# block 1

**config.mk**
```make
export PLATFORM = sky130hd
export DESIGN_NAME = wb_io_debug_port
export DESIGN_NICKNAME = d
export VERILOG_FILES = /design/src/rtl/wb_io_debug_port.sv
export SDC_FILE = /design/constraint.sdc
export NUM_CORES = 1
export LEC_CHECK = 0
export CORE_MARGIN = 8
export CORE_UTILIZATION = 53
export CTS_CLUSTER_DIAMETER = 120
export CTS_CLUSTER_SIZE = 8
export DETAILED_ROUTE_END_ITERATION = 8
export PLACE_DENSITY = 0.86
export SETUP_SLACK_MARGIN = 0.5
export SYNTH_ARGS = -nofsm -noshare
export SYNTH_HDL_FRONTEND = slang
export SYNTH_SLANG_ARGS = --single-unit
export TNS_END_PERCENT = 1
```
**constraint.sdc**
```tcl
create_clock -name wb_clk_i -period 4.45 [get_ports wb_clk_i]
set_input_delay 1.335 -clock wb_clk_i [delete_from_list [all_inputs] [get_ports wb_clk_i]]
set_output_delay 1.335 -clock wb_clk_i [all_outputs]
set_load 0.01 [all_outputs]
```
**src/rtl/wb_io_debug_port.sv**
```systemverilog
// Wishbone classic IO slave for POST port 0x80 and the 0xE9 debug console with a byte FIFO.
// Optional build macro WB_IO_DBG_STALL_EN: pushes to a full FIFO wait for space instead of dropping.
module wb_io_debug_port #(
    parameter int unsigned FIFO_DEPTH = 16,
    parameter int unsigned AW         = 16
) (
    input  logic          wb_clk_i,
    input  logic          wb_rst_n_i,
    input  logic [AW-1:0] wb_adr_i,
    input  logic [31:0]   wb_dat_i,
    input  logic [3:0]    wb_sel_i,
    input  logic          wb_we_i,
    input  logic          wb_cyc_i,
    input  logic          wb_stb_i,
    input  logic [2:0]    wb_cti_i,
    input  logic [1:0]    wb_bte_i,
    output logic [31:0]   wb_dat_o,
    output logic          wb_ack_o,
    output logic          wb_err_o,
    output logic          wb_rty_o,
    output logic [7:0]    post_code_o,
    output logic          post_stb_o,
    output logic [7:0]    con_data_o,
    output logic          con_valid_o,
    input  logic          con_ready_i
);

    localparam int unsigned PTR_W = $clog2(FIFO_DEPTH);
    localparam int unsigned CNT_W = PTR_W + 1;
    localparam int unsigned IDX_W = AW - 2;
    localparam logic [IDX_W-1:0] POST_IDX = IDX_W'(32'h80 >> 2);
    localparam logic [IDX_W-1:0] CON_IDX  = IDX_W'(32'hE8 >> 2);

    logic [7:0]       mem [FIFO_DEPTH];
    logic [PTR_W-1:0] wr_ptr;
    logic [PTR_W-1:0] rd_ptr;
    logic [CNT_W-1:0] count;
    logic             ovf;

    logic        req;
    logic        hit_post;
    logic        hit_con;
    logic        mapped;
    logic        wr;
    logic        post_wr;
    logic        push_req;
    logic        push;
    logic        pop;
    logic        full;
    logic        empty;
    logic        blocked;
    logic        stall;
    logic        ovf_set;
    logic        ovf_clr;
    logic        commit;
    logic [7:0]  cnt_sat;
    logic [31:0] rdata;
    logic        unused_ok;

    assign unused_ok = ^{wb_cti_i, wb_bte_i, wb_adr_i[1:0], wb_dat_i[31:24], wb_dat_i[22:16]};

    assign wb_rty_o    = 1'b0;
    assign con_data_o  = mem[rd_ptr];
    assign con_valid_o = ~empty;

    // Request decode: a new access is seen only while no termination is showing
    assign req      = wb_cyc_i & wb_stb_i & ~wb_ack_o & ~wb_err_o;
    assign hit_post = (wb_adr_i[AW-1:2] == POST_IDX);
    assign hit_con  = (wb_adr_i[AW-1:2] == CON_IDX);
    assign mapped   = hit_post | hit_con;
    assign wr       = req & wb_we_i;

    assign full     = (count == CNT_W'(FIFO_DEPTH));
    assign empty    = (count == '0);
    assign pop      = ~empty & con_ready_i;
    assign push_req = wr & hit_con & wb_sel_i[1];
    assign blocked  = push_req & full & ~pop;

`ifdef WB_IO_DBG_STALL_EN
    assign stall   = blocked;
    assign ovf_set = 1'b0;
`else
    assign stall   = 1'b0;
    assign ovf_set = blocked;
`endif

    assign commit  = req & mapped & ~stall;
    assign push    = push_req & ~blocked;
    assign post_wr = wr & hit_post & wb_sel_i[0];
    assign ovf_clr = wr & hit_con & wb_sel_i[2] & wb_dat_i[23] & ~stall;

    assign cnt_sat = (32'(count) > 32'd255) ? 8'hFF : 8'(count);

    // Read mux, pre-update values, unselected lanes forced to zero
    always_comb begin
        rdata = '0;
        if (hit_post) begin
            rdata[7:0] = post_code_o;
        end
        if (hit_con) begin
            rdata[15:8]  = 8'hE9;
            rdata[23:16] = {ovf, 5'b0, full, empty};
            rdata[31:24] = cnt_sat;
        end
        for (int i = 0; i < 4; i++) begin
            if (!wb_sel_i[i]) begin
                rdata[i*8 +: 8] = 8'h00;
            end
        end
    end

    always_ff @(posedge wb_clk_i) begin
        if (!wb_rst_n_i) begin
            wb_ack_o    <= 1'b0;
            wb_err_o    <= 1'b0;
            wb_dat_o    <= '0;
            post_code_o <= '0;
            post_stb_o  <= 1'b0;
            wr_ptr      <= '0;
            rd_ptr      <= '0;
            count       <= '0;
            ovf         <= 1'b0;
        end else begin
            wb_ack_o   <= commit;
            wb_err_o   <= req & ~mapped;
            wb_dat_o   <= (commit & ~wb_we_i) ? rdata : '0;
            post_stb_o <= post_wr;
            if (post_wr) begin
                post_code_o <= wb_dat_i[7:0];
            end
            if (push) begin
                wr_ptr <= wr_ptr + 1'b1;
            end
            if (pop) begin
                rd_ptr <= rd_ptr + 1'b1;
            end
            count <= count + CNT_W'(push) - CNT_W'(pop);
            ovf   <= (ovf & ~ovf_clr) | ovf_set;
        end
    end

    // Storage needs no reset; occupancy is tracked by count
    always_ff @(posedge wb_clk_i) begin
        if (push) begin
            mem[wr_ptr] <= wb_dat_i[15:8];
        end
    end

endmodule

```
==> results.json <==
{
  "total_switching_power_uw": 978,
  "drt_pass_1_iters": 4,
  "top_signal_layer_used": "met4",
  "route.detailed.wl_per_inst_um": 21.4,
  "result_of_the_run": "finished clean",
  "largest_area_cell": "sky130_fd_sc_hd__edfxtp_1",
  "floorplan.core_util_pct": 53.7,
  "crit_path_max_fanout": 6,
  "largest_register_ffs": 128,
  "n_antenna_cell": 0,
  "grt_util_met2_pct": 30.4,
  "most-common-layout-cells": "128 x sky130_fd_sc_hd__edfxtp_1, 81 x sky130_fd_sc_hd__clkdlybuf4s50_1, 45 x sky130_fd_sc_hd__dfxtp_1, 32 x sky130_fd_sc_hd__mux4_2, 17 x sky130_fd_sc_hd__clkbuf_16",
  "final_cycle_utilization_of_the_critical_path_pct": 85.3,
  "m1WireLength_mm": 5.71,
  "buffer_ports.inserted": 81,
  "grt_start_max_net_pins": 33,
  "clock_skew_ps": 4.88,
  "hold_ws_ps": 485,
  "most_common_cell": "sky130_fd_sc_hd__edfxtp_1",
  "layout_cell_share_with_drive_strength_beyond_1_pct": 15.6,
  "grt.overflow.total": 0
}
area by class of cell:
cell class / count / share of cell area (%)
timing repair buffer: 89 / 10.5
sequential: 174 / 55.8
clock buffer: 18 / 5.02
clock inverter: 13 / 1.60
tap: 176 / 2.58
inverter: 12 / 0.527
multi-input combinational: 214 / 24.0
critical path, cell delays in order (launching register included):
cell and delay, ps:
sky130_fd_sc_hd__dfxtp_4 390, sky130_fd_sc_hd__buf_4 210, sky130_fd_sc_hd__mux4_2 530, sky130_fd_sc_hd__a22oi_1 320, sky130_fd_sc_hd__nand2_1 100, sky130_fd_sc_hd__clkdlybuf4s50_1 500
per-stage QoR:
stage          utilization, %  total power [mW]
2_1_floorplan               -              2.33
3_3_place_gp             60.8              2.53
3_5_place_dp             60.8              2.56
4_1_cts                  65.3              4.00
5_1_grt                  65.3              4.13
6_report                 65.3              3.98
kinds of logic (layout without fill, tap and decap cells):
group	Yosys count	count (layout)	synth area share, %
adders and majority gates	11	11	2.07
other	1	12	0.0534
muxes	33	33	10.4
xor gates and xnor gates	6	6	0.749
DFF	174	174	67.9
buffers and inverters	49	132	3.62
AOI/OAI and AO/OA	47	47	4.40
and+or+nand+nor	105	105	10.9
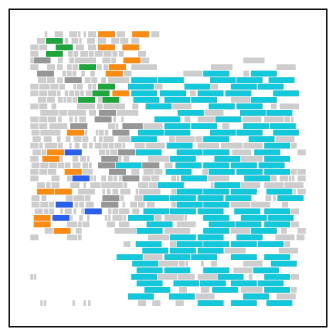
Figure 1: block 1, register map, names as in the netlist.
Other sequential cells in the stronger grey, the rest of the logic in the fainter grey.
[`wb_dat_o`] orange | sequential cells: 17
[`post_code_o`] green | sequential cells: 8 | where: top left
[`mem`] cyan | sequential cells: 128
[`count`] blue | sequential cells: 5 | where: left middle

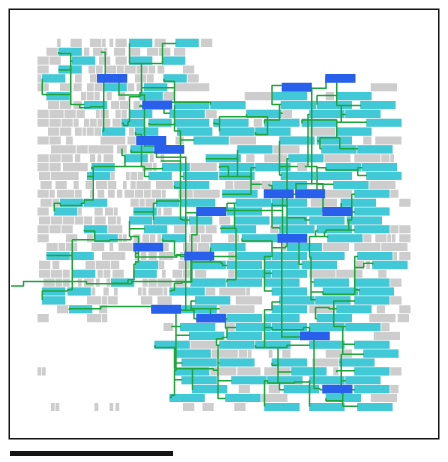
Figure 2: block 1, routed clock nets over the placement.
The bar under the picture is 50 um long.
[clock-net drivers] blue | count: 17
[flip-flops] cyan | count: 174
[clock wires] green | length: 1770 um
flops lie: spread over the die
routed clock nets: 18


# block 2

Figure 3. Ports around the boundary (block 2).
Pins as bars across the die edge, other pins in grey.
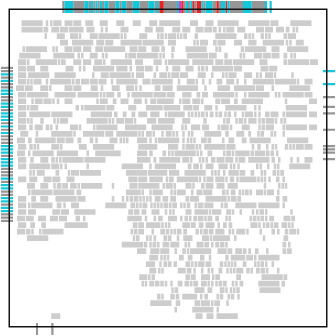
Figure 4. The clock network (block 2).
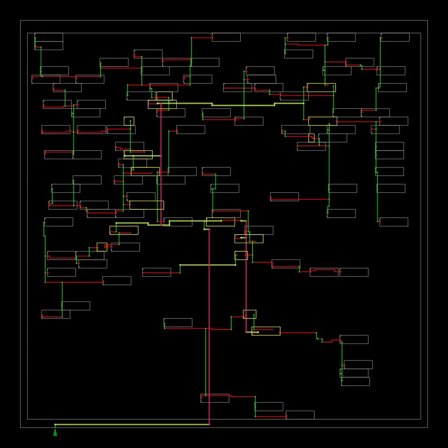
--- src/rtl/eth_tx_pad.sv ---
// Zero-pads short Ethernet TX frames up to MIN_FRAME_BYTES (pre-FCS) and passes
// longer frames through untouched, behind a single registered AXI-Stream output slice.
module eth_tx_pad #(
    parameter int AXIS_DATA_WIDTH = 64,
    parameter int MIN_FRAME_BYTES = 60
) (
    input  logic                         clk,
    input  logic                         rstn,
    input  logic [AXIS_DATA_WIDTH-1:0]   tx_frame_tdata,
    input  logic [AXIS_DATA_WIDTH/8-1:0] tx_frame_tkeep,
    input  logic                         tx_frame_tvalid,
    input  logic                         tx_frame_tlast,
    input  logic                         tx_frame_tuser,
    output logic                         tx_frame_tready,
    output logic [AXIS_DATA_WIDTH-1:0]   tx_pad_tdata,
    output logic [AXIS_DATA_WIDTH/8-1:0] tx_pad_tkeep,
    output logic                         tx_pad_tvalid,
    output logic                         tx_pad_tlast,
    output logic                         tx_pad_tuser,
    input  logic                         tx_pad_tready
);

    localparam int          KW    = AXIS_DATA_WIDTH / 8;
    localparam logic [16:0] MIN17 = 17'(MIN_FRAME_BYTES);
    localparam logic [16:0] KW17  = 17'(KW);

    typedef enum logic {
        PASS = 1'b0,
        PAD  = 1'b1
    } state_t;

    state_t                       state_q, state_d;
    logic [15:0]                  cnt_q, cnt_d;
    logic                         err_q, err_d;
    logic                         ready_en_q, ready_en_d;
    logic [AXIS_DATA_WIDTH-1:0]   tdata_q, tdata_d;
    logic [KW-1:0]                tkeep_q, tkeep_d;
    logic                         tvalid_q, tvalid_d;
    logic                         tlast_q, tlast_d;
    logic                         tuser_q, tuser_d;

    logic [AXIS_DATA_WIDTH-1:0]   data_masked;
    logic [16:0]                  beat_bytes;
    logic [16:0]                  total;
    logic [16:0]                  cnt_plus_w;
    logic [16:0]                  rem;
    logic                         load;
    logic                         accept;

    function automatic logic [KW-1:0] low_mask(input logic [16:0] n);
        logic [KW-1:0] m;
        for (int i = 0; i < KW; i++) begin
            m[i] = (17'(i) < n);
        end
        return m;
    endfunction

    function automatic logic [15:0] sat_add(input logic [15:0] a, input logic [16:0] b);
        logic [17:0] s;
        s = {2'b00, a} + {1'b0, b};
        return (s > 18'h0FFFF) ? 16'hFFFF : s[15:0];
    endfunction

    // Bytes beyond the valid lanes of a short last beat become padding, so clear them.
    generate
        for (genvar gi = 0; gi < KW; gi++) begin : g_mask
            assign data_masked[gi*8 +: 8] = tx_frame_tkeep[gi] ? tx_frame_tdata[gi*8 +: 8] : 8'h00;
        end
    endgenerate

    always_comb begin
        beat_bytes = '0;
        for (int i = 0; i < KW; i++) begin
            beat_bytes = beat_bytes + 17'(tx_frame_tkeep[i]);
        end
    end

    assign total      = {1'b0, cnt_q} + beat_bytes;
    assign cnt_plus_w = {1'b0, cnt_q} + KW17;
    assign rem        = MIN17 - {1'b0, cnt_q};

    assign load            = !tvalid_q || tx_pad_tready;
    assign tx_frame_tready = ready_en_q && (state_q == PASS) && load;
    assign accept          = tx_frame_tvalid && tx_frame_tready;

    always_comb begin
        state_d    = state_q;
        cnt_d      = cnt_q;
        err_d      = err_q;
        ready_en_d = 1'b1;
        tdata_d    = tdata_q;
        tkeep_d    = tkeep_q;
        tvalid_d   = tvalid_q;
        tlast_d    = tlast_q;
        tuser_d    = tuser_q;

        if (load) begin
            tvalid_d = 1'b0;
        end

        case (state_q)
            PASS: begin
                if (accept) begin
                    tvalid_d = 1'b1;
                    tuser_d  = 1'b0;
                    if (!tx_frame_tlast) begin
                        tdata_d = tx_frame_tdata;
                        tkeep_d = tx_frame_tkeep;
                        tlast_d = 1'b0;
                        cnt_d   = sat_add(cnt_q, beat_bytes);
                        err_d   = err_q | tx_frame_tuser;
                    end else if (total >= MIN17) begin
                        tdata_d = tx_frame_tdata;
                        tkeep_d = tx_frame_tkeep;
                        tlast_d = 1'b1;
                        tuser_d = err_q | tx_frame_tuser;
                        cnt_d   = '0;
                        err_d   = 1'b0;
                    end else begin
                        tdata_d = data_masked;
                        tkeep_d = (cnt_plus_w <= MIN17) ? '1 : low_mask(rem);
                        if (cnt_plus_w >= MIN17) begin
                            tlast_d = 1'b1;
                            tuser_d = err_q | tx_frame_tuser;
                            cnt_d   = '0;
                            err_d   = 1'b0;
                        end else begin
                            // Counter now tracks output bytes, including the zeroed tail of this beat.
                            tlast_d = 1'b0;
                            cnt_d   = cnt_plus_w[15:0];
                            err_d   = err_q | tx_frame_tuser;
                            state_d = PAD;
                        end
                    end
                end
            end
            PAD: begin
                if (load) begin
                    tvalid_d = 1'b1;
                    tdata_d  = '0;
                    if (rem > KW17) begin
                        tkeep_d = '1;
                        tlast_d = 1'b0;
                        tuser_d = 1'b0;
                        cnt_d   = cnt_plus_w[15:0];
                    end else begin
                        tkeep_d = low_mask(rem);
                        tlast_d = 1'b1;
                        tuser_d = err_q;
                        cnt_d   = '0;
                        err_d   = 1'b0;
                        state_d = PASS;
                    end
                end
            end
        endcase
    end

    always_ff @(posedge clk or negedge rstn) begin
        if (!rstn) begin
            state_q    <= PASS;
            cnt_q      <= '0;
            err_q      <= 1'b0;
            ready_en_q <= 1'b0;
            tdata_q    <= '0;
            tkeep_q    <= '0;
            tvalid_q   <= 1'b0;
            tlast_q    <= 1'b0;
            tuser_q    <= 1'b0;
        end else begin
            state_q    <= state_d;
            cnt_q      <= cnt_d;
            err_q      <= err_d;
            ready_en_q <= ready_en_d;
            tdata_q    <= tdata_d;
            tkeep_q    <= tkeep_d;
            tvalid_q   <= tvalid_d;
            tlast_q    <= tlast_d;
            tuser_q    <= tuser_d;
        end
    end

    assign tx_pad_tdata  = tdata_q;
    assign tx_pad_tkeep  = tkeep_q;
    assign tx_pad_tvalid = tvalid_q;
    assign tx_pad_tlast  = tlast_q;
    assign tx_pad_tuser  = tuser_q;

endmodule

--- config.mk ---
export PLATFORM = sky130hd
export DESIGN_NAME = eth_tx_pad
export DESIGN_NICKNAME = d
export VERILOG_FILES = /design/src/rtl/eth_tx_pad.sv
export SDC_FILE = /design/constraint.sdc
export NUM_CORES = 1
export LEC_CHECK = 0
export ABC_AREA = 1
export CORE_MARGIN = 2
export CORE_UTILIZATION = 35
export DETAILED_ROUTE_END_ITERATION = 8
export GPL_TIMING_DRIVEN = 0
export PLACE_DENSITY = 0.66
export SLEW_MARGIN = 20
export SYNTH_ARGS = -nofsm -noshare
export SYNTH_HDL_FRONTEND = slang
export SYNTH_SLANG_ARGS = --single-unit
--- constraint.sdc ---
create_clock -name clk -period 2.7 [get_ports clk]
set_input_delay 0.675 -clock clk [delete_from_list [all_inputs] [get_ports clk]]
set_output_delay 0.675 -clock clk [all_outputs]
set_load 0.02 [all_outputs]
==> results.json <==
{
  "result_of_the_run": "complete, but fails checks",
  "failed_checks": "setup timing",
  "cpLargestDelayFamily": "adder cells",
  "nWellTaps": 216,
  "postRouteAntennaNets": 0,
  "synth_largest_type_area_fraction_pct": 41.1,
  "core_utilization_of_the_finished_layout_pct": 54.6,
  "yosysChipArea_um2": 5730,
  "worst_setup_path_start_kind": "input port",
  "fin_ws_ps": -2060,
  "max_stage_delay_ps": 550,
  "buffers": 207,
  "antenna_violations_before_repair": 0,
  "drt_pass_1_iters": 5,
  "non_clock_inverter_count": 59,
  "n_antenna_cell": 0,
  "floorplan.rows": 46,
  "setup_viol": 92,
  "crit_top_cell": "sky130_fd_sc_hd__nand2_2",
  "worst-r2r-setup-slack_ps": -230
}
Notes on Figure 3 above:
[`tx_pad_tdata`] cyan | pins: 64 | direction: output | edge: 38 top, 24 left, 2 right
[`tx_pad_tvalid`] magenta | pins: 1 | direction: output | edge: top
[`tx_frame_tkeep`] red | pins: 8 | direction: input | edge: top

Notes on Figure 4 above:
sinks on the clock net: 94
power drawn by the clock network: 1.38 mW

[where the power goes]
group / leakage (nW) / internal (mW) / switching [mW] / total (mW)
Combinational: 2.76 / 2.24 / 3.35 / 5.59
Sequential: 1.17 / 2.04 / 0.441 / 2.48
Clock: 0.157 / 0.763 / 0.614 / 1.38
Total: 4.09 / 5.04 / 4.41 / 9.45
[per-stage QoR]
stage,power [mW],area [um^2],cells,setup slack [ps]
after CTS,9.23,8470,1199,-1990
after floorplan,5.48,5810,795,-2080
after global placement,7.48,7600,1163,-3290
final,9.45,8700,1206,-2060
after detailed placement,7.53,7630,1164,-3320
after global routing,10.1,8700,1206,-2210
[worst register-to-register path: cells and delay by family, from the launching register on]
| family | cells | cell delay, ps |
|---|---|---|
| adder cells (fa/ha/maj) | 2 | 660 |
| AND/OR/NAND/NOR | 14 | 1320 |
| flip-flops | 1 | 520 |
| buffers and inverters | 3 | 310 |
[metal layers]
layer / track usage, % / wire length (um)
met1: 29.1 / 8110
met2: 36.1 / 9250
met3: 4.92 / 1450
met4: 6.52 / 458
met5: 0 / 0

# block 3

Figure 5. Ports around the boundary (block 3).
Pins as bars across the die edge, other pins in grey.
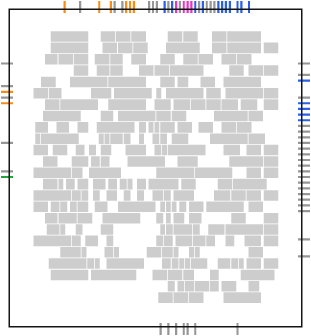
Figure 6. The clock network (block 3).
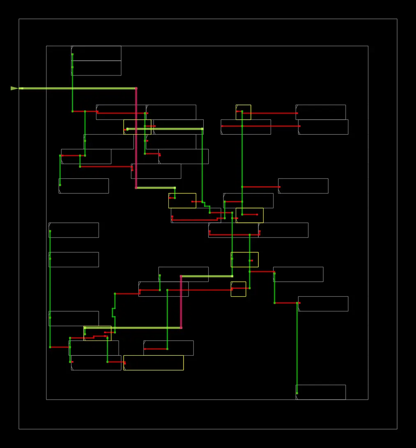
Figure 7. Register map, names as in the netlist (block 3).
Other sequential cells in the stronger grey, the rest of the logic in the fainter grey.
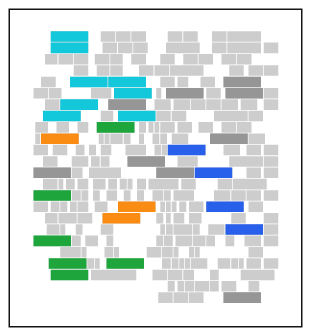
==> config.mk <==
export PLATFORM = sky130hd
export DESIGN_NAME = mul_share_sched
export DESIGN_NICKNAME = d
export VERILOG_FILES = /design/src/rtl/mul_share_sched_pkg.sv /design/src/rtl/mul_share_sched_rr_arbiter.sv /design/src/rtl/mul_share_sched.sv
export SDC_FILE = /design/constraint.sdc
export NUM_CORES = 1
export LEC_CHECK = 0
export CAP_MARGIN = 40
export CORE_ASPECT_RATIO = 1.1
export CORE_MARGIN = 5
export CORE_UTILIZATION = 47
export CTS_CLUSTER_DIAMETER = 40
export DETAILED_ROUTE_END_ITERATION = 10
export PLACE_DENSITY_LB_ADDON = 0.12
export SETUP_SLACK_MARGIN = 0.4
export SLEW_MARGIN = 20
export SYNTH_ARGS = -nofsm -noshare
export SYNTH_HDL_FRONTEND = slang
export SYNTH_HIERARCHICAL = 1
export SYNTH_SLANG_ARGS = --single-unit
==> constraint.sdc <==
create_clock -name clk -period 6.2 [get_ports clk]
set_clock_uncertainty 0.15 [all_clocks]
set_input_delay 0.93 -clock clk [delete_from_list [all_inputs] [get_ports clk]]
set_output_delay 0.93 -clock clk [all_outputs]
set_load 0.02 [all_outputs]
==> src/rtl/mul_share_sched_pkg.sv <==
// Shared state encodings, default sizing and index helpers for the
// multiplier-sharing scheduler.
package mul_share_sched_pkg;

  localparam int DEF_NREQ    = 4;
  localparam int DEF_W       = 4;
  localparam int DEF_TIMEOUT = 32;

  localparam logic [2:0] ST_IDLE      = 3'd0;
  localparam logic [2:0] ST_START     = 3'd1;
  localparam logic [2:0] ST_WAIT_BUSY = 3'd2;
  localparam logic [2:0] ST_WAIT_DONE = 3'd3;
  localparam logic [2:0] ST_RESP      = 3'd4;

  // (base + off) mod n, for base < n and off < n; valid for any n, not only powers of 2
  function automatic int wrap_add(input int base, input int off, input int n);
    int s;
    s = base + off;
    if (s >= n) s = s - n;
    return s;
  endfunction

endpackage

==> src/rtl/mul_share_sched_rr_arbiter.sv <==
// Combinational round-robin arbiter: picks the first requesting index at or
// after the pointer, wrapping at NREQ-1.
module rr_arbiter
  import mul_share_sched_pkg::*;
#(
  parameter int NREQ = DEF_NREQ,
  parameter int PW   = $clog2(NREQ)
) (
  input  logic [NREQ-1:0] req,
  input  logic [PW-1:0]   ptr,
  output logic [NREQ-1:0] grant,
  output logic [PW-1:0]   grant_idx,
  output logic            grant_any
);

  logic [PW-1:0] cand;

  // Scan from the far end so the candidate closest to the pointer wins last.
  always_comb begin
    cand      = '0;
    grant_idx = '0;
    grant_any = 1'b0;
    for (int k = NREQ - 1; k >= 0; k--) begin
      cand = PW'(wrap_add(int'(ptr), k, NREQ));
      if (req[cand]) begin
        grant_idx = cand;
        grant_any = 1'b1;
      end
    end
    grant = '0;
    if (grant_any) grant[grant_idx] = 1'b1;
  end

endmodule

==> src/rtl/mul_share_sched.sv <==
// Time-shares one shift-add multiplier among NREQ requesters: round-robin
// accept, start/done sequencing, watchdog abort, one-hot response.
module mul_share_sched
  import mul_share_sched_pkg::*;
#(
  parameter int NREQ    = DEF_NREQ,
  parameter int W       = DEF_W,
  parameter int TIMEOUT = DEF_TIMEOUT
) (
  input  logic              clk,
  input  logic              rst_n,
  input  logic [NREQ-1:0]   req_valid,
  input  logic [NREQ*W-1:0] req_a,
  input  logic [NREQ*W-1:0] req_b,
  output logic [NREQ-1:0]   req_ready,
  output logic [NREQ-1:0]   rsp_valid,
  output logic [2*W-1:0]    rsp_product,
  output logic              rsp_err,
  output logic              busy,
  output logic              mul_start,
  output logic [W-1:0]      mul_a,
  output logic [W-1:0]      mul_b,
  input  logic              mul_done,
  input  logic [2*W-1:0]    mul_product
);

  // state        | meaning
  // ST_IDLE      | arbitrate; accept only while the multiplier reports idle
  // ST_START     | mul_start high for one cycle
  // ST_WAIT_BUSY | wait for mul_done to fall
  // ST_WAIT_DONE | wait for mul_done to rise, capture product
  // ST_RESP      | one-cycle response pulse to the owner

  localparam int PW = $clog2(NREQ);
  localparam int TW = $clog2(TIMEOUT + 1);

  logic [2:0]      state;
  logic [PW-1:0]   rr_ptr;
  logic [PW-1:0]   owner;
  logic [TW-1:0]   timer;
  logic [NREQ-1:0] grant;
  logic [PW-1:0]   grant_idx;
  logic            grant_any;
  logic            accept;
  logic            timeout_hit;

  rr_arbiter #(.NREQ(NREQ), .PW(PW)) u_arb (
    .req       (req_valid),
    .ptr       (rr_ptr),
    .grant     (grant),
    .grant_idx (grant_idx),
    .grant_any (grant_any)
  );

  assign accept      = (state == ST_IDLE) && grant_any && mul_done;
  assign req_ready   = accept ? grant : '0;
  assign timeout_hit = (timer == TW'(TIMEOUT - 1));
  assign busy        = (state != ST_IDLE);
  assign mul_start   = (state == ST_START);

  always_comb begin
    rsp_valid = '0;
    if (state == ST_RESP) rsp_valid[owner] = 1'b1;
  end

  always_ff @(posedge clk or negedge rst_n) begin
    if (!rst_n) begin
      state       <= ST_IDLE;
      rr_ptr      <= '0;
      owner       <= '0;
      timer       <= '0;
      mul_a       <= '0;
      mul_b       <= '0;
      rsp_product <= '0;
      rsp_err     <= 1'b0;
    end else begin
      case (state)
        ST_IDLE: begin
          if (accept) begin
            mul_a  <= req_a[int'(grant_idx)*W +: W];
            mul_b  <= req_b[int'(grant_idx)*W +: W];
            owner  <= grant_idx;
            rr_ptr <= PW'(wrap_add(int'(grant_idx), 1, NREQ));
            state  <= ST_START;
          end
        end
        ST_START: begin
          timer <= '0;
          state <= ST_WAIT_BUSY;
        end
        ST_WAIT_BUSY: begin
          if (!mul_done) begin
            timer <= timer + TW'(1);
            state <= ST_WAIT_DONE;
          end else if (timeout_hit) begin
            rsp_product <= '0;
            rsp_err     <= 1'b1;
            state       <= ST_RESP;
          end else begin
            timer <= timer + TW'(1);
          end
        end
        ST_WAIT_DONE: begin
          // A completion on the final permitted cycle still counts as success.
          if (mul_done) begin
            rsp_product <= mul_product;
            rsp_err     <= 1'b0;
            state       <= ST_RESP;
          end else if (timeout_hit) begin
            rsp_product <= '0;
            rsp_err     <= 1'b1;
            state       <= ST_RESP;
          end else begin
            timer <= timer + TW'(1);
          end
        end
        ST_RESP: begin
          state <= ST_IDLE;
        end
        default: begin
          state <= ST_IDLE;
        end
      endcase
    end
  end

endmodule

==> results.json <==
{
  "final.min_clock_period_ps": 4070,
  "route.detailed.wl_per_inst_um": 16.8,
  "placed_cell_area_um2": 2540,
  "fin_ws_ps": 2130,
  "post_synth_instance_area_um2": 1850,
  "hold_path.class": "reg2reg",
  "buffers": 75,
  "cts_tree": "done",
  "regToRegStartpoint": "rr_ptr[1]$_DFFE_PN0P_",
  "final_layout_top_logic_cell": "sky130_fd_sc_hd__clkdlybuf4s50_1",
  "hold_path.startpoint": "rsp_product[5]$_DFFE_PN0P_",
  "grt_pass1_vias": 1559,
  "core_utilization_of_the_finished_layout_pct": 68.6,
  "area.share.sequential_pct": 28.3,
  "synth_largest_type_area_fraction_pct": 40.7,
  "drt-total-wl_mm": 4.83,
  "clkSlewWorstSetupHoldPaths_ps": 70,
  "drt_drc_violations_left": 0,
  "max-vdd-ir-drop_mv": 0.221,
  "final_cycle_utilization_of_the_critical_path_pct": 65.6,
  "worst-endpoint-arrival_ps": 2990,
  "ff2ff_path_depth": 6,
  "post_synth_and_or_nand_nor_area_fraction_pct": 14.6,
  "ys_top_cells_by_area": "sky130_fd_sc_hd__dfrtp_1 41%, sky130_fd_sc_hd__mux4_2 9.8%, sky130_fd_sc_hd__mux2_2 5.5%",
  "result_of_the_run": "finished clean",
  "seq_area_um2": 751,
  "crit_path_end": "req_ready[0]",
  "n_antenna_cell": 0,
  "detailedPlacementHpwl_mm": 3.71,
  "postCtsResizedCells": 0
}
## Picture notes: Figure 5
[`mul_done`] green | pins: 1 | direction: input | edge: left
[`req_a`] blue | pins: 16 | direction: input | edge: 11 top, 5 right
[`mul_product`] orange | pins: 8 | direction: input | edge: 6 top, 2 left
[`rsp_valid`] magenta | pins: 4 | direction: output | edge: top
all pins by edge: 33 top, 26 right, 8 left, 7 bottom

## Picture notes: Figure 6
CTS Buf Count: 5
registers: 30
worst skew pair latency: 280 ps
tally of clock buffers in the finished layout: 5
sinks on the clock net: 30

## Picture notes: Figure 7
[`state`] orange | sequential cells: 3
[`rsp_product`] cyan | sequential cells: 8 | where: top left
[`timer`] green | sequential cells: 6
[`mul_b`] blue | sequential cells: 4 | where: right middle
not coloured: 9

## per-layer routing
metal | up-vias | part of all wire (%)
li1 | 756 | -
met1 | 774 | 39
met2 | 57 | 54
met3 | 6 | 6.2
met4 | 0 | 0.95
met5 | - | 0
## where the power goes
part | total [mW] | leakage, nW | internal, mW | switching (mW)
clock | 0.198 | 0.0504 | 0.119 | 0.0787
combinational | 0.561 | 0.669 | 0.296 | 0.265
sequential | 0.361 | 0.375 | 0.276 | 0.0845
total | 1.12 | 1.09 | 0.692 | 0.428
## cells in the mapped netlist, drive strengths merged (2+ instances only)
master   number
dfrtp        30
buf          13
a21oi        11
nor2         11
a22o         10
mux2          9
o21ai         9
mux4          8
nand2         8
inv           7
and2          5
and3          5
nand3         4
clkbuf        3
nor2b         3
nor3          3
or3           3
a21boi        2
a31oi         2
a41oi         2
nor3b         2
o221a         2
o2bb2ai       2
## flip-flops by register name, summed over array words and instances, names as in the netlist
| name | flops |
|---|---|
| timer | 6 |
| mul_b | 4 |
| rsp_product | 8 |
| rsp_err | 1 |
| state | 3 |
| rr_ptr | 2 |
| mul_a | 4 |
| owner | 2 |

# block 4

### src/rtl/hub75_scan_scheduler.sv
// hub75_scan_scheduler: walks every (row, bit-plane), requests the column load, then drives
// HUB75 address/latch/OE with binary-weighted lit times. Optional macro: HUB75_SCAN_FRAME_SYNC_EN.
module hub75_scan_scheduler #(
    parameter int SCAN_RATE      = 32,
    parameter int BIT_PLANES     = 3,
    parameter int BASE_OE_CYCLES = 16,
    parameter int BLANK_CYCLES   = 2,
    localparam int ROW_W   = $clog2(SCAN_RATE),
    localparam int PLANE_W = (BIT_PLANES > 1) ? $clog2(BIT_PLANES) : 1,
    localparam int DWELL_W = $clog2(BASE_OE_CYCLES << (BIT_PLANES - 1)) + 1
) (
    input  logic               clk_in,
    input  logic               rst_in,
    input  logic               enable,
    input  logic               frame_start,
    output logic               shift_req,
    output logic [ROW_W-1:0]   shift_row,
    output logic [PLANE_W-1:0] shift_plane,
    input  logic               shift_done,
    output logic [ROW_W-1:0]   hub75_addr,
    output logic               hub75_latch,
    output logic               hub75_OE,
    output logic               frame_done
);

    typedef enum logic [2:0] {S_IDLE, S_REQ, S_BLANK, S_LATCH, S_DISPLAY} state_t;

    state_t             r_state, w_state_nxt;
    logic [ROW_W-1:0]   r_row, w_row_nxt;
    logic [ROW_W-1:0]   r_addr, w_addr_nxt;
    logic [PLANE_W-1:0] r_plane, w_plane_nxt;
    logic [DWELL_W-1:0] r_dwell, w_dwell_nxt;
    logic               r_shift_req, r_latch, r_oe, r_frame_done;
    logic               w_frame_done_nxt;
    logic               w_sync_pend, w_sync_consume;

`ifdef HUB75_SCAN_FRAME_SYNC_EN
    logic r_sync_pend;

    // A new pulse arriving on the consuming cycle stays pending for the next restart point.
    always_ff @(posedge clk_in or posedge rst_in) begin
        if (rst_in) r_sync_pend <= 1'b0;
        else        r_sync_pend <= frame_start | (r_sync_pend & ~w_sync_consume);
    end

    assign w_sync_pend = r_sync_pend;
`else
    logic w_unused_sync;
    assign w_sync_pend   = 1'b0;
    assign w_unused_sync = frame_start | w_sync_consume;
`endif

    always_ff @(posedge clk_in or posedge rst_in) begin
        if (rst_in) r_state <= S_IDLE;
        else        r_state <= w_state_nxt;
    end

    always_comb begin
        w_state_nxt      = r_state;
        w_row_nxt        = r_row;
        w_plane_nxt      = r_plane;
        w_addr_nxt       = r_addr;
        w_dwell_nxt      = r_dwell;
        w_frame_done_nxt = 1'b0;
        w_sync_consume   = 1'b0;
        unique case (r_state)
            S_IDLE: begin
                if (w_sync_pend) begin
                    w_row_nxt      = '0;
                    w_plane_nxt    = '0;
                    w_sync_consume = 1'b1;
                end
                if (enable) w_state_nxt = S_REQ;
            end
            S_REQ: begin
                if (shift_done) begin
                    w_addr_nxt  = r_row;
                    w_dwell_nxt = DWELL_W'(BLANK_CYCLES - 1);
                    w_state_nxt = S_BLANK;
                end
            end
            S_BLANK: begin
                if (r_dwell == '0) w_state_nxt = S_LATCH;
                else               w_dwell_nxt = r_dwell - 1'b1;
            end
            S_LATCH: begin
                w_dwell_nxt = DWELL_W'((BASE_OE_CYCLES << r_plane) - 1);
                w_state_nxt = S_DISPLAY;
            end
            S_DISPLAY: begin
                if (r_dwell == '0) begin
                    // Plane is the inner loop; a pending frame sync restarts the scan silently.
                    if (w_sync_pend) begin
                        w_row_nxt      = '0;
                        w_plane_nxt    = '0;
                        w_sync_consume = 1'b1;
                    end else if (r_plane != PLANE_W'(BIT_PLANES - 1)) begin
                        w_plane_nxt = r_plane + 1'b1;
                    end else begin
                        w_plane_nxt = '0;
                        if (r_row == ROW_W'(SCAN_RATE - 1)) begin
                            w_row_nxt        = '0;
                            w_frame_done_nxt = 1'b1;
                        end else begin
                            w_row_nxt = r_row + 1'b1;
                        end
                    end
                    w_state_nxt = enable ? S_REQ : S_IDLE;
                end else begin
                    w_dwell_nxt = r_dwell - 1'b1;
                end
            end
            default: w_state_nxt = S_IDLE;
        endcase
    end

    // Pin-side outputs are decoded from the next state so they line up with the state register.
    always_ff @(posedge clk_in or posedge rst_in) begin
        if (rst_in) begin
            r_row        <= '0;
            r_plane      <= '0;
            r_addr       <= '0;
            r_dwell      <= '0;
            r_shift_req  <= 1'b0;
            r_latch      <= 1'b0;
            r_oe         <= 1'b1;
            r_frame_done <= 1'b0;
        end else begin
            r_row        <= w_row_nxt;
            r_plane      <= w_plane_nxt;
            r_addr       <= w_addr_nxt;
            r_dwell      <= w_dwell_nxt;
            r_shift_req  <= (w_state_nxt == S_REQ);
            r_latch      <= (w_state_nxt == S_LATCH);
            r_oe         <= (w_state_nxt != S_DISPLAY);
            r_frame_done <= w_frame_done_nxt;
        end
    end

    assign shift_req   = r_shift_req;
    assign shift_row   = r_row;
    assign shift_plane = r_plane;
    assign hub75_addr  = r_addr;
    assign hub75_latch = r_latch;
    assign hub75_OE    = r_oe;
    assign frame_done  = r_frame_done;

endmodule

### config.mk
export PLATFORM = sky130hd
export DESIGN_NAME = hub75_scan_scheduler
export DESIGN_NICKNAME = d
export VERILOG_FILES = /design/src/rtl/hub75_scan_scheduler.sv
export SDC_FILE = /design/constraint.sdc
export NUM_CORES = 1
export LEC_CHECK = 0
export CAP_MARGIN = 20
export CELL_PAD_IN_SITES_DETAIL_PLACEMENT = 1
export CELL_PAD_IN_SITES_GLOBAL_PLACEMENT = 1
export CORE_MARGIN = 2
export CORE_UTILIZATION = 36
export CTS_CLUSTER_DIAMETER = 120
export DETAILED_ROUTE_END_ITERATION = 7
export PLACE_DENSITY = 0.74
export SYNTH_ARGS = -nofsm -noshare
export SYNTH_HDL_FRONTEND = slang
export SYNTH_SLANG_ARGS = --single-unit
export TNS_END_PERCENT = 5
### constraint.sdc
create_clock -name clk_in -period 1.9 [get_ports clk_in]
set_input_delay 0.19 -clock clk_in [delete_from_list [all_inputs] [get_ports clk_in]]
set_output_delay 0.19 -clock clk_in [all_outputs]
set_load 0.01 [all_outputs]
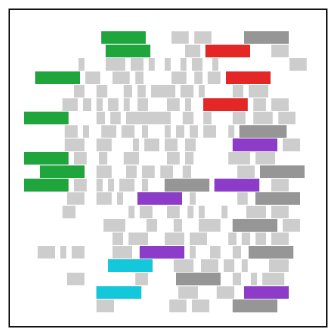
Figure 8: block 4, register map, names as in the netlist.
Other sequential cells in the stronger grey, the rest of the logic in the fainter grey.
[`hub75_addr`] purple | sequential cells: 5
[`shift_plane`] cyan | sequential cells: 2
[`r_dwell`] green | sequential cells: 7
[`r_state`] red | sequential cells: 3
not coloured: 9

==> results.json <==
{
  "ff_type": "sky130_fd_sc_hd__dfrtp_1",
  "nWellTaps": 46,
  "worst_skew_pair.late_latency_ps": 320,
  "floorplan.core_area_um2": 3390,
  "regToRegStartpoint": "r_dwell[5]$_DFFE_PP0P_",
  "power_sequential_uw": 730,
  "detailedPlacementHpwl_mm": 2.49,
  "top_register": "r_dwell",
  "clock_power_share_pct": 13.2,
  "hold_path.class": "in2async",
  "htree_levels": 1,
  "fp_nets": 132,
  "timing_hold_violations_final": 0,
  "max_cap_viol_count": 0,
  "max_slew_margin_pct": 66.1,
  "result_of_the_run": "finished clean",
  "ys_top_cells_by_area": "sky130_fd_sc_hd__dfrtp_1 48%, sky130_fd_sc_hd__mux2_2 6.9%, sky130_fd_sc_hd__nor2_1 4.3%",
  "synth_largest_type_area_fraction_pct": 48.2,
  "seq_area_um2": 652,
  "cts_buffers": 3,
  "chipHeight_um": 64.1,
  "comb-power_mw": 1.19,
  "final_cycle_utilization_of_the_critical_path_pct": 99.3,
  "route.detailed.wl_per_inst_um": 15.8,
  "worst-r2r-setup-slack_ps": 10,
  "floorplan.core_util_pct": 38.3,
  "setup.worst_path.end_class": "flop",
  "worst_slew_pin_slew_ps": 504
}
-- worst max-delay path: stages, from the launching register on --
cell,delay [ps]
sky130_fd_sc_hd__dfrtp_1,410
sky130_fd_sc_hd__or4_4,550
sky130_fd_sc_hd__or4_4,500
sky130_fd_sc_hd__a221o_1,340
-- kinds of logic (layout without fill, tap and decap cells) --
logic type,count (synthesis),after routing,share of synthesized area (%)
AND/OR/NAND/NOR,46,46,19.1
AND-OR/OR-AND,28,28,15.1
flip-flops,26,26,50.2
multiplexers,10,10,8.57
buffers and inverters,10,43,3.47
adder cells (fa/ha/maj),3,3,2.89
XOR/XNOR,1,1,0.674
-- layer usage --
layer  track usage, %  vias to the layer above  wire, um
met5                0                        -         0
li1                 -                      512         -
met4             4.89                        0        23
met1             21.1                      534      1390
met3             1.58                        2        75
met2             31.6                       18      1710
-- per-stage QoR --
stage / setup TNS (ps) / instance area, um^2 / hold WS [ps] / util (%)
final: 0 / 1690 / 192 / 49.8
after global routing: -51.9 / 1690 / 221 / 49.8
after CTS: -1.76 / 1660 / 200 / 49.0
after detailed placement: 0 / 1620 / 507 / 47.9
after global placement: 0 / 1620 / 490 / 47.9
after floorplan: -40.7 / 1310 / 229 / -

# block 5

Figure 9. Ports around the boundary (block 5).
Pins as bars across the die edge, other pins in grey.
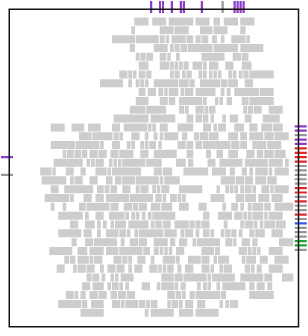
Figure 10. Routed clock nets over the placement (block 5).
The bar under the picture is 20 um long.
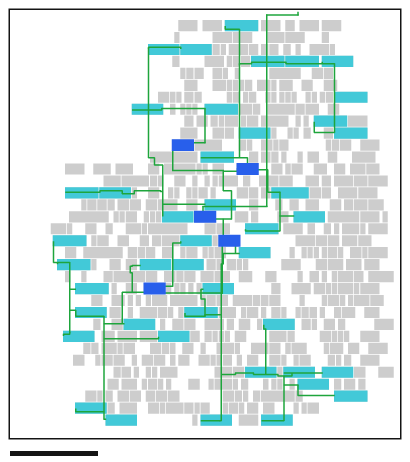
$ cat src/rtl/cpu_step_ctrl_pkg.sv
// Shared encodings for the RPN CPU execution scheduler: run modes and FSM states.
package cpu_step_ctrl_pkg;

    localparam int unsigned MODE_W  = 2;
    localparam int unsigned STATE_W = 2;

    typedef enum logic [MODE_W-1:0] {
        MODE_SLOW  = 2'd0,
        MODE_TURBO = 2'd1,
        MODE_STEP  = 2'd2,
        MODE_HALT  = 2'd3
    } mode_e;

    typedef enum logic [STATE_W-1:0] {
        S_RUN  = 2'd0,
        S_BRK  = 2'd1,
        S_HOLD = 2'd2
    } state_e;

    // Per-mode execute request before breakpoint/FSM gating.
    function automatic logic mode_req(input mode_e mode, input logic tick, input logic step);
        logic r;
        r = 1'b0;
        case (mode)
            MODE_SLOW:  r = tick;
            MODE_TURBO: r = 1'b1;
            MODE_STEP:  r = step;
            default:    r = 1'b0;
        endcase
        return r;
    endfunction

endpackage

$ cat src/rtl/cpu_step_ctrl_tick_prescaler.sv
// Free-running 0..CNT_MAX counter producing a one-clk tick when the count is zero.
module tick_prescaler #(
    parameter int unsigned CNT_MAX = 12500000,
    parameter int unsigned CNT_W   = 24
) (
    input  logic clk,
    input  logic Reset,
    output logic tick
);

    logic [CNT_W-1:0] cnt;

    always_ff @(posedge clk) begin
        if (Reset) begin
            cnt <= '0;
        end else if (cnt == CNT_W'(CNT_MAX)) begin
            cnt <= '0;
        end else begin
            cnt <= cnt + CNT_W'(1);
        end
    end

    assign tick = (cnt == '0);

endmodule

$ cat src/rtl/cpu_step_ctrl.sv
// Execution scheduler: derives the CPU go enable from mode, step and breakpoint,
// and counts executed instructions for the debug display.
module cpu_step_ctrl
    import cpu_step_ctrl_pkg::*;
#(
    parameter int unsigned CNT_MAX = 12500000,
    parameter int unsigned CNT_W   = 24,
    parameter int unsigned IP_W    = 8,
    parameter int unsigned ICNT_W  = 16
) (
    input  logic              clk,
    input  logic              Reset,
    input  logic [1:0]        mode_sel,
    input  logic              step_pulse,
    input  logic              bp_en,
    input  logic [IP_W-1:0]   bp_addr,
    input  logic [IP_W-1:0]   ip,
    input  logic              clr_icnt,
    output logic              go,
    output logic              halted,
    output logic [1:0]        state,
    output logic [ICNT_W-1:0] icnt
);

    mode_e             mode;
    state_e            state_q;
    state_e            state_d;
    logic              tick;
    logic              req;
    logic              bp_hit;
    logic              skip_q;
    logic              skip_set;
    logic [ICNT_W-1:0] icnt_q;

    tick_prescaler #(
        .CNT_MAX (CNT_MAX),
        .CNT_W   (CNT_W)
    ) u_prescaler (
        .clk   (clk),
        .Reset (Reset),
        .tick  (tick)
    );

    assign mode   = mode_e'(mode_sel);
    assign req    = mode_req(mode, tick, step_pulse);
    assign bp_hit = bp_en & (ip == bp_addr) & ~skip_q;

    // go is combinational so TURBO can issue on every clock without a bubble.
    always_comb begin
        state_d  = state_q;
        go       = 1'b0;
        skip_set = 1'b0;
        case (state_q)
            S_RUN: begin
                if (mode == MODE_HALT) begin
                    state_d = S_HOLD;
                end else if (req && bp_hit) begin
                    state_d = S_BRK;
                end else begin
                    go = req;
                end
            end
            S_BRK: begin
                if (step_pulse) begin
                    go       = 1'b1;
                    skip_set = 1'b1;
                    state_d  = S_RUN;
                end else if (!bp_en) begin
                    state_d = S_RUN;
                end
            end
            S_HOLD: begin
                if (mode != MODE_HALT) begin
                    state_d = S_RUN;
                end
            end
            default: state_d = S_RUN;
        endcase
        if (Reset) begin
            go = 1'b0;
        end
    end

    always_ff @(posedge clk) begin
        if (Reset) begin
            state_q <= S_RUN;
        end else begin
            state_q <= state_d;
        end
    end

    // skip lets the breakpoint instruction run once on resume without re-trapping.
    always_ff @(posedge clk) begin
        if (Reset) begin
            skip_q <= 1'b0;
        end else if (skip_set) begin
            skip_q <= 1'b1;
        end else if (go || (ip != bp_addr)) begin
            skip_q <= 1'b0;
        end
    end

    always_ff @(posedge clk) begin
        if (Reset || clr_icnt) begin
            icnt_q <= '0;
        end else if (go && !(&icnt_q)) begin
            icnt_q <= icnt_q + ICNT_W'(1);
        end
    end

    assign halted = (state_q == S_BRK) | (mode == MODE_HALT);
    assign state  = state_q;
    assign icnt   = icnt_q;

endmodule

$ cat config.mk
export PLATFORM = sky130hd
export DESIGN_NAME = cpu_step_ctrl
export DESIGN_NICKNAME = d
export VERILOG_FILES = /design/src/rtl/cpu_step_ctrl_pkg.sv /design/src/rtl/cpu_step_ctrl_tick_prescaler.sv /design/src/rtl/cpu_step_ctrl.sv
export SDC_FILE = /design/constraint.sdc
export NUM_CORES = 1
export LEC_CHECK = 0
export ABC_AREA = 1
export CAP_MARGIN = 5
export CORE_ASPECT_RATIO = 1.1
export CORE_MARGIN = 1
export CORE_UTILIZATION = 30
export DETAILED_ROUTE_END_ITERATION = 8
export REMOVE_ABC_BUFFERS = 1
export SKIP_CTS_REPAIR_TIMING = 1
export SKIP_LAST_GASP = 1
export SYNTH_ARGS = -nofsm -noshare
export SYNTH_HDL_FRONTEND = slang
export SYNTH_SLANG_ARGS = --single-unit
$ cat constraint.sdc
create_clock -name clk -period 1.44 [get_ports clk]
set_input_delay 0.288 -clock clk [delete_from_list [all_inputs] [get_ports clk]]
set_output_delay 0.288 -clock clk [all_outputs]
set_load 0.01 [all_outputs]
==> results.json <==
{
  "result_of_the_run": "complete, but fails checks",
  "failed_checks": "setup timing",
  "holdPathEnd": "state[1]$_SDFFE_PP0P_",
  "ff_type": "sky130_fd_sc_hd__dfxtp_1",
  "setup_viol": 41,
  "worst_setup_path_start_kind": "flop",
  "buffer_ports.inserted": 42,
  "placed_cell_area_um2": 3640,
  "fin_ws_ps": -405,
  "final_layout_top_logic_cell": "sky130_fd_sc_hd__buf_4",
  "ys_types": 32,
  "fin_nets": 535,
  "netlist_instances": 364,
  "xor_area_share_pct": 8.12,
  "stage_log_warnings": 27,
  "top_signal_layer_used": "met4",
  "comb_pwr_share_pct": 17.8,
  "grt.overflow.total": 0,
  "crit-reg2reg-capture": "icnt[12]$_SDFFE_PP0P_",
  "numPlacedInstances": 591,
  "critical_path.n_buffers_inverters": 2,
  "clkSlewWorstSetupHoldPaths_ps": 80,
  "stdcell_count": 617
}
## Picture notes: Figure 9
[`step_pulse`] blue | pins: 1 | direction: input | edge: right
[`icnt`] purple | pins: 16 | direction: output | edge: 11 top, 4 right, 1 left
[`state`] green | pins: 2 | direction: output | edge: right
[`ip`] red | pins: 8 | direction: input | edge: right
all pins by edge: 29 right, 12 top, 2 left

## Picture notes: Figure 10
[clock wires] green | length: 640 um
[flip-flops] cyan | count: 43
[clock-net drivers] blue | count: 5
routed clock nets: 6

==> worst register-to-register path, stage by stage, from the launching register on <==
cell                      delay, ps
sky130_fd_sc_hd__dfxtp_2        330
sky130_fd_sc_hd__nor2_2         120
sky130_fd_sc_hd__nand3_2        100
sky130_fd_sc_hd__nor2_2         140
sky130_fd_sc_hd__nand4_1        120
sky130_fd_sc_hd__nand2_2        110
sky130_fd_sc_hd__nand3_2         80
sky130_fd_sc_hd__nand2_2         70
sky130_fd_sc_hd__buf_4          120
sky130_fd_sc_hd__buf_12         130
sky130_fd_sc_hd__buf_12         110
sky130_fd_sc_hd__nand3_1         60
sky130_fd_sc_hd__nand2_1         70
sky130_fd_sc_hd__nand2_1         40
sky130_fd_sc_hd__nor2_1          80
==> final cells by class <==
type	instances	share of cell area (%)
tap	108	3.14
sequential	43	20.6
multi-input combinational	273	38.7
timing repair buffer	142	31.4
inverter	44	3.84
clock inverter	1	0.699
clock buffer	6	1.69
==> state kept, by name (all words and copies together), names as in the netlist <==
signal           count
u_prescaler.cnt     24
icnt                16
state                2
skip_q               1

# block 6

<file path="config.mk">
export PLATFORM = sky130hd
export DESIGN_NAME = bin_to_bcd
export DESIGN_NICKNAME = d
export VERILOG_FILES = /design/src/rtl/bin_to_bcd.sv
export SDC_FILE = /design/constraint.sdc
export NUM_CORES = 1
export LEC_CHECK = 0
export CORE_UTILIZATION = 43
export DETAILED_ROUTE_END_ITERATION = 12
export PLACE_DENSITY_LB_ADDON = 0.2
export SYNTH_ARGS = -nofsm -noshare
export SYNTH_HDL_FRONTEND = slang
export SYNTH_SLANG_ARGS = --single-unit
</file>
<file path="constraint.sdc">
create_clock -name clk -period 0.8 [get_ports clk]
set_input_delay 0.12 -clock clk [delete_from_list [all_inputs] [get_ports clk]]
set_output_delay 0.12 -clock clk [all_outputs]
set_load 0.01 [all_outputs]
</file>
<file path="src/rtl/bin_to_bcd.sv">
// bin_to_bcd: registered 5-bit binary to two-digit BCD converter (shift-add-3),
// with a compact 0..19 output that saturates and flags overflow above 19.
module bin_to_bcd (
    input  logic       clk,
    input  logic       rst,
    input  logic [4:0] inp,
    output logic [4:0] op,
    output logic [1:0] bcd_tens,
    output logic [3:0] bcd_ones,
    output logic       ovf
);
    logic [7:0] dd;
    logic [4:0] op_d, op_q;
    logic [1:0] tens_d, tens_q;
    logic [3:0] ones_d, ones_q;
    logic       ovf_d, ovf_q;

    // Input bits shift in MSB first; each nibble is corrected before every shift.
    always_comb begin
        dd = 8'd0;
        for (int i = 4; i >= 0; i--) begin
            dd[3:0] = (dd[3:0] >= 4'd5) ? dd[3:0] + 4'd3 : dd[3:0];
            dd[7:4] = (dd[7:4] >= 4'd5) ? dd[7:4] + 4'd3 : dd[7:4];
            dd = {dd[6:0], inp[i]};
        end
        ones_d = dd[3:0];
        tens_d = dd[5:4];
        ovf_d  = |dd[7:5];
        op_d   = ovf_d ? 5'b1_1001 : {dd[4], dd[3:0]};
    end

    always_ff @(posedge clk or posedge rst) begin
        if (rst) begin
            op_q   <= 5'd0;
            tens_q <= 2'd0;
            ones_q <= 4'd0;
            ovf_q  <= 1'b0;
        end else begin
            op_q   <= op_d;
            tens_q <= tens_d;
            ones_q <= ones_d;
            ovf_q  <= ovf_d;
        end
    end

    assign op       = op_q;
    assign bcd_tens = tens_q;
    assign bcd_ones = ones_q;
    assign ovf      = ovf_q;
endmodule

</file>
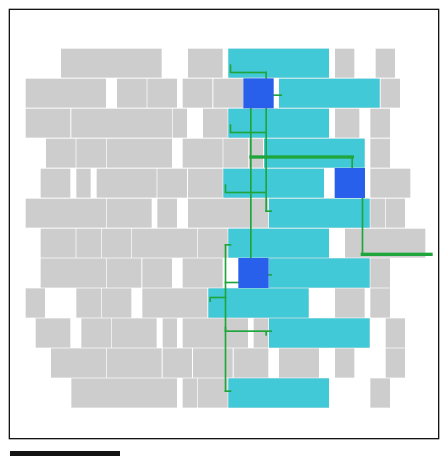
Figure 11: block 6, routed clock nets over the placement.
The bar under the picture is 10 um long.
[clock wires] green | length: 92.8 um
[flip-flops] cyan | count: 11
[clock-net drivers] blue | count: 3
routed clock nets: 4

==> results.json <==
{
  "postCtsResizedCells": 68,
  "failed_checks": "setup timing",
  "ff_type": "sky130_fd_sc_hd__dfrtp_1",
  "clkSlewWorstSetupHoldPaths_ps": 60,
  "comb-power_uw": 528,
  "synth.avg_cell_area_um2": 11.2,
  "synth-edff-count": 0,
  "postSynthSeqShare_pct": 47.2,
  "ys_cells": 52,
  "crit_path_slowest_cell": "sky130_fd_sc_hd__a21o_4",
  "chipArea_um2": 1510,
  "critical_path_class": "in2reg",
  "post_cts_hold_buffer_count": 0,
  "routed_via_density": 4.96,
  "max_clock_freq_mhz": 1050,
  "cts_tree": "done",
  "fin_ws_ps": -149,
  "setup_viol": 20,
  "post_cts_buffers": 1,
  "result_of_the_run": "complete, but fails checks",
  "wl_met2_um": 738,
  "placed_cell_area_um2": 941,
  "die.size.x_um": 38.8,
  "htree_levels": 1,
  "largest_area_cell": "sky130_fd_sc_hd__dfrtp_1",
  "drt_iter0_drcs": 6,
  "intPower_mw": 1.08,
  "timing_hold_violations_final": 0,
  "total_switching_power_uw": 431,
  "cts_buffers": 3
}
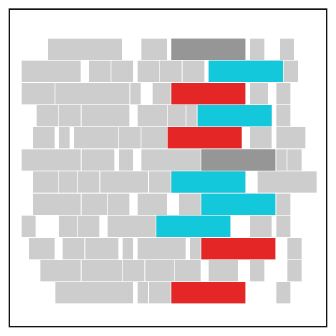
Figure 12: block 6, register map, names as in the netlist.
Other sequential cells in the stronger grey, the rest of the logic in the fainter grey.
[`op`] cyan | sequential cells: 5
[`bcd_ones`] red | sequential cells: 4
not coloured: 2

[cell type report]
cell class,instances,area [um^2],share of cell area [%]
tap,14,17.5,1.79
timing repair buffer,31,248,25.3
inverter,4,35.0,3.58
clock buffer,4,26.3,2.68
sequential,11,275,28.1
multi-input combinational,35,378,38.6
[metrics by stage]
| step | std cells | utilization [%] | power (mW) | TNS [ps] | worst slack, ps |
|---|---|---|---|---|---|
| after detailed placement | 95 | 79.3 | 1.19 | -10950 | -1010 |
| final | 99 | 82.6 | 1.52 | -1760 | -149 |
| after floorplan | 52 | - | 0.904 | -1450 | -247 |
| after CTS | 100 | 79.1 | 1.48 | -2590 | -258 |
| after global routing | 99 | 82.6 | 1.60 | -2400 | -193 |
| after global placement | 95 | 79.3 | 1.16 | -10410 | -955 |
[worst max path at each step]
stage / from / endpoint / cells past startpoint
3_5_place_dp: inp[3] / op[2]$_DFF_PP0_ / 7
4_1_cts: inp[2] / op[1]$_DFF_PP0_ / 8
3_3_place_gp: inp[3] / op[1]$_DFF_PP0_ / 7
2_1_floorplan: inp[3] / op[2]$_DFF_PP0_ / 6
5_1_grt: inp[3] / op[1]$_DFF_PP0_ / 7
6_report: inp[3] / op[2]$_DFF_PP0_ / 7

# block 7

===== src/rtl/pad_event_pkg.sv =====
// Shared sizing defaults and the pad index type for the launchpad pad front end.
package pad_event_pkg;
  localparam int NUM_PADS_DEF        = 8;
  localparam int PAD_ID_W            = $clog2(NUM_PADS_DEF);
  localparam int DEBOUNCE_CYCLES_DEF = 4;
  localparam int FIFO_DEPTH_DEF      = 4;

  typedef logic [PAD_ID_W-1:0] pad_id_t;
endpackage


===== src/rtl/pad_debouncer.sv =====
// One pad: 2-flop synchronizer plus debouncer. The level flips DEBOUNCE_CYCLES+2 edges after the raw change.
// rise pulses combinationally in the cycle whose edge flips the level 0->1. There is no backpressure.
module pad_debouncer import pad_event_pkg::*; #(
  parameter int DEBOUNCE_CYCLES = DEBOUNCE_CYCLES_DEF
) (
  input  logic clk,
  input  logic rst,
  input  logic pad_raw,
  output logic level,
  output logic rise
);

  localparam int CNT_W = $clog2(DEBOUNCE_CYCLES);

  logic             sync0;
  logic             sync1;
  logic [CNT_W-1:0] cnt;
  logic             settle;

  // The level is allowed to flip only once the counter has seen DEBOUNCE_CYCLES-1 prior differing samples.
  assign settle = (sync1 != level) && (cnt == CNT_W'(DEBOUNCE_CYCLES - 1));
  assign rise   = settle && sync1;

  always_ff @(posedge clk or negedge rst) begin
    if (!rst) begin
      sync0 <= 1'b0;
      sync1 <= 1'b0;
      cnt   <= '0;
      level <= 1'b0;
    end else begin
      sync0 <= pad_raw;
      sync1 <= sync0;
      if (sync1 == level) begin
        cnt <= '0;
      end else if (settle) begin
        level <= sync1;
        cnt   <= '0;
      end else begin
        cnt <= cnt + 1'b1;
      end
    end
  end

endmodule


===== src/rtl/pad_event_encoder.sv =====
// Debounces the pads, latches presses as pending bits, and queues them lowest index first into a FIFO with no fall-through.
// A press shows on evt_valid DEBOUNCE_CYCLES+3 edges after the pin goes high. A full FIFO holds presses in pending; a repeat press on a still-pending pad sets ovf.
module pad_event_encoder import pad_event_pkg::*; #(
  parameter int NUM_PADS        = NUM_PADS_DEF,
  parameter int DEBOUNCE_CYCLES = DEBOUNCE_CYCLES_DEF,
  parameter int FIFO_DEPTH      = FIFO_DEPTH_DEF
) (
  input  logic                        clk,
  input  logic                        rst,
  input  logic [NUM_PADS-1:0]         pad_in,
  input  logic                        evt_ready,
  input  logic                        ovf_clr,
  output logic                        evt_valid,
  output logic [$clog2(NUM_PADS)-1:0] evt_id,
  output logic [NUM_PADS-1:0]         pressed,
  output logic                        ovf
);

  localparam int ID_W  = $clog2(NUM_PADS);
  localparam int PTR_W = $clog2(FIFO_DEPTH);
  localparam int CNT_W = PTR_W + 1;

  logic [NUM_PADS-1:0] rise;
  logic [NUM_PADS-1:0] pending;
  logic [NUM_PADS-1:0] sel_mask;
  logic [NUM_PADS-1:0] grant_mask;
  logic [ID_W-1:0]     grant_id;
  logic                push;
  logic                pop;
  logic                full;
  logic                ovf_set;

  logic [ID_W-1:0]  mem [FIFO_DEPTH];
  logic [PTR_W-1:0] wr_ptr;
  logic [PTR_W-1:0] rd_ptr;
  logic [CNT_W-1:0] count;

  for (genvar g = 0; g < NUM_PADS; g++) begin : g_pad
    pad_debouncer #(.DEBOUNCE_CYCLES(DEBOUNCE_CYCLES)) u_deb (
      .clk     (clk),
      .rst     (rst),
      .pad_raw (pad_in[g]),
      .level   (pressed[g]),
      .rise    (rise[g])
    );
  end

  // Scanning from the top down leaves the lowest set index selected.
  always_comb begin
    grant_id = '0;
    sel_mask = '0;
    for (int i = NUM_PADS - 1; i >= 0; i--) begin
      if (pending[i]) begin
        grant_id    = ID_W'(i);
        sel_mask    = '0;
        sel_mask[i] = 1'b1;
      end
    end
  end

  assign full       = (count == CNT_W'(FIFO_DEPTH));
  assign evt_valid  = (count != '0);
  assign evt_id     = mem[rd_ptr];
  assign pop        = evt_valid && evt_ready;
  assign push       = (|pending) && (!full || pop);
  assign grant_mask = push ? sel_mask : '0;
  // A press on a pad whose previous press is leaving this cycle is a fresh event, not an overflow.
  assign ovf_set    = |(rise & pending & ~grant_mask);

  always_ff @(posedge clk or negedge rst) begin
    if (!rst) begin
      pending <= '0;
      ovf     <= 1'b0;
    end else begin
      pending <= (pending & ~grant_mask) | rise;
      if (ovf_set) begin
        ovf <= 1'b1;
      end else if (ovf_clr) begin
        ovf <= 1'b0;
      end
    end
  end

  always_ff @(posedge clk or negedge rst) begin
    if (!rst) begin
      wr_ptr <= '0;
      rd_ptr <= '0;
      count  <= '0;
      for (int i = 0; i < FIFO_DEPTH; i++) begin
        mem[i] <= '0;
      end
    end else begin
      if (push) begin
        mem[wr_ptr] <= grant_id;
        wr_ptr      <= wr_ptr + 1'b1;
      end
      if (pop) begin
        rd_ptr <= rd_ptr + 1'b1;
      end
      if (push && !pop) begin
        count <= count + 1'b1;
      end else if (pop && !push) begin
        count <= count - 1'b1;
      end
    end
  end

endmodule


===== config.mk =====
export PLATFORM = sky130hd
export DESIGN_NAME = pad_event_encoder
export DESIGN_NICKNAME = d
export VERILOG_FILES = /design/src/rtl/pad_event_pkg.sv /design/src/rtl/pad_debouncer.sv /design/src/rtl/pad_event_encoder.sv
export SDC_FILE = /design/constraint.sdc
export NUM_CORES = 1
export LEC_CHECK = 0
export CAP_MARGIN = 20
export CORE_MARGIN = 2
export CORE_UTILIZATION = 40
export CTS_CLUSTER_DIAMETER = 120
export DETAILED_ROUTE_END_ITERATION = 10
export GPL_TIMING_DRIVEN = 0
export PLACE_DENSITY = 0.69
export SYNTH_ARGS = -nofsm -noshare
export SYNTH_HDL_FRONTEND = slang
export SYNTH_SLANG_ARGS = --single-unit

===== constraint.sdc =====
create_clock -name clk -period 3.43 [get_ports clk]
set_input_delay 0.5145 -clock clk [delete_from_list [all_inputs] [get_ports clk]]
set_output_delay 0.5145 -clock clk [all_outputs]
set_load 0.05 [all_outputs]

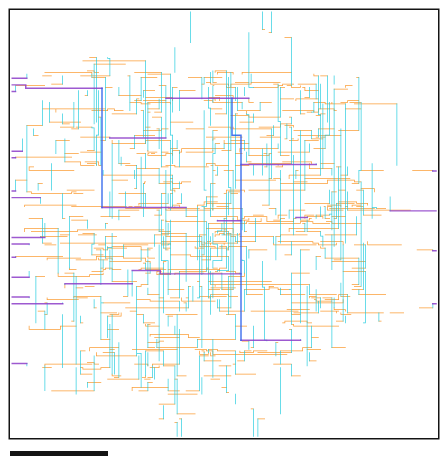
Figure 13: block 7, metal layers overlaid.
The bar under the picture is 20 um long.
[M3] purple | wire length: 192 um
[M2] cyan | wire length: 1920 um
[M1] orange | wire length: 2020 um
[M4] blue | wire length: 76.0 um

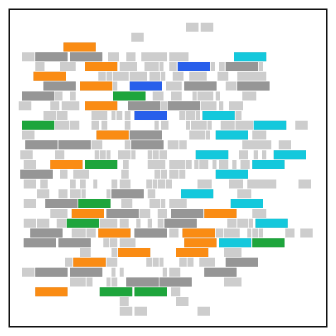
Figure 14: block 7, register map, names as in the netlist.
Other sequential cells in the stronger grey, the rest of the logic in the fainter grey.
[`g_pad.u_deb.cnt`] orange | sequential cells: 16
[`g_pad.u_deb.level`] green | sequential cells: 8
[`mem`] cyan | sequential cells: 12 | where: right middle
[`count`] blue | sequential cells: 3

==> results.json <==
{
  "netlist_top_cells_count": "68 x sky130_fd_sc_hd__dfrtp_1, 21 x sky130_fd_sc_hd__nand2_1, 13 x sky130_fd_sc_hd__ha_1, 13 x sky130_fd_sc_hd__o21ai_0",
  "post_synth_instance_area_um2": 2810,
  "floorplan.rows": 30,
  "worst_setup_path_start_kind": "flop",
  "max-vdd-ir-drop_mv": 0.432,
  "critical_path_class": "reg2out",
  "max_slew_margin_pct": 45.7,
  "postCtsResizedCells": 0,
  "result_of_the_run": "finished clean",
  "crit_path_end": "evt_id[2]",
  "final_layout_top_logic_cell": "sky130_fd_sc_hd__dfrtp_1",
  "ys_top_cells_by_area": "sky130_fd_sc_hd__dfrtp_1 61%, sky130_fd_sc_hd__ha_1 5.8%, sky130_fd_sc_hd__mux2_2 4.4%",
  "htree_levels": 3,
  "dpl_worst_slack_ps": 661,
  "comb_share_pct": 29.8,
  "drt_pass_1_iters": 4,
  "area.share.sequential_pct": 50.9,
  "seq_area_um2": 1700,
  "area_share_of_and_or_or_and_cells_after_synthesis_pct": 6.64,
  "cts_num_sinks": 68,
  "buffers": 34,
  "detailedPlacementHpwl_mm": 2.90,
  "tally_of_clock_buffers_in_the_finished_layout": 11,
  "portion_of_the_layout_cell_area_used_by_clock_cells_pct": 5.28,
  "ys_cells": 220,
  "fp_nets": 246,
  "wl_met2_mm": 1.92,
  "adder_share_pct": 6.51
}
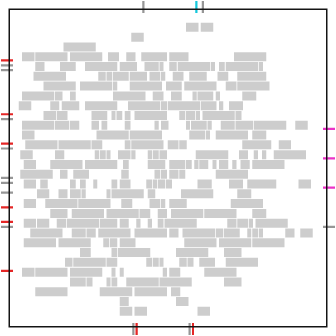
Figure 15: block 7, ports around the boundary.
Pins as bars across the die edge, other pins in grey.
[`pad_in`] red | pins: 8 | direction: input | edge: 6 left, 2 bottom
[`evt_valid`] cyan | pins: 1 | direction: output | edge: top
[`evt_id`] magenta | pins: 3 | direction: output | edge: right
all pins by edge: 14 left, 4 right, 4 bottom, 3 top

==> metal layers <==
layer,vias to the layer above,track usage (%)
met4,0,5.03
met1,781,16.7
met3,7,6.41
met2,31,19.1
li1,821,-
met5,-,0
==> power breakdown <==
part | internal, mW | switching, mW
clock network | 0.295 | 0.289
logic | 0.520 | 0.609
registers | 1.04 | 0.172
==> through the flow <==
stage,util (%),std cells
after floorplan,-,220
after global placement,46.6,340
after detailed placement,46.6,340
after CTS,49.2,355
after global routing,49.2,355
final,49.2,355
==> flip-flops by register name (all words and copies together) (netlist names) <==
name / flops
g_pad.u_deb.cnt: 16
mem: 12
g_pad.u_deb.level: 8
g_pad.u_deb.sync0: 8
g_pad.u_deb.sync1: 8
pending: 8
count: 3
rd_ptr: 2
wr_ptr: 2
ovf: 1
==> worst max-delay path: stages, from the launching register on <==
cell	delay (ps)
sky130_fd_sc_hd__dfrtp_1	320
sky130_fd_sc_hd__clkbuf_1	300
sky130_fd_sc_hd__mux4_2	560
sky130_fd_sc_hd__clkdlybuf4s50_1	710

# block 8

Figure 16. Metal layers overlaid (block 8).
The bar under the picture is 20 um long.
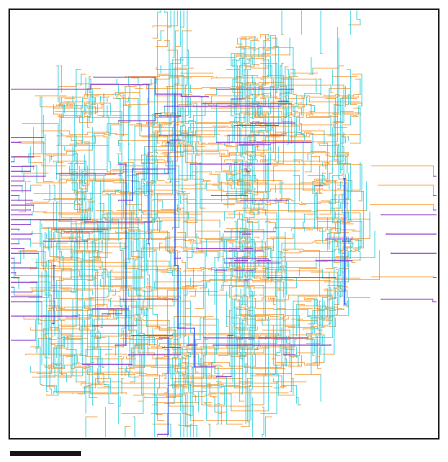
Figure 17. Ports around the boundary (block 8).
Pins as bars across the die edge, other pins in grey.
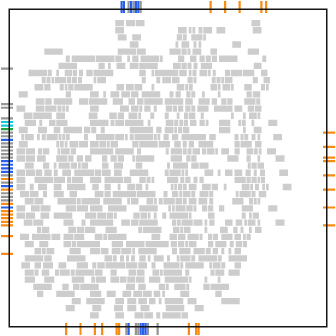
===== src/rtl/muldiv_pkg.sv =====
// Shared types and constants for the iterative multiply/divide sequencer.
package muldiv_pkg;

  typedef enum logic [1:0] {
    IDLE = 2'd0,
    MUL  = 2'd1,
    DIV  = 2'd2,
    DONE = 2'd3
  } state_t;

  localparam logic OP_MUL = 1'b0;
  localparam logic OP_DIV = 1'b1;

  // Wide enough for any supported WIDTH; users cast down to their operand width.
  localparam logic [63:0] DIV0_QUOTIENT = '1;

endpackage


===== src/rtl/muldiv_seq_if.sv =====
// Request/response bus of the multiply/divide sequencer.
// Both channels transfer on a rising edge where valid and ready are both high;
// a producer holds valid and its payload stable until that edge, and ready may not depend on valid.
interface muldiv_seq_if #(
  parameter int WIDTH = 16
);
  logic               in_valid;
  logic               in_ready;
  logic               op;
  logic [WIDTH-1:0]   a;
  logic [WIDTH-1:0]   b;
  logic               out_valid;
  logic               out_ready;
  logic [2*WIDTH-1:0] result;
  logic               div0;
  logic               busy;

  modport master (
    output in_valid, op, a, b, out_ready,
    input  in_ready, out_valid, result, div0, busy
  );

  modport slave (
    input  in_valid, op, a, b, out_ready,
    output in_ready, out_valid, result, div0, busy
  );
endinterface


===== src/rtl/muldiv_step.sv =====
// One combinational iteration: shift-add for multiply, restoring trial-subtract for divide.
// acc holds {upper, multiplier} for multiply and {remainder, quotient} for divide.
module muldiv_step
  import muldiv_pkg::*;
#(
  parameter int WIDTH = 16
) (
  input  logic               op,
  input  logic [2*WIDTH-1:0] acc,
  input  logic [WIDTH-1:0]   operand,
  output logic [2*WIDTH-1:0] acc_next
);
  logic [WIDTH:0] sum;
  logic [WIDTH:0] rem_sh;
  logic [WIDTH:0] diff;

  always_comb begin
    sum    = {1'b0, acc[2*WIDTH-1:WIDTH]} + (acc[0] ? {1'b0, operand} : '0);
    rem_sh = acc[2*WIDTH-1:WIDTH-1];
    // rem_sh < 2*divisor, so bit WIDTH of the difference is set exactly when it went negative.
    diff   = rem_sh - {1'b0, operand};
    if (op == OP_MUL) begin
      acc_next = {sum, acc[WIDTH-1:1]};
    end else if (diff[WIDTH]) begin
      acc_next = {rem_sh[WIDTH-1:0], acc[WIDTH-2:0], 1'b0};
    end else begin
      acc_next = {diff[WIDTH-1:0], acc[WIDTH-2:0], 1'b1};
    end
  end
endmodule


===== src/rtl/muldiv_seq.sv =====
// Iterative unsigned multiply/divide sequencer, one step per clock.
// Optional MULDIV_EARLY_OUT_EN: multiply stops once the remaining multiplier bits are zero.
module muldiv_seq
  import muldiv_pkg::*;
#(
  parameter int WIDTH = 16,
  parameter int CNT_W = 5
) (
  input  logic        clk,
  input  logic        rst,
  muldiv_seq_if.slave bus,
  output state_t      fsm_state
);
  localparam logic [CNT_W-1:0] LAST = CNT_W'(WIDTH - 1);

  state_t             state, state_nx;
  logic [CNT_W-1:0]   cnt, cnt_nx;
  logic [2*WIDTH-1:0] acc, acc_nx, step_acc, acc_aligned;
  logic [WIDTH-1:0]   opnd, opnd_nx;
  logic               op_r, op_nx, div0_r, div0_nx;
  logic               early_done;

  muldiv_step #(.WIDTH(WIDTH)) u_step (
    .op       (op_r),
    .acc      (acc),
    .operand  (opnd),
    .acc_next (step_acc)
  );

`ifdef MULDIV_EARLY_OUT_EN
  logic [WIDTH-1:0] remain_mask;
  // After step cnt, the unconsumed multiplier bits sit in the low WIDTH-1-cnt bits.
  assign remain_mask = {WIDTH{1'b1}} >> (cnt + CNT_W'(1));
  assign early_done  = ((step_acc[WIDTH-1:0] & remain_mask) == '0);
  assign acc_aligned = step_acc >> (LAST - cnt);
`else
  assign early_done  = 1'b0;
  assign acc_aligned = step_acc;
`endif

  always_ff @(posedge clk) begin
    if (rst) begin
      state  <= IDLE;
      cnt    <= '0;
      acc    <= '0;
      opnd   <= '0;
      op_r   <= OP_MUL;
      div0_r <= 1'b0;
    end else begin
      state  <= state_nx;
      cnt    <= cnt_nx;
      acc    <= acc_nx;
      opnd   <= opnd_nx;
      op_r   <= op_nx;
      div0_r <= div0_nx;
    end
  end

  always_comb begin
    state_nx = state;
    cnt_nx   = cnt;
    acc_nx   = acc;
    opnd_nx  = opnd;
    op_nx    = op_r;
    div0_nx  = div0_r;
    case (state)
      IDLE: begin
        if (bus.in_valid) begin
          cnt_nx  = '0;
          op_nx   = bus.op;
          div0_nx = 1'b0;
          if (bus.op == OP_MUL) begin
            acc_nx   = {{WIDTH{1'b0}}, bus.b};
            opnd_nx  = bus.a;
            state_nx = MUL;
          end else if (bus.b == '0) begin
            // Divide by zero takes one pass through DIV so its result lands one edge after accept.
            acc_nx   = {bus.a, WIDTH'(DIV0_QUOTIENT)};
            opnd_nx  = bus.b;
            div0_nx  = 1'b1;
            state_nx = DIV;
          end else begin
            acc_nx   = {{WIDTH{1'b0}}, bus.a};
            opnd_nx  = bus.b;
            state_nx = DIV;
          end
        end
      end
      MUL: begin
        cnt_nx = cnt + CNT_W'(1);
        if (cnt == LAST) begin
          acc_nx   = step_acc;
          state_nx = DONE;
        end else if (early_done) begin
          acc_nx   = acc_aligned;
          state_nx = DONE;
        end else begin
          acc_nx = step_acc;
        end
      end
      DIV: begin
        if (div0_r) begin
          state_nx = DONE;
        end else begin
          cnt_nx = cnt + CNT_W'(1);
          acc_nx = step_acc;
          if (cnt == LAST) state_nx = DONE;
        end
      end
      DONE: begin
        if (bus.out_ready) state_nx = IDLE;
      end
      default: state_nx = IDLE;
    endcase
  end

  assign bus.in_ready  = (state == IDLE);
  assign bus.out_valid = (state == DONE);
  assign bus.busy      = (state != IDLE);
  assign bus.result    = acc;
  assign bus.div0      = div0_r;
  assign fsm_state     = state;
endmodule


===== src/flat_wrapper.sv =====
// flat-port wrapper written by rule: the top's interface ports become plain ports
module muldiv_seq_flat import muldiv_pkg::*;
#(
  parameter int WIDTH = 16,
  parameter int CNT_W = 5
)
  (clk, rst, fsm_state, bus_in_valid, bus_op, bus_a, bus_b, bus_out_ready, bus_in_ready, bus_out_valid, bus_result, bus_div0, bus_busy);
  muldiv_seq_if #(.WIDTH(WIDTH)) bus_i ();
  input  logic clk;
  input  logic rst;
  output state_t fsm_state;
  input wire logic [$bits(bus_i.in_valid)-1:0] bus_in_valid;
  input wire logic [$bits(bus_i.op)-1:0] bus_op;
  input wire logic [$bits(bus_i.a)-1:0] bus_a;
  input wire logic [$bits(bus_i.b)-1:0] bus_b;
  input wire logic [$bits(bus_i.out_ready)-1:0] bus_out_ready;
  output wire logic [$bits(bus_i.in_ready)-1:0] bus_in_ready;
  output wire logic [$bits(bus_i.out_valid)-1:0] bus_out_valid;
  output wire logic [$bits(bus_i.result)-1:0] bus_result;
  output wire logic [$bits(bus_i.div0)-1:0] bus_div0;
  output wire logic [$bits(bus_i.busy)-1:0] bus_busy;
  assign bus_i.in_valid = bus_in_valid;
  assign bus_i.op = bus_op;
  assign bus_i.a = bus_a;
  assign bus_i.b = bus_b;
  assign bus_i.out_ready = bus_out_ready;
  assign bus_in_ready = bus_i.in_ready;
  assign bus_out_valid = bus_i.out_valid;
  assign bus_result = bus_i.result;
  assign bus_div0 = bus_i.div0;
  assign bus_busy = bus_i.busy;
  muldiv_seq #(.WIDTH(WIDTH), .CNT_W(CNT_W)) u_core (.clk(clk), .rst(rst), .bus(bus_i), .fsm_state(fsm_state));
endmodule

===== config.mk =====
export PLATFORM = sky130hd
export DESIGN_NAME = muldiv_seq_flat
export DESIGN_NICKNAME = d
export VERILOG_FILES = /design/src/rtl/muldiv_pkg.sv /design/src/rtl/muldiv_seq_if.sv /design/src/rtl/muldiv_step.sv /design/src/rtl/muldiv_seq.sv /design/src/flat_wrapper.sv
export SDC_FILE = /design/constraint.sdc
export NUM_CORES = 1
export LEC_CHECK = 0
export CORE_MARGIN = 2
export CORE_UTILIZATION = 38
export CTS_CLUSTER_DIAMETER = 120
export DETAILED_ROUTE_END_ITERATION = 8
export PLACE_DENSITY = 0.7
export SYNTH_ARGS = -nofsm -noshare
export SYNTH_HDL_FRONTEND = slang
export SYNTH_HIERARCHICAL = 1
export SYNTH_SLANG_ARGS = --single-unit

===== constraint.sdc =====
create_clock -name clk -period 3.7 [get_ports clk]
set_input_delay 0.555 -clock clk [delete_from_list [all_inputs] [get_ports clk]]
set_output_delay 0.555 -clock clk [all_outputs]
set_load 0.03 [all_outputs]

==> results.json <==
{
  "postRouteAntennaNets": 0,
  "grt_start_max_net_pins": 58,
  "holdPathEnd": "u_core/cnt[4]$_SDFFE_PP0P_",
  "worst-endpoint-arrival_ps": 3580,
  "grt_pass1_vias": 4914,
  "synth-edff-count": 0,
  "result_of_the_run": "finished clean",
  "cp.required_ps": 3920,
  "die.size.x_um": 121,
  "synth.yosys.warnings": 6,
  "hold_ws_ps": 454,
  "most-common-layout-cells": "72 x sky130_fd_sc_hd__clkdlybuf4s50_1, 65 x sky130_fd_sc_hd__nor2_1, 56 x sky130_fd_sc_hd__dfxtp_1, 49 x sky130_fd_sc_hd__a21oi_1, 44 x sky130_fd_sc_hd__mux2i_1",
  "numPlacedInstances": 851,
  "crit-reg2reg-capture": "u_core/bus.result[17]$_SDFFE_PP0P_",
  "final_layout_top_logic_cell": "sky130_fd_sc_hd__clkdlybuf4s50_1",
  "cts_tree": "done"
}
Notes on Figure 16 above:
[M4] blue | wire length: 270 um
[M1] orange | wire length: 7060 um
[M3] purple | wire length: 994 um
[M2] cyan | wire length: 7330 um

Notes on Figure 17 above:
[`fsm_state`] cyan | pins: 2 | direction: output | edge: left
[`bus_out_valid`] green | pins: 1 | direction: output | edge: left
[`bus_result`] orange | pins: 32 | direction: output | edge: 10 left, 9 bottom, 8 right, 5 top
[`bus_a`] blue | pins: 16 | direction: input | edge: 7 left, 5 top, 4 bottom

==> metal layers <==
metal	track usage, %	up-vias	routed length (um)
li1	-	2453	-
met1	28.4	2397	7060
met2	36.0	175	7330
met3	3.92	21	994
met4	6.40	0	270
met5	0	-	0
==> sequential cells by signal, indices dropped and copies added (netlist names) <==
name,cells
u_core/op_r,1
u_core/fsm_state,2
u_core/bus.div0,1
u_core/bus.result,32
u_core/opnd,16
u_core/cnt,5
==> power breakdown <==
part	internal, mW	total [mW]	switching (mW)
clock network	0.485	0.761	0.276
registers	0.845	1.17	0.321
logic	1.81	4.21	2.39
total	3.14	6.13	2.99
==> cell families after synthesis <==
logic type      synth area share [%]
compound gates                  25.3
simple gates                    20.1
buf+inv                         5.98
mux                             12.2
flops                           22.1
fa+ha+maj                       10.2
xor+xnor                        4.04
==> final cells by class <==
cell class                 instances  area (um^2)
sequential                        57         1140
timing repair buffer              88          836
fill                            1299         6930
tap                              176          220
multi-input combinational        498         3720
clock inverter                     3         15.0
inverter                          32          120
clock buffer                      13          260

# block 9

Figure 18. Ports around the boundary (block 9).
Pins as bars across the die edge, other pins in grey.
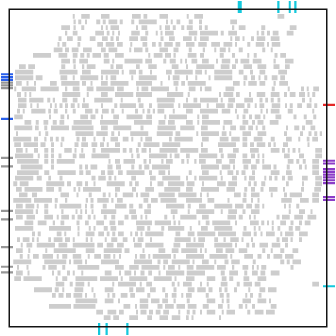
Figure 19. Metal layers overlaid (block 9).
The bar under the picture is 50 um long.
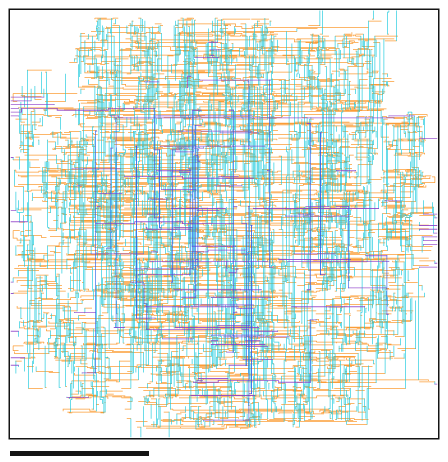
Figure 20. Routed clock nets over the placement (block 9).
The bar under the picture is 50 um long.
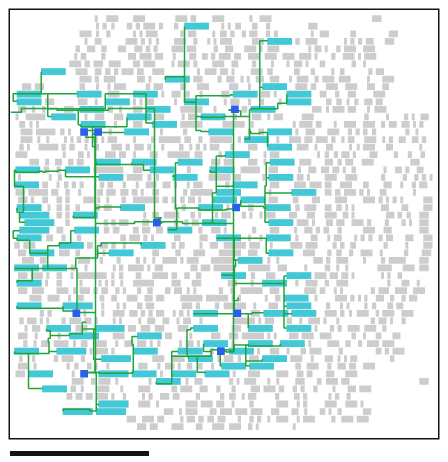
File: src/rtl/note_lane_scheduler_pkg.sv
// Shared definitions for the per-lane note scheduler: FSM encoding,
// screen/note geometry defaults and the slot-index width helper.
package note_lane_scheduler_pkg;

  typedef enum logic [1:0] {
    ST_IDLE        = 2'd0,
    ST_MOVE        = 2'd1,
    ST_HIT_SCAN    = 2'd2,
    ST_HIT_RESOLVE = 2'd3
  } state_t;

  localparam logic [8:0] SCREEN_H_DEFAULT = 9'd480;
  localparam logic [6:0] NOTE_W_DEFAULT   = 7'd40;

  // Width of an index that can address n slots (never narrower than 1 bit).
  function automatic int slot_idx_w(input int n);
    return (n > 1) ? $clog2(n) : 1;
  endfunction

endpackage

File: src/rtl/note_slot_bounds.sv
// Per-slot pixel comparator: is (curr_x, curr_y) strictly inside this note?
// Sums are formed at 10 bits so a note near the bottom never wraps.
module note_slot_bounds
  import note_lane_scheduler_pkg::*;
#(
  parameter logic [9:0] LANE_X = 10'd100,
  parameter logic [6:0] NOTE_W = NOTE_W_DEFAULT
) (
  input  logic       valid,
  input  logic [8:0] y,
  input  logic [9:0] curr_x,
  input  logic [8:0] curr_y,
  output logic       match
);

  logic [9:0] x_hi;
  logic [9:0] y_lo;
  logic [9:0] y_hi;
  logic [9:0] py;

  // Strict-inequality box test against the note's four edges.
  always_comb begin
    x_hi  = LANE_X + 10'(NOTE_W);
    y_lo  = {1'b0, y};
    y_hi  = {1'b0, y} + 10'(NOTE_W);
    py    = {1'b0, curr_y};
    match = valid && (py > y_lo) && (py < y_hi) &&
            (curr_x > LANE_X) && (curr_x < x_hi);
  end

endmodule

File: src/rtl/note_lane_scheduler.sv
// One fret lane: note slots, spawn allocation, per-frame fall, strum hit
// resolution and the registered per-pixel "inside a note" answer.
module note_lane_scheduler
  import note_lane_scheduler_pkg::*;
#(
  parameter int         NOTES    = 8,
  parameter logic [9:0] LANE_X   = 10'd100,
  parameter logic [6:0] NOTE_W   = NOTE_W_DEFAULT,
  parameter logic [3:0] SPEED    = 4'd2,
  parameter logic [8:0] SCREEN_H = SCREEN_H_DEFAULT,
  parameter logic [8:0] HIT_LO   = 9'd400,
  parameter logic [8:0] HIT_HI   = 9'd460
) (
  input  logic                       clock,
  input  logic                       resetn,
  input  logic                       frame_tick,
  input  logic                       spawn,
  input  logic                       strum,
  input  logic [9:0]                 curr_x,
  input  logic [8:0]                 curr_y,
  output logic                       in_note,
  output logic                       hit,
  output logic                       strum_miss,
  output logic                       note_miss,
  output logic                       overflow,
  output logic                       busy,
  output logic [$clog2(NOTES):0]     active_count
);

  localparam int             IW   = slot_idx_w(NOTES);
  localparam int             CW   = $clog2(NOTES) + 1;
  localparam logic [IW-1:0]  LAST = IW'(NOTES - 1);

  state_t            state, state_next;
  logic              go_move, go_scan;
  logic [NOTES-1:0]  valid;
  logic [8:0]        ys [NOTES];
  logic [NOTES-1:0]  match;
  logic [IW-1:0]     idx;
  logic              pend_frame, pend_strum;
  logic              cand_found;
  logic [IW-1:0]     cand_idx;
  logic [8:0]        cand_y;

  logic              free_found;
  logic [IW-1:0]     free_idx;
  logic              cur_valid;
  logic [8:0]        cur_y;
  logic [9:0]        y_adv;
  logic              off_screen;
  logic              better;
  logic [CW-1:0]     count;

  for (genvar g = 0; g < NOTES; g++) begin : g_slot
    note_slot_bounds #(.LANE_X(LANE_X), .NOTE_W(NOTE_W)) u_bounds (
      .valid  (valid[g]),
      .y      (ys[g]),
      .curr_x (curr_x),
      .curr_y (curr_y),
      .match  (match[g])
    );
  end

  // Lowest-index free slot, occupancy count and the slot under the scan index.
  always_comb begin
    free_found = 1'b0;
    free_idx   = '0;
    count      = '0;
    for (int i = NOTES - 1; i >= 0; i--) begin
      if (!valid[i]) begin
        free_found = 1'b1;
        free_idx   = IW'(i);
      end
      count = count + CW'(valid[i]);
    end
    cur_valid  = valid[idx];
    cur_y      = ys[idx];
    y_adv      = {1'b0, cur_y} + {6'd0, SPEED};
    off_screen = (y_adv >= {1'b0, SCREEN_H});
    better     = cur_valid && (cur_y >= HIT_LO) && (cur_y <= HIT_HI) &&
                 (!cand_found || (cur_y > cand_y));
  end

  // Next-state logic; a frame tick (live or pending) beats a strum in IDLE.
  always_comb begin
    state_next = state;
    go_move    = 1'b0;
    go_scan    = 1'b0;
    case (state)
      ST_IDLE: begin
        if (frame_tick || pend_frame) begin
          state_next = ST_MOVE;
          go_move    = 1'b1;
        end else if (strum || pend_strum) begin
          state_next = ST_HIT_SCAN;
          go_scan    = 1'b1;
        end
      end
      ST_MOVE:        if (idx == LAST) state_next = ST_IDLE;
      ST_HIT_SCAN:    if (idx == LAST) state_next = ST_HIT_RESOLVE;
      ST_HIT_RESOLVE: state_next = ST_IDLE;
      default:        state_next = ST_IDLE;
    endcase
  end

  // FSM state register.
  always_ff @(posedge clock or negedge resetn) begin
    if (!resetn) state <= ST_IDLE;
    else         state <= state_next;
  end

  // Scan index, pending requests and hit-candidate flag.
  always_ff @(posedge clock or negedge resetn) begin
    if (!resetn) begin
      idx        <= '0;
      pend_frame <= 1'b0;
      pend_strum <= 1'b0;
      cand_found <= 1'b0;
    end else begin
      if ((state == ST_MOVE) || (state == ST_HIT_SCAN))
        idx <= (idx == LAST) ? '0 : idx + 1'b1;
      else
        idx <= '0;
      if (state == ST_IDLE) begin
        if (go_move) begin
          pend_frame <= 1'b0;
          pend_strum <= pend_strum | strum;
        end else if (go_scan) begin
          pend_strum <= 1'b0;
        end
      end else begin
        pend_frame <= pend_frame | frame_tick;
        pend_strum <= pend_strum | strum;
      end
      if (go_scan)                            cand_found <= 1'b0;
      else if ((state == ST_HIT_SCAN) && better) cand_found <= 1'b1;
    end
  end

  // Candidate location; only meaningful while cand_found is set.
  always_ff @(posedge clock) begin
    if ((state == ST_HIT_SCAN) && better) begin
      cand_idx <= idx;
      cand_y   <= cur_y;
    end
  end

  // Slot storage: fall/expire, hit clear and spawn touch disjoint slots.
  always_ff @(posedge clock or negedge resetn) begin
    if (!resetn) begin
      valid <= '0;
      for (int i = 0; i < NOTES; i++) ys[i] <= '0;
    end else begin
      if ((state == ST_MOVE) && cur_valid) begin
        if (off_screen) valid[idx] <= 1'b0;
        else            ys[idx]    <= y_adv[8:0];
      end
      if ((state == ST_HIT_RESOLVE) && cand_found) valid[cand_idx] <= 1'b0;
      if (spawn && free_found) begin
        valid[free_idx] <= 1'b1;
        ys[free_idx]    <= '0;
      end
    end
  end

  // Registered pulses, pixel answer and occupancy count.
  always_ff @(posedge clock or negedge resetn) begin
    if (!resetn) begin
      in_note      <= 1'b0;
      hit          <= 1'b0;
      strum_miss   <= 1'b0;
      note_miss    <= 1'b0;
      overflow     <= 1'b0;
      active_count <= '0;
    end else begin
      in_note      <= |match;
      hit          <= (state == ST_HIT_RESOLVE) && cand_found;
      strum_miss   <= (state == ST_HIT_RESOLVE) && !cand_found;
      note_miss    <= (state == ST_MOVE) && cur_valid && off_screen;
      overflow     <= spawn && !free_found;
      active_count <= count;
    end
  end

  assign busy = (state != ST_IDLE);

endmodule
File: config.mk
export PLATFORM = sky130hd
export DESIGN_NAME = note_lane_scheduler
export DESIGN_NICKNAME = d
export VERILOG_FILES = /design/src/rtl/note_lane_scheduler_pkg.sv /design/src/rtl/note_slot_bounds.sv /design/src/rtl/note_lane_scheduler.sv
export SDC_FILE = /design/constraint.sdc
export NUM_CORES = 1
export LEC_CHECK = 0
export CELL_PAD_IN_SITES_DETAIL_PLACEMENT = 1
export CELL_PAD_IN_SITES_GLOBAL_PLACEMENT = 2
export CORE_MARGIN = 1
export CORE_UTILIZATION = 44
export CTS_BUF_LIST = sky130_fd_sc_hd__clkbuf_4
export CTS_CLUSTER_SIZE = 16
export DETAILED_ROUTE_END_ITERATION = 6
export GPL_TIMING_DRIVEN = 0
export PLACE_DENSITY = 0.9
export RECOVER_POWER = 25
export SKIP_CTS_REPAIR_TIMING = 1
export SKIP_LAST_GASP = 1
export SYNTH_ARGS = -nofsm -noshare
export SYNTH_HDL_FRONTEND = slang
export SYNTH_HIERARCHICAL = 1
export SYNTH_SLANG_ARGS = --single-unit
File: constraint.sdc
create_clock -name clock -period 10.64 [get_ports clock]
set_input_delay 1.596 -clock clock [delete_from_list [all_inputs] [get_ports clock]]
set_output_delay 1.596 -clock clock [all_outputs]
set_load 0.01 [all_outputs]
==> results.json <==
{
  "route.detailed.wl_per_inst_um": 23.1,
  "final.min_clock_period_ps": 5760,
  "stage_log_warnings": 40,
  "detailedPlacementHpwl_mm": 25.9,
  "failed_checks": "capacitance limit, slew limit",
  "drt_pass_1_iters": 5,
  "total_switching_power_mw": 1.72,
  "power.static_leakage_nw": 5.29,
  "fin_ws_ps": 4880,
  "drt_drc_violations_left": 0,
  "area_delta_synth_final_pct": 8.19,
  "switching_fraction_of_total_power_pct": 52.6,
  "final_cycle_utilization_of_the_critical_path_pct": 54.1,
  "clock_power_share_pct": 7.4,
  "postRouteAntennaNets": 0,
  "ys_async_sr_fraction_pct": 89.0,
  "synth-edff-count": 12,
  "xor_area_share_pct": 3.44,
  "ys_types": 77,
  "grt_start_max_net_pins": 56,
  "result_of_the_run": "complete, but fails checks",
  "max_cap_viol_count": 2,
  "top_register": "ys",
  "numPlacedInstances": 1428,
  "timing.final.max_slew_violations": 100
}
## Picture notes: Figure 18
[`curr_x`] purple | pins: 10 | direction: input | edge: right
[`active_count`] blue | pins: 4 | direction: output | edge: left
[`in_note`] red | pins: 1 | direction: output | edge: right
[`curr_y`] cyan | pins: 9 | direction: input | edge: 5 top, 3 bottom, 1 right

## Picture notes: Figure 19
[M3] purple | wire length: 1530 um
[M1] orange | wire length: 15500 um
[M4] blue | wire length: 1140 um
[M2] cyan | wire length: 15200 um

## Picture notes: Figure 20
[clock wires] green | length: 1500 um
[clock-net drivers] blue | count: 9
[flip-flops] cyan | count: 109
routed clock nets: 10

==> worst paths after layout <==
kind | start | end | slack (ps)
setup / recovery | resetn | ys[31]$_DFF_PN0_ | 4880
hold / removal | idx[2]$_DFF_PN0_ | cand_idx[2]$_DFFE_PP_ | 510
setup reg to reg | idx[0]$_DFF_PN0_ | cand_y[5]$_DFFE_PP_ | 6150
hold reg to reg | idx[2]$_DFF_PN0_ | cand_idx[2]$_DFFE_PP_ | 510
max in group clock | curr_y[3] | in_note$_DFF_PN0_ | 5930
min in group asynchronous | resetn | ys[1]$_DFF_PN0_ | 1850
==> cell type report <==
class / instances / share of cell area [%]
repair buffers: 34 / 2.98
clock inverters: 6 / 0.705
inverters: 129 / 4.40
well taps: 285 / 3.24
flip-flops and latches: 109 / 25.3
plain buffers: 21 / 1.35
clock buffers: 10 / 0.682
multi-input cells: 850 / 61.3
==> layer usage <==
metal / vias up / global-route usage, % / routed length, um
li1: 4118 / - / -
met1: 4504 / 39.1 / 15500
met2: 230 / 47.0 / 15200
met3: 53 / 3.61 / 1530
met4: 0 / 11.2 / 1140
met5: - / 0 / 0

# block 10

File: config.mk
export PLATFORM = sky130hd
export DESIGN_NAME = i2s_tx
export DESIGN_NICKNAME = d
export VERILOG_FILES = /design/src/rtl/i2s_tx.sv
export SDC_FILE = /design/constraint.sdc
export NUM_CORES = 1
export LEC_CHECK = 0
export CORE_UTILIZATION = 30
export DETAILED_ROUTE_END_ITERATION = 6
export GPL_TIMING_DRIVEN = 0
export PLACE_DENSITY = 0.55
export SYNTH_ARGS = -nofsm -noshare
export SYNTH_HDL_FRONTEND = slang
export SYNTH_SLANG_ARGS = --single-unit
export TNS_END_PERCENT = 20
File: constraint.sdc
create_clock -name sclk -period 3.8 [get_ports sclk]
set_input_delay 0.57 -clock sclk [delete_from_list [all_inputs] [get_ports sclk]]
set_output_delay 0.57 -clock sclk [all_outputs]
set_load 0.01 [all_outputs]
File: src/rtl/i2s_tx.sv
// rtl/i2s_tx.sv - I2S master transmitter with one-entry sample buffer
module i2s_tx #(
    parameter int BITSIZE = 24,
    parameter int WORD    = 32
) (
    input  logic               sclk,
    input  logic               rst,
    input  logic               enable,
    input  logic [BITSIZE-1:0] left_in,
    input  logic [BITSIZE-1:0] right_in,
    input  logic               valid_in,
    output logic               ready_out,
    output logic               lrclk,
    output logic               sdata,
    output logic               frame_start,
    output logic               underrun,
    output logic [7:0]         underrun_cnt
);
    localparam int FRAME = 2 * WORD;
    localparam int CW = $clog2(FRAME);
    localparam logic [CW-1:0] LAST    = CW'(FRAME - 1);
    localparam logic [CW-1:0] HALF_M1 = CW'(WORD - 1);

    typedef enum logic {S_IDLE, S_RUN} state_t;

    state_t             r_state;
    logic [CW-1:0]      r_cnt;
    logic               r_buf_full;
    logic [BITSIZE-1:0] r_buf_left;
    logic [BITSIZE-1:0] r_buf_right;
    logic [BITSIZE-1:0] r_frame_left;
    logic [BITSIZE-1:0] r_frame_right;
    logic               r_lrclk;
    logic               r_sdata;
    logic               r_frame_start;
    logic               r_underrun;
    logic [7:0]         r_ucnt;

    logic [WORD-1:0]    w_word_left;
    logic [WORD-1:0]    w_word_right;
    logic [FRAME-1:0]   w_stream;
    logic [CW-1:0]      w_bit_idx;
    logic               w_wrap;
    logic               w_load;
    logic               w_accept;

    always_comb begin
        w_word_left  = '0;
        w_word_right = '0;
        w_word_left[WORD-1 -: BITSIZE]  = r_frame_left;
        w_word_right[WORD-1 -: BITSIZE] = r_frame_right;
    end

    // sdata is registered, so the edge leaving count c launches stream bit c
    assign w_stream  = {w_word_left, w_word_right};
    assign w_bit_idx = LAST - r_cnt;
    assign w_wrap    = (r_state == S_RUN) && (r_cnt == LAST);
    assign w_load    = enable && ((r_state == S_IDLE) || w_wrap);
    assign w_accept  = valid_in && !r_buf_full;

    always_ff @(posedge sclk or posedge rst) begin
        if (rst) begin
            r_state       <= S_IDLE;
            r_cnt         <= '0;
            r_buf_full    <= 1'b0;
            r_buf_left    <= '0;
            r_buf_right   <= '0;
            r_frame_left  <= '0;
            r_frame_right <= '0;
            r_lrclk       <= 1'b0;
            r_sdata       <= 1'b0;
            r_frame_start <= 1'b0;
            r_underrun    <= 1'b0;
            r_ucnt        <= '0;
        end else begin
            r_frame_start <= w_load;
            r_underrun    <= w_load && !r_buf_full;

            if (w_load) begin
                if (r_buf_full) begin
                    r_frame_left  <= r_buf_left;
                    r_frame_right <= r_buf_right;
                end else begin
                    r_frame_left  <= '0;
                    r_frame_right <= '0;
                    if (r_ucnt != 8'hFF) begin
                        r_ucnt <= r_ucnt + 8'd1;
                    end
                end
            end

            if (w_accept) begin
                r_buf_full  <= 1'b1;
                r_buf_left  <= left_in;
                r_buf_right <= right_in;
            end else if (w_load) begin
                r_buf_full <= 1'b0;
            end

            case (r_state)
                S_IDLE: begin
                    r_cnt   <= '0;
                    r_lrclk <= 1'b0;
                    r_sdata <= 1'b0;
                    if (enable) begin
                        r_state <= S_RUN;
                    end
                end
                S_RUN: begin
                    r_sdata <= w_stream[w_bit_idx];
                    if (w_wrap) begin
                        r_cnt   <= '0;
                        r_lrclk <= 1'b0;
                        if (!enable) begin
                            r_state <= S_IDLE;
                            r_sdata <= 1'b0;
                        end
                    end else begin
                        r_cnt   <= r_cnt + CW'(1);
                        r_lrclk <= (r_cnt >= HALF_M1);
                    end
                end
                default: r_state <= S_IDLE;
            endcase
        end
    end

    assign ready_out    = !r_buf_full;
    assign lrclk        = r_lrclk;
    assign sdata        = r_sdata;
    assign frame_start  = r_frame_start;
    assign underrun     = r_underrun;
    assign underrun_cnt = r_ucnt;
endmodule

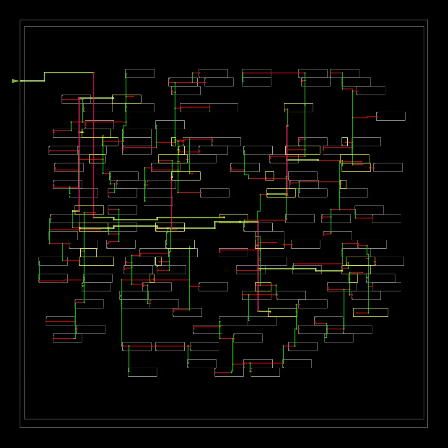
Figure 21: block 10, the clock network.
worst skew pair latency: 400 ps
registers: 116
CTS Buf Count: 17
tally of clock buffers in the finished layout: 23
Post-Route Skew: 6.02 ps

power by group through the flow:
stage                     Sequential, mW  Combinational (mW)  Clock, mW
after global placement              1.56               0.387          0
after detailed placement            1.57               0.398          0
after global routing                1.58               0.445       1.74
after CTS                           1.55               0.400       1.67
final                               1.55               0.389       1.63
after floorplan                     1.53               0.285          0
metal layers:
| metal | vias up | global-route usage (%) | share of wire [%] |
|---|---|---|---|
| li1 | 1626 | - | - |
| met3 | 14 | 3.81 | 4.4 |
| met1 | 1606 | 18.9 | 50 |
| met4 | 0 | 5.34 | 1.4 |
| met2 | 66 | 20.7 | 45 |
| met5 | - | 0 | 0 |
worst paths after layout:
kind	endpoint	slack [ps]
min in group asynchronous	underrun_cnt[5]$_DFFE_PP0P_	640
min reg2reg	r_frame_right[4]$_DFFE_PP0P_	470
max reg2reg	r_frame_right[12]$_DFFE_PP0P_	1220
max	r_frame_right[12]$_DFFE_PP0P_	1220
min	r_frame_right[4]$_DFFE_PP0P_	470
max in group asynchronous	r_frame_right[22]$_DFFE_PP0P_	2420
==> results.json <==
{
  "worst-endpoint-arrival_ps": 2840,
  "final_layout_top_logic_cell": "sky130_fd_sc_hd__dfrtp_1",
  "grt_pass1_vias": 3483,
  "htree_levels": 4,
  "chipHeight_um": 130,
  "ys_top_cells_by_area": "sky130_fd_sc_hd__dfrtp_1 59%, sky130_fd_sc_hd__mux2_2 11%, sky130_fd_sc_hd__nand2_1 8.3%",
  "ff2ff_path_depth": 8,
  "synth.yosys.warnings": 0,
  "final_cycle_utilization_of_the_critical_path_pct": 67.8,
  "critical_path.n_buffers_inverters": 2,
  "clkSlewWorstSetupHoldPaths_ps": 50,
  "post_cts_buffers": 0,
  "portion_of_the_layout_cell_area_used_by_clock_cells_pct": 9.48,
  "result_of_the_run": "finished clean",
  "total_power_mw": 3.57
}


==> notes/layouts.md <==
Pictures saved along the way, in no particular order.

Routed clock nets over the placement.
(a)
The bar under the picture is 20 um long.
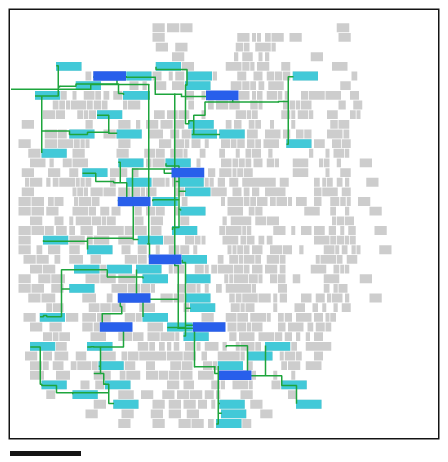
(b)
The bar under the picture is 20 um long.
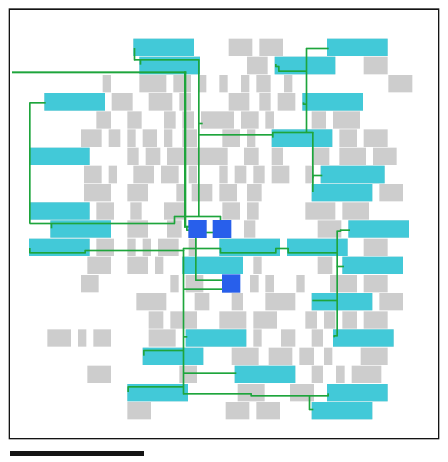
(c)
The bar under the picture is 20 um long.
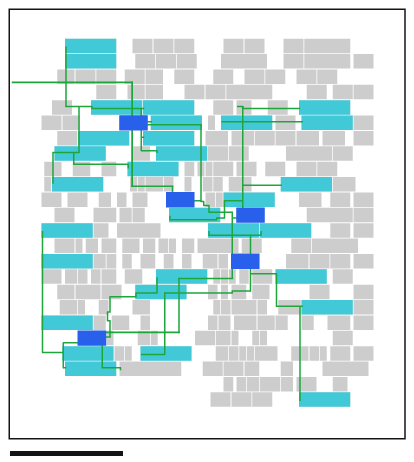
(d)
The bar under the picture is 20 um long.
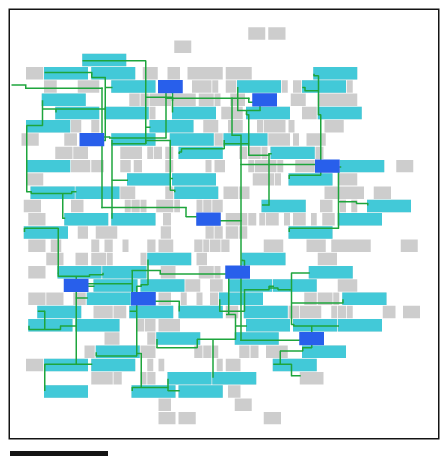
(e)
The bar under the picture is 50 um long.
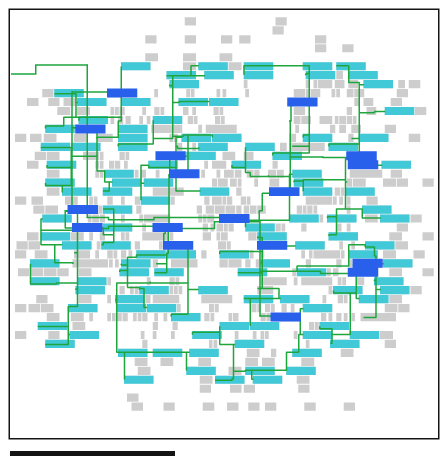
(f)
The bar under the picture is 50 um long.
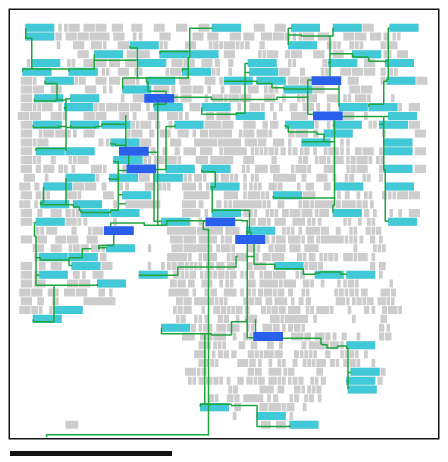
(e) -> block 10
(a) -> block 8
(d) -> block 7
(f) -> block 2
(b) -> block 4
(c) -> block 3
Of these, most sequential cells: (e)


==> screenshots <==
The clock network.
picture 1
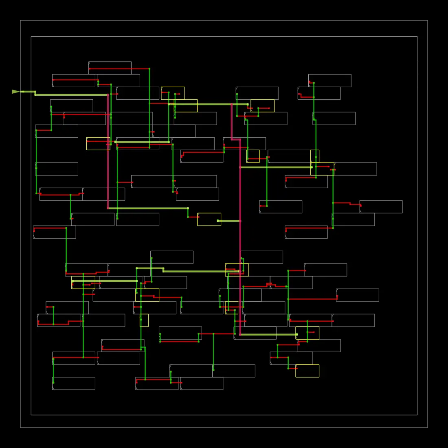
picture 2
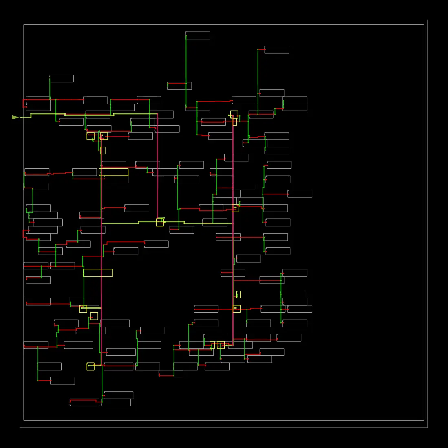
picture 3
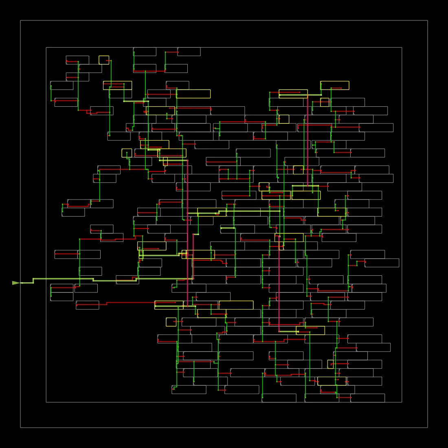
picture 4
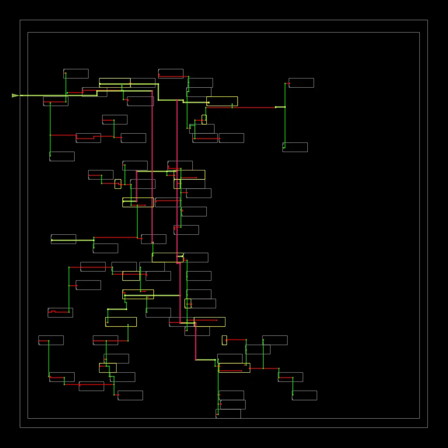
picture 5
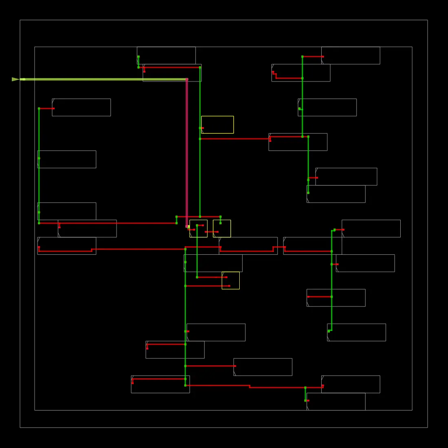
picture 6
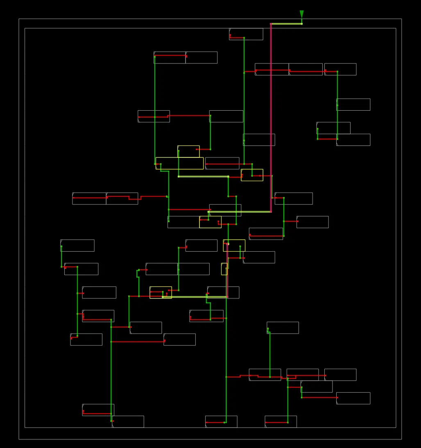
Picture 3 is block 1.
Picture 5 is block 4.
Picture 4 is block 8.
Picture 2 is block 9.
Picture 1 is block 7.
Picture 6 is block 5.
The one with the fewest sequential cells is picture 5.

Power is estimated from default activity; no workload was simulated.
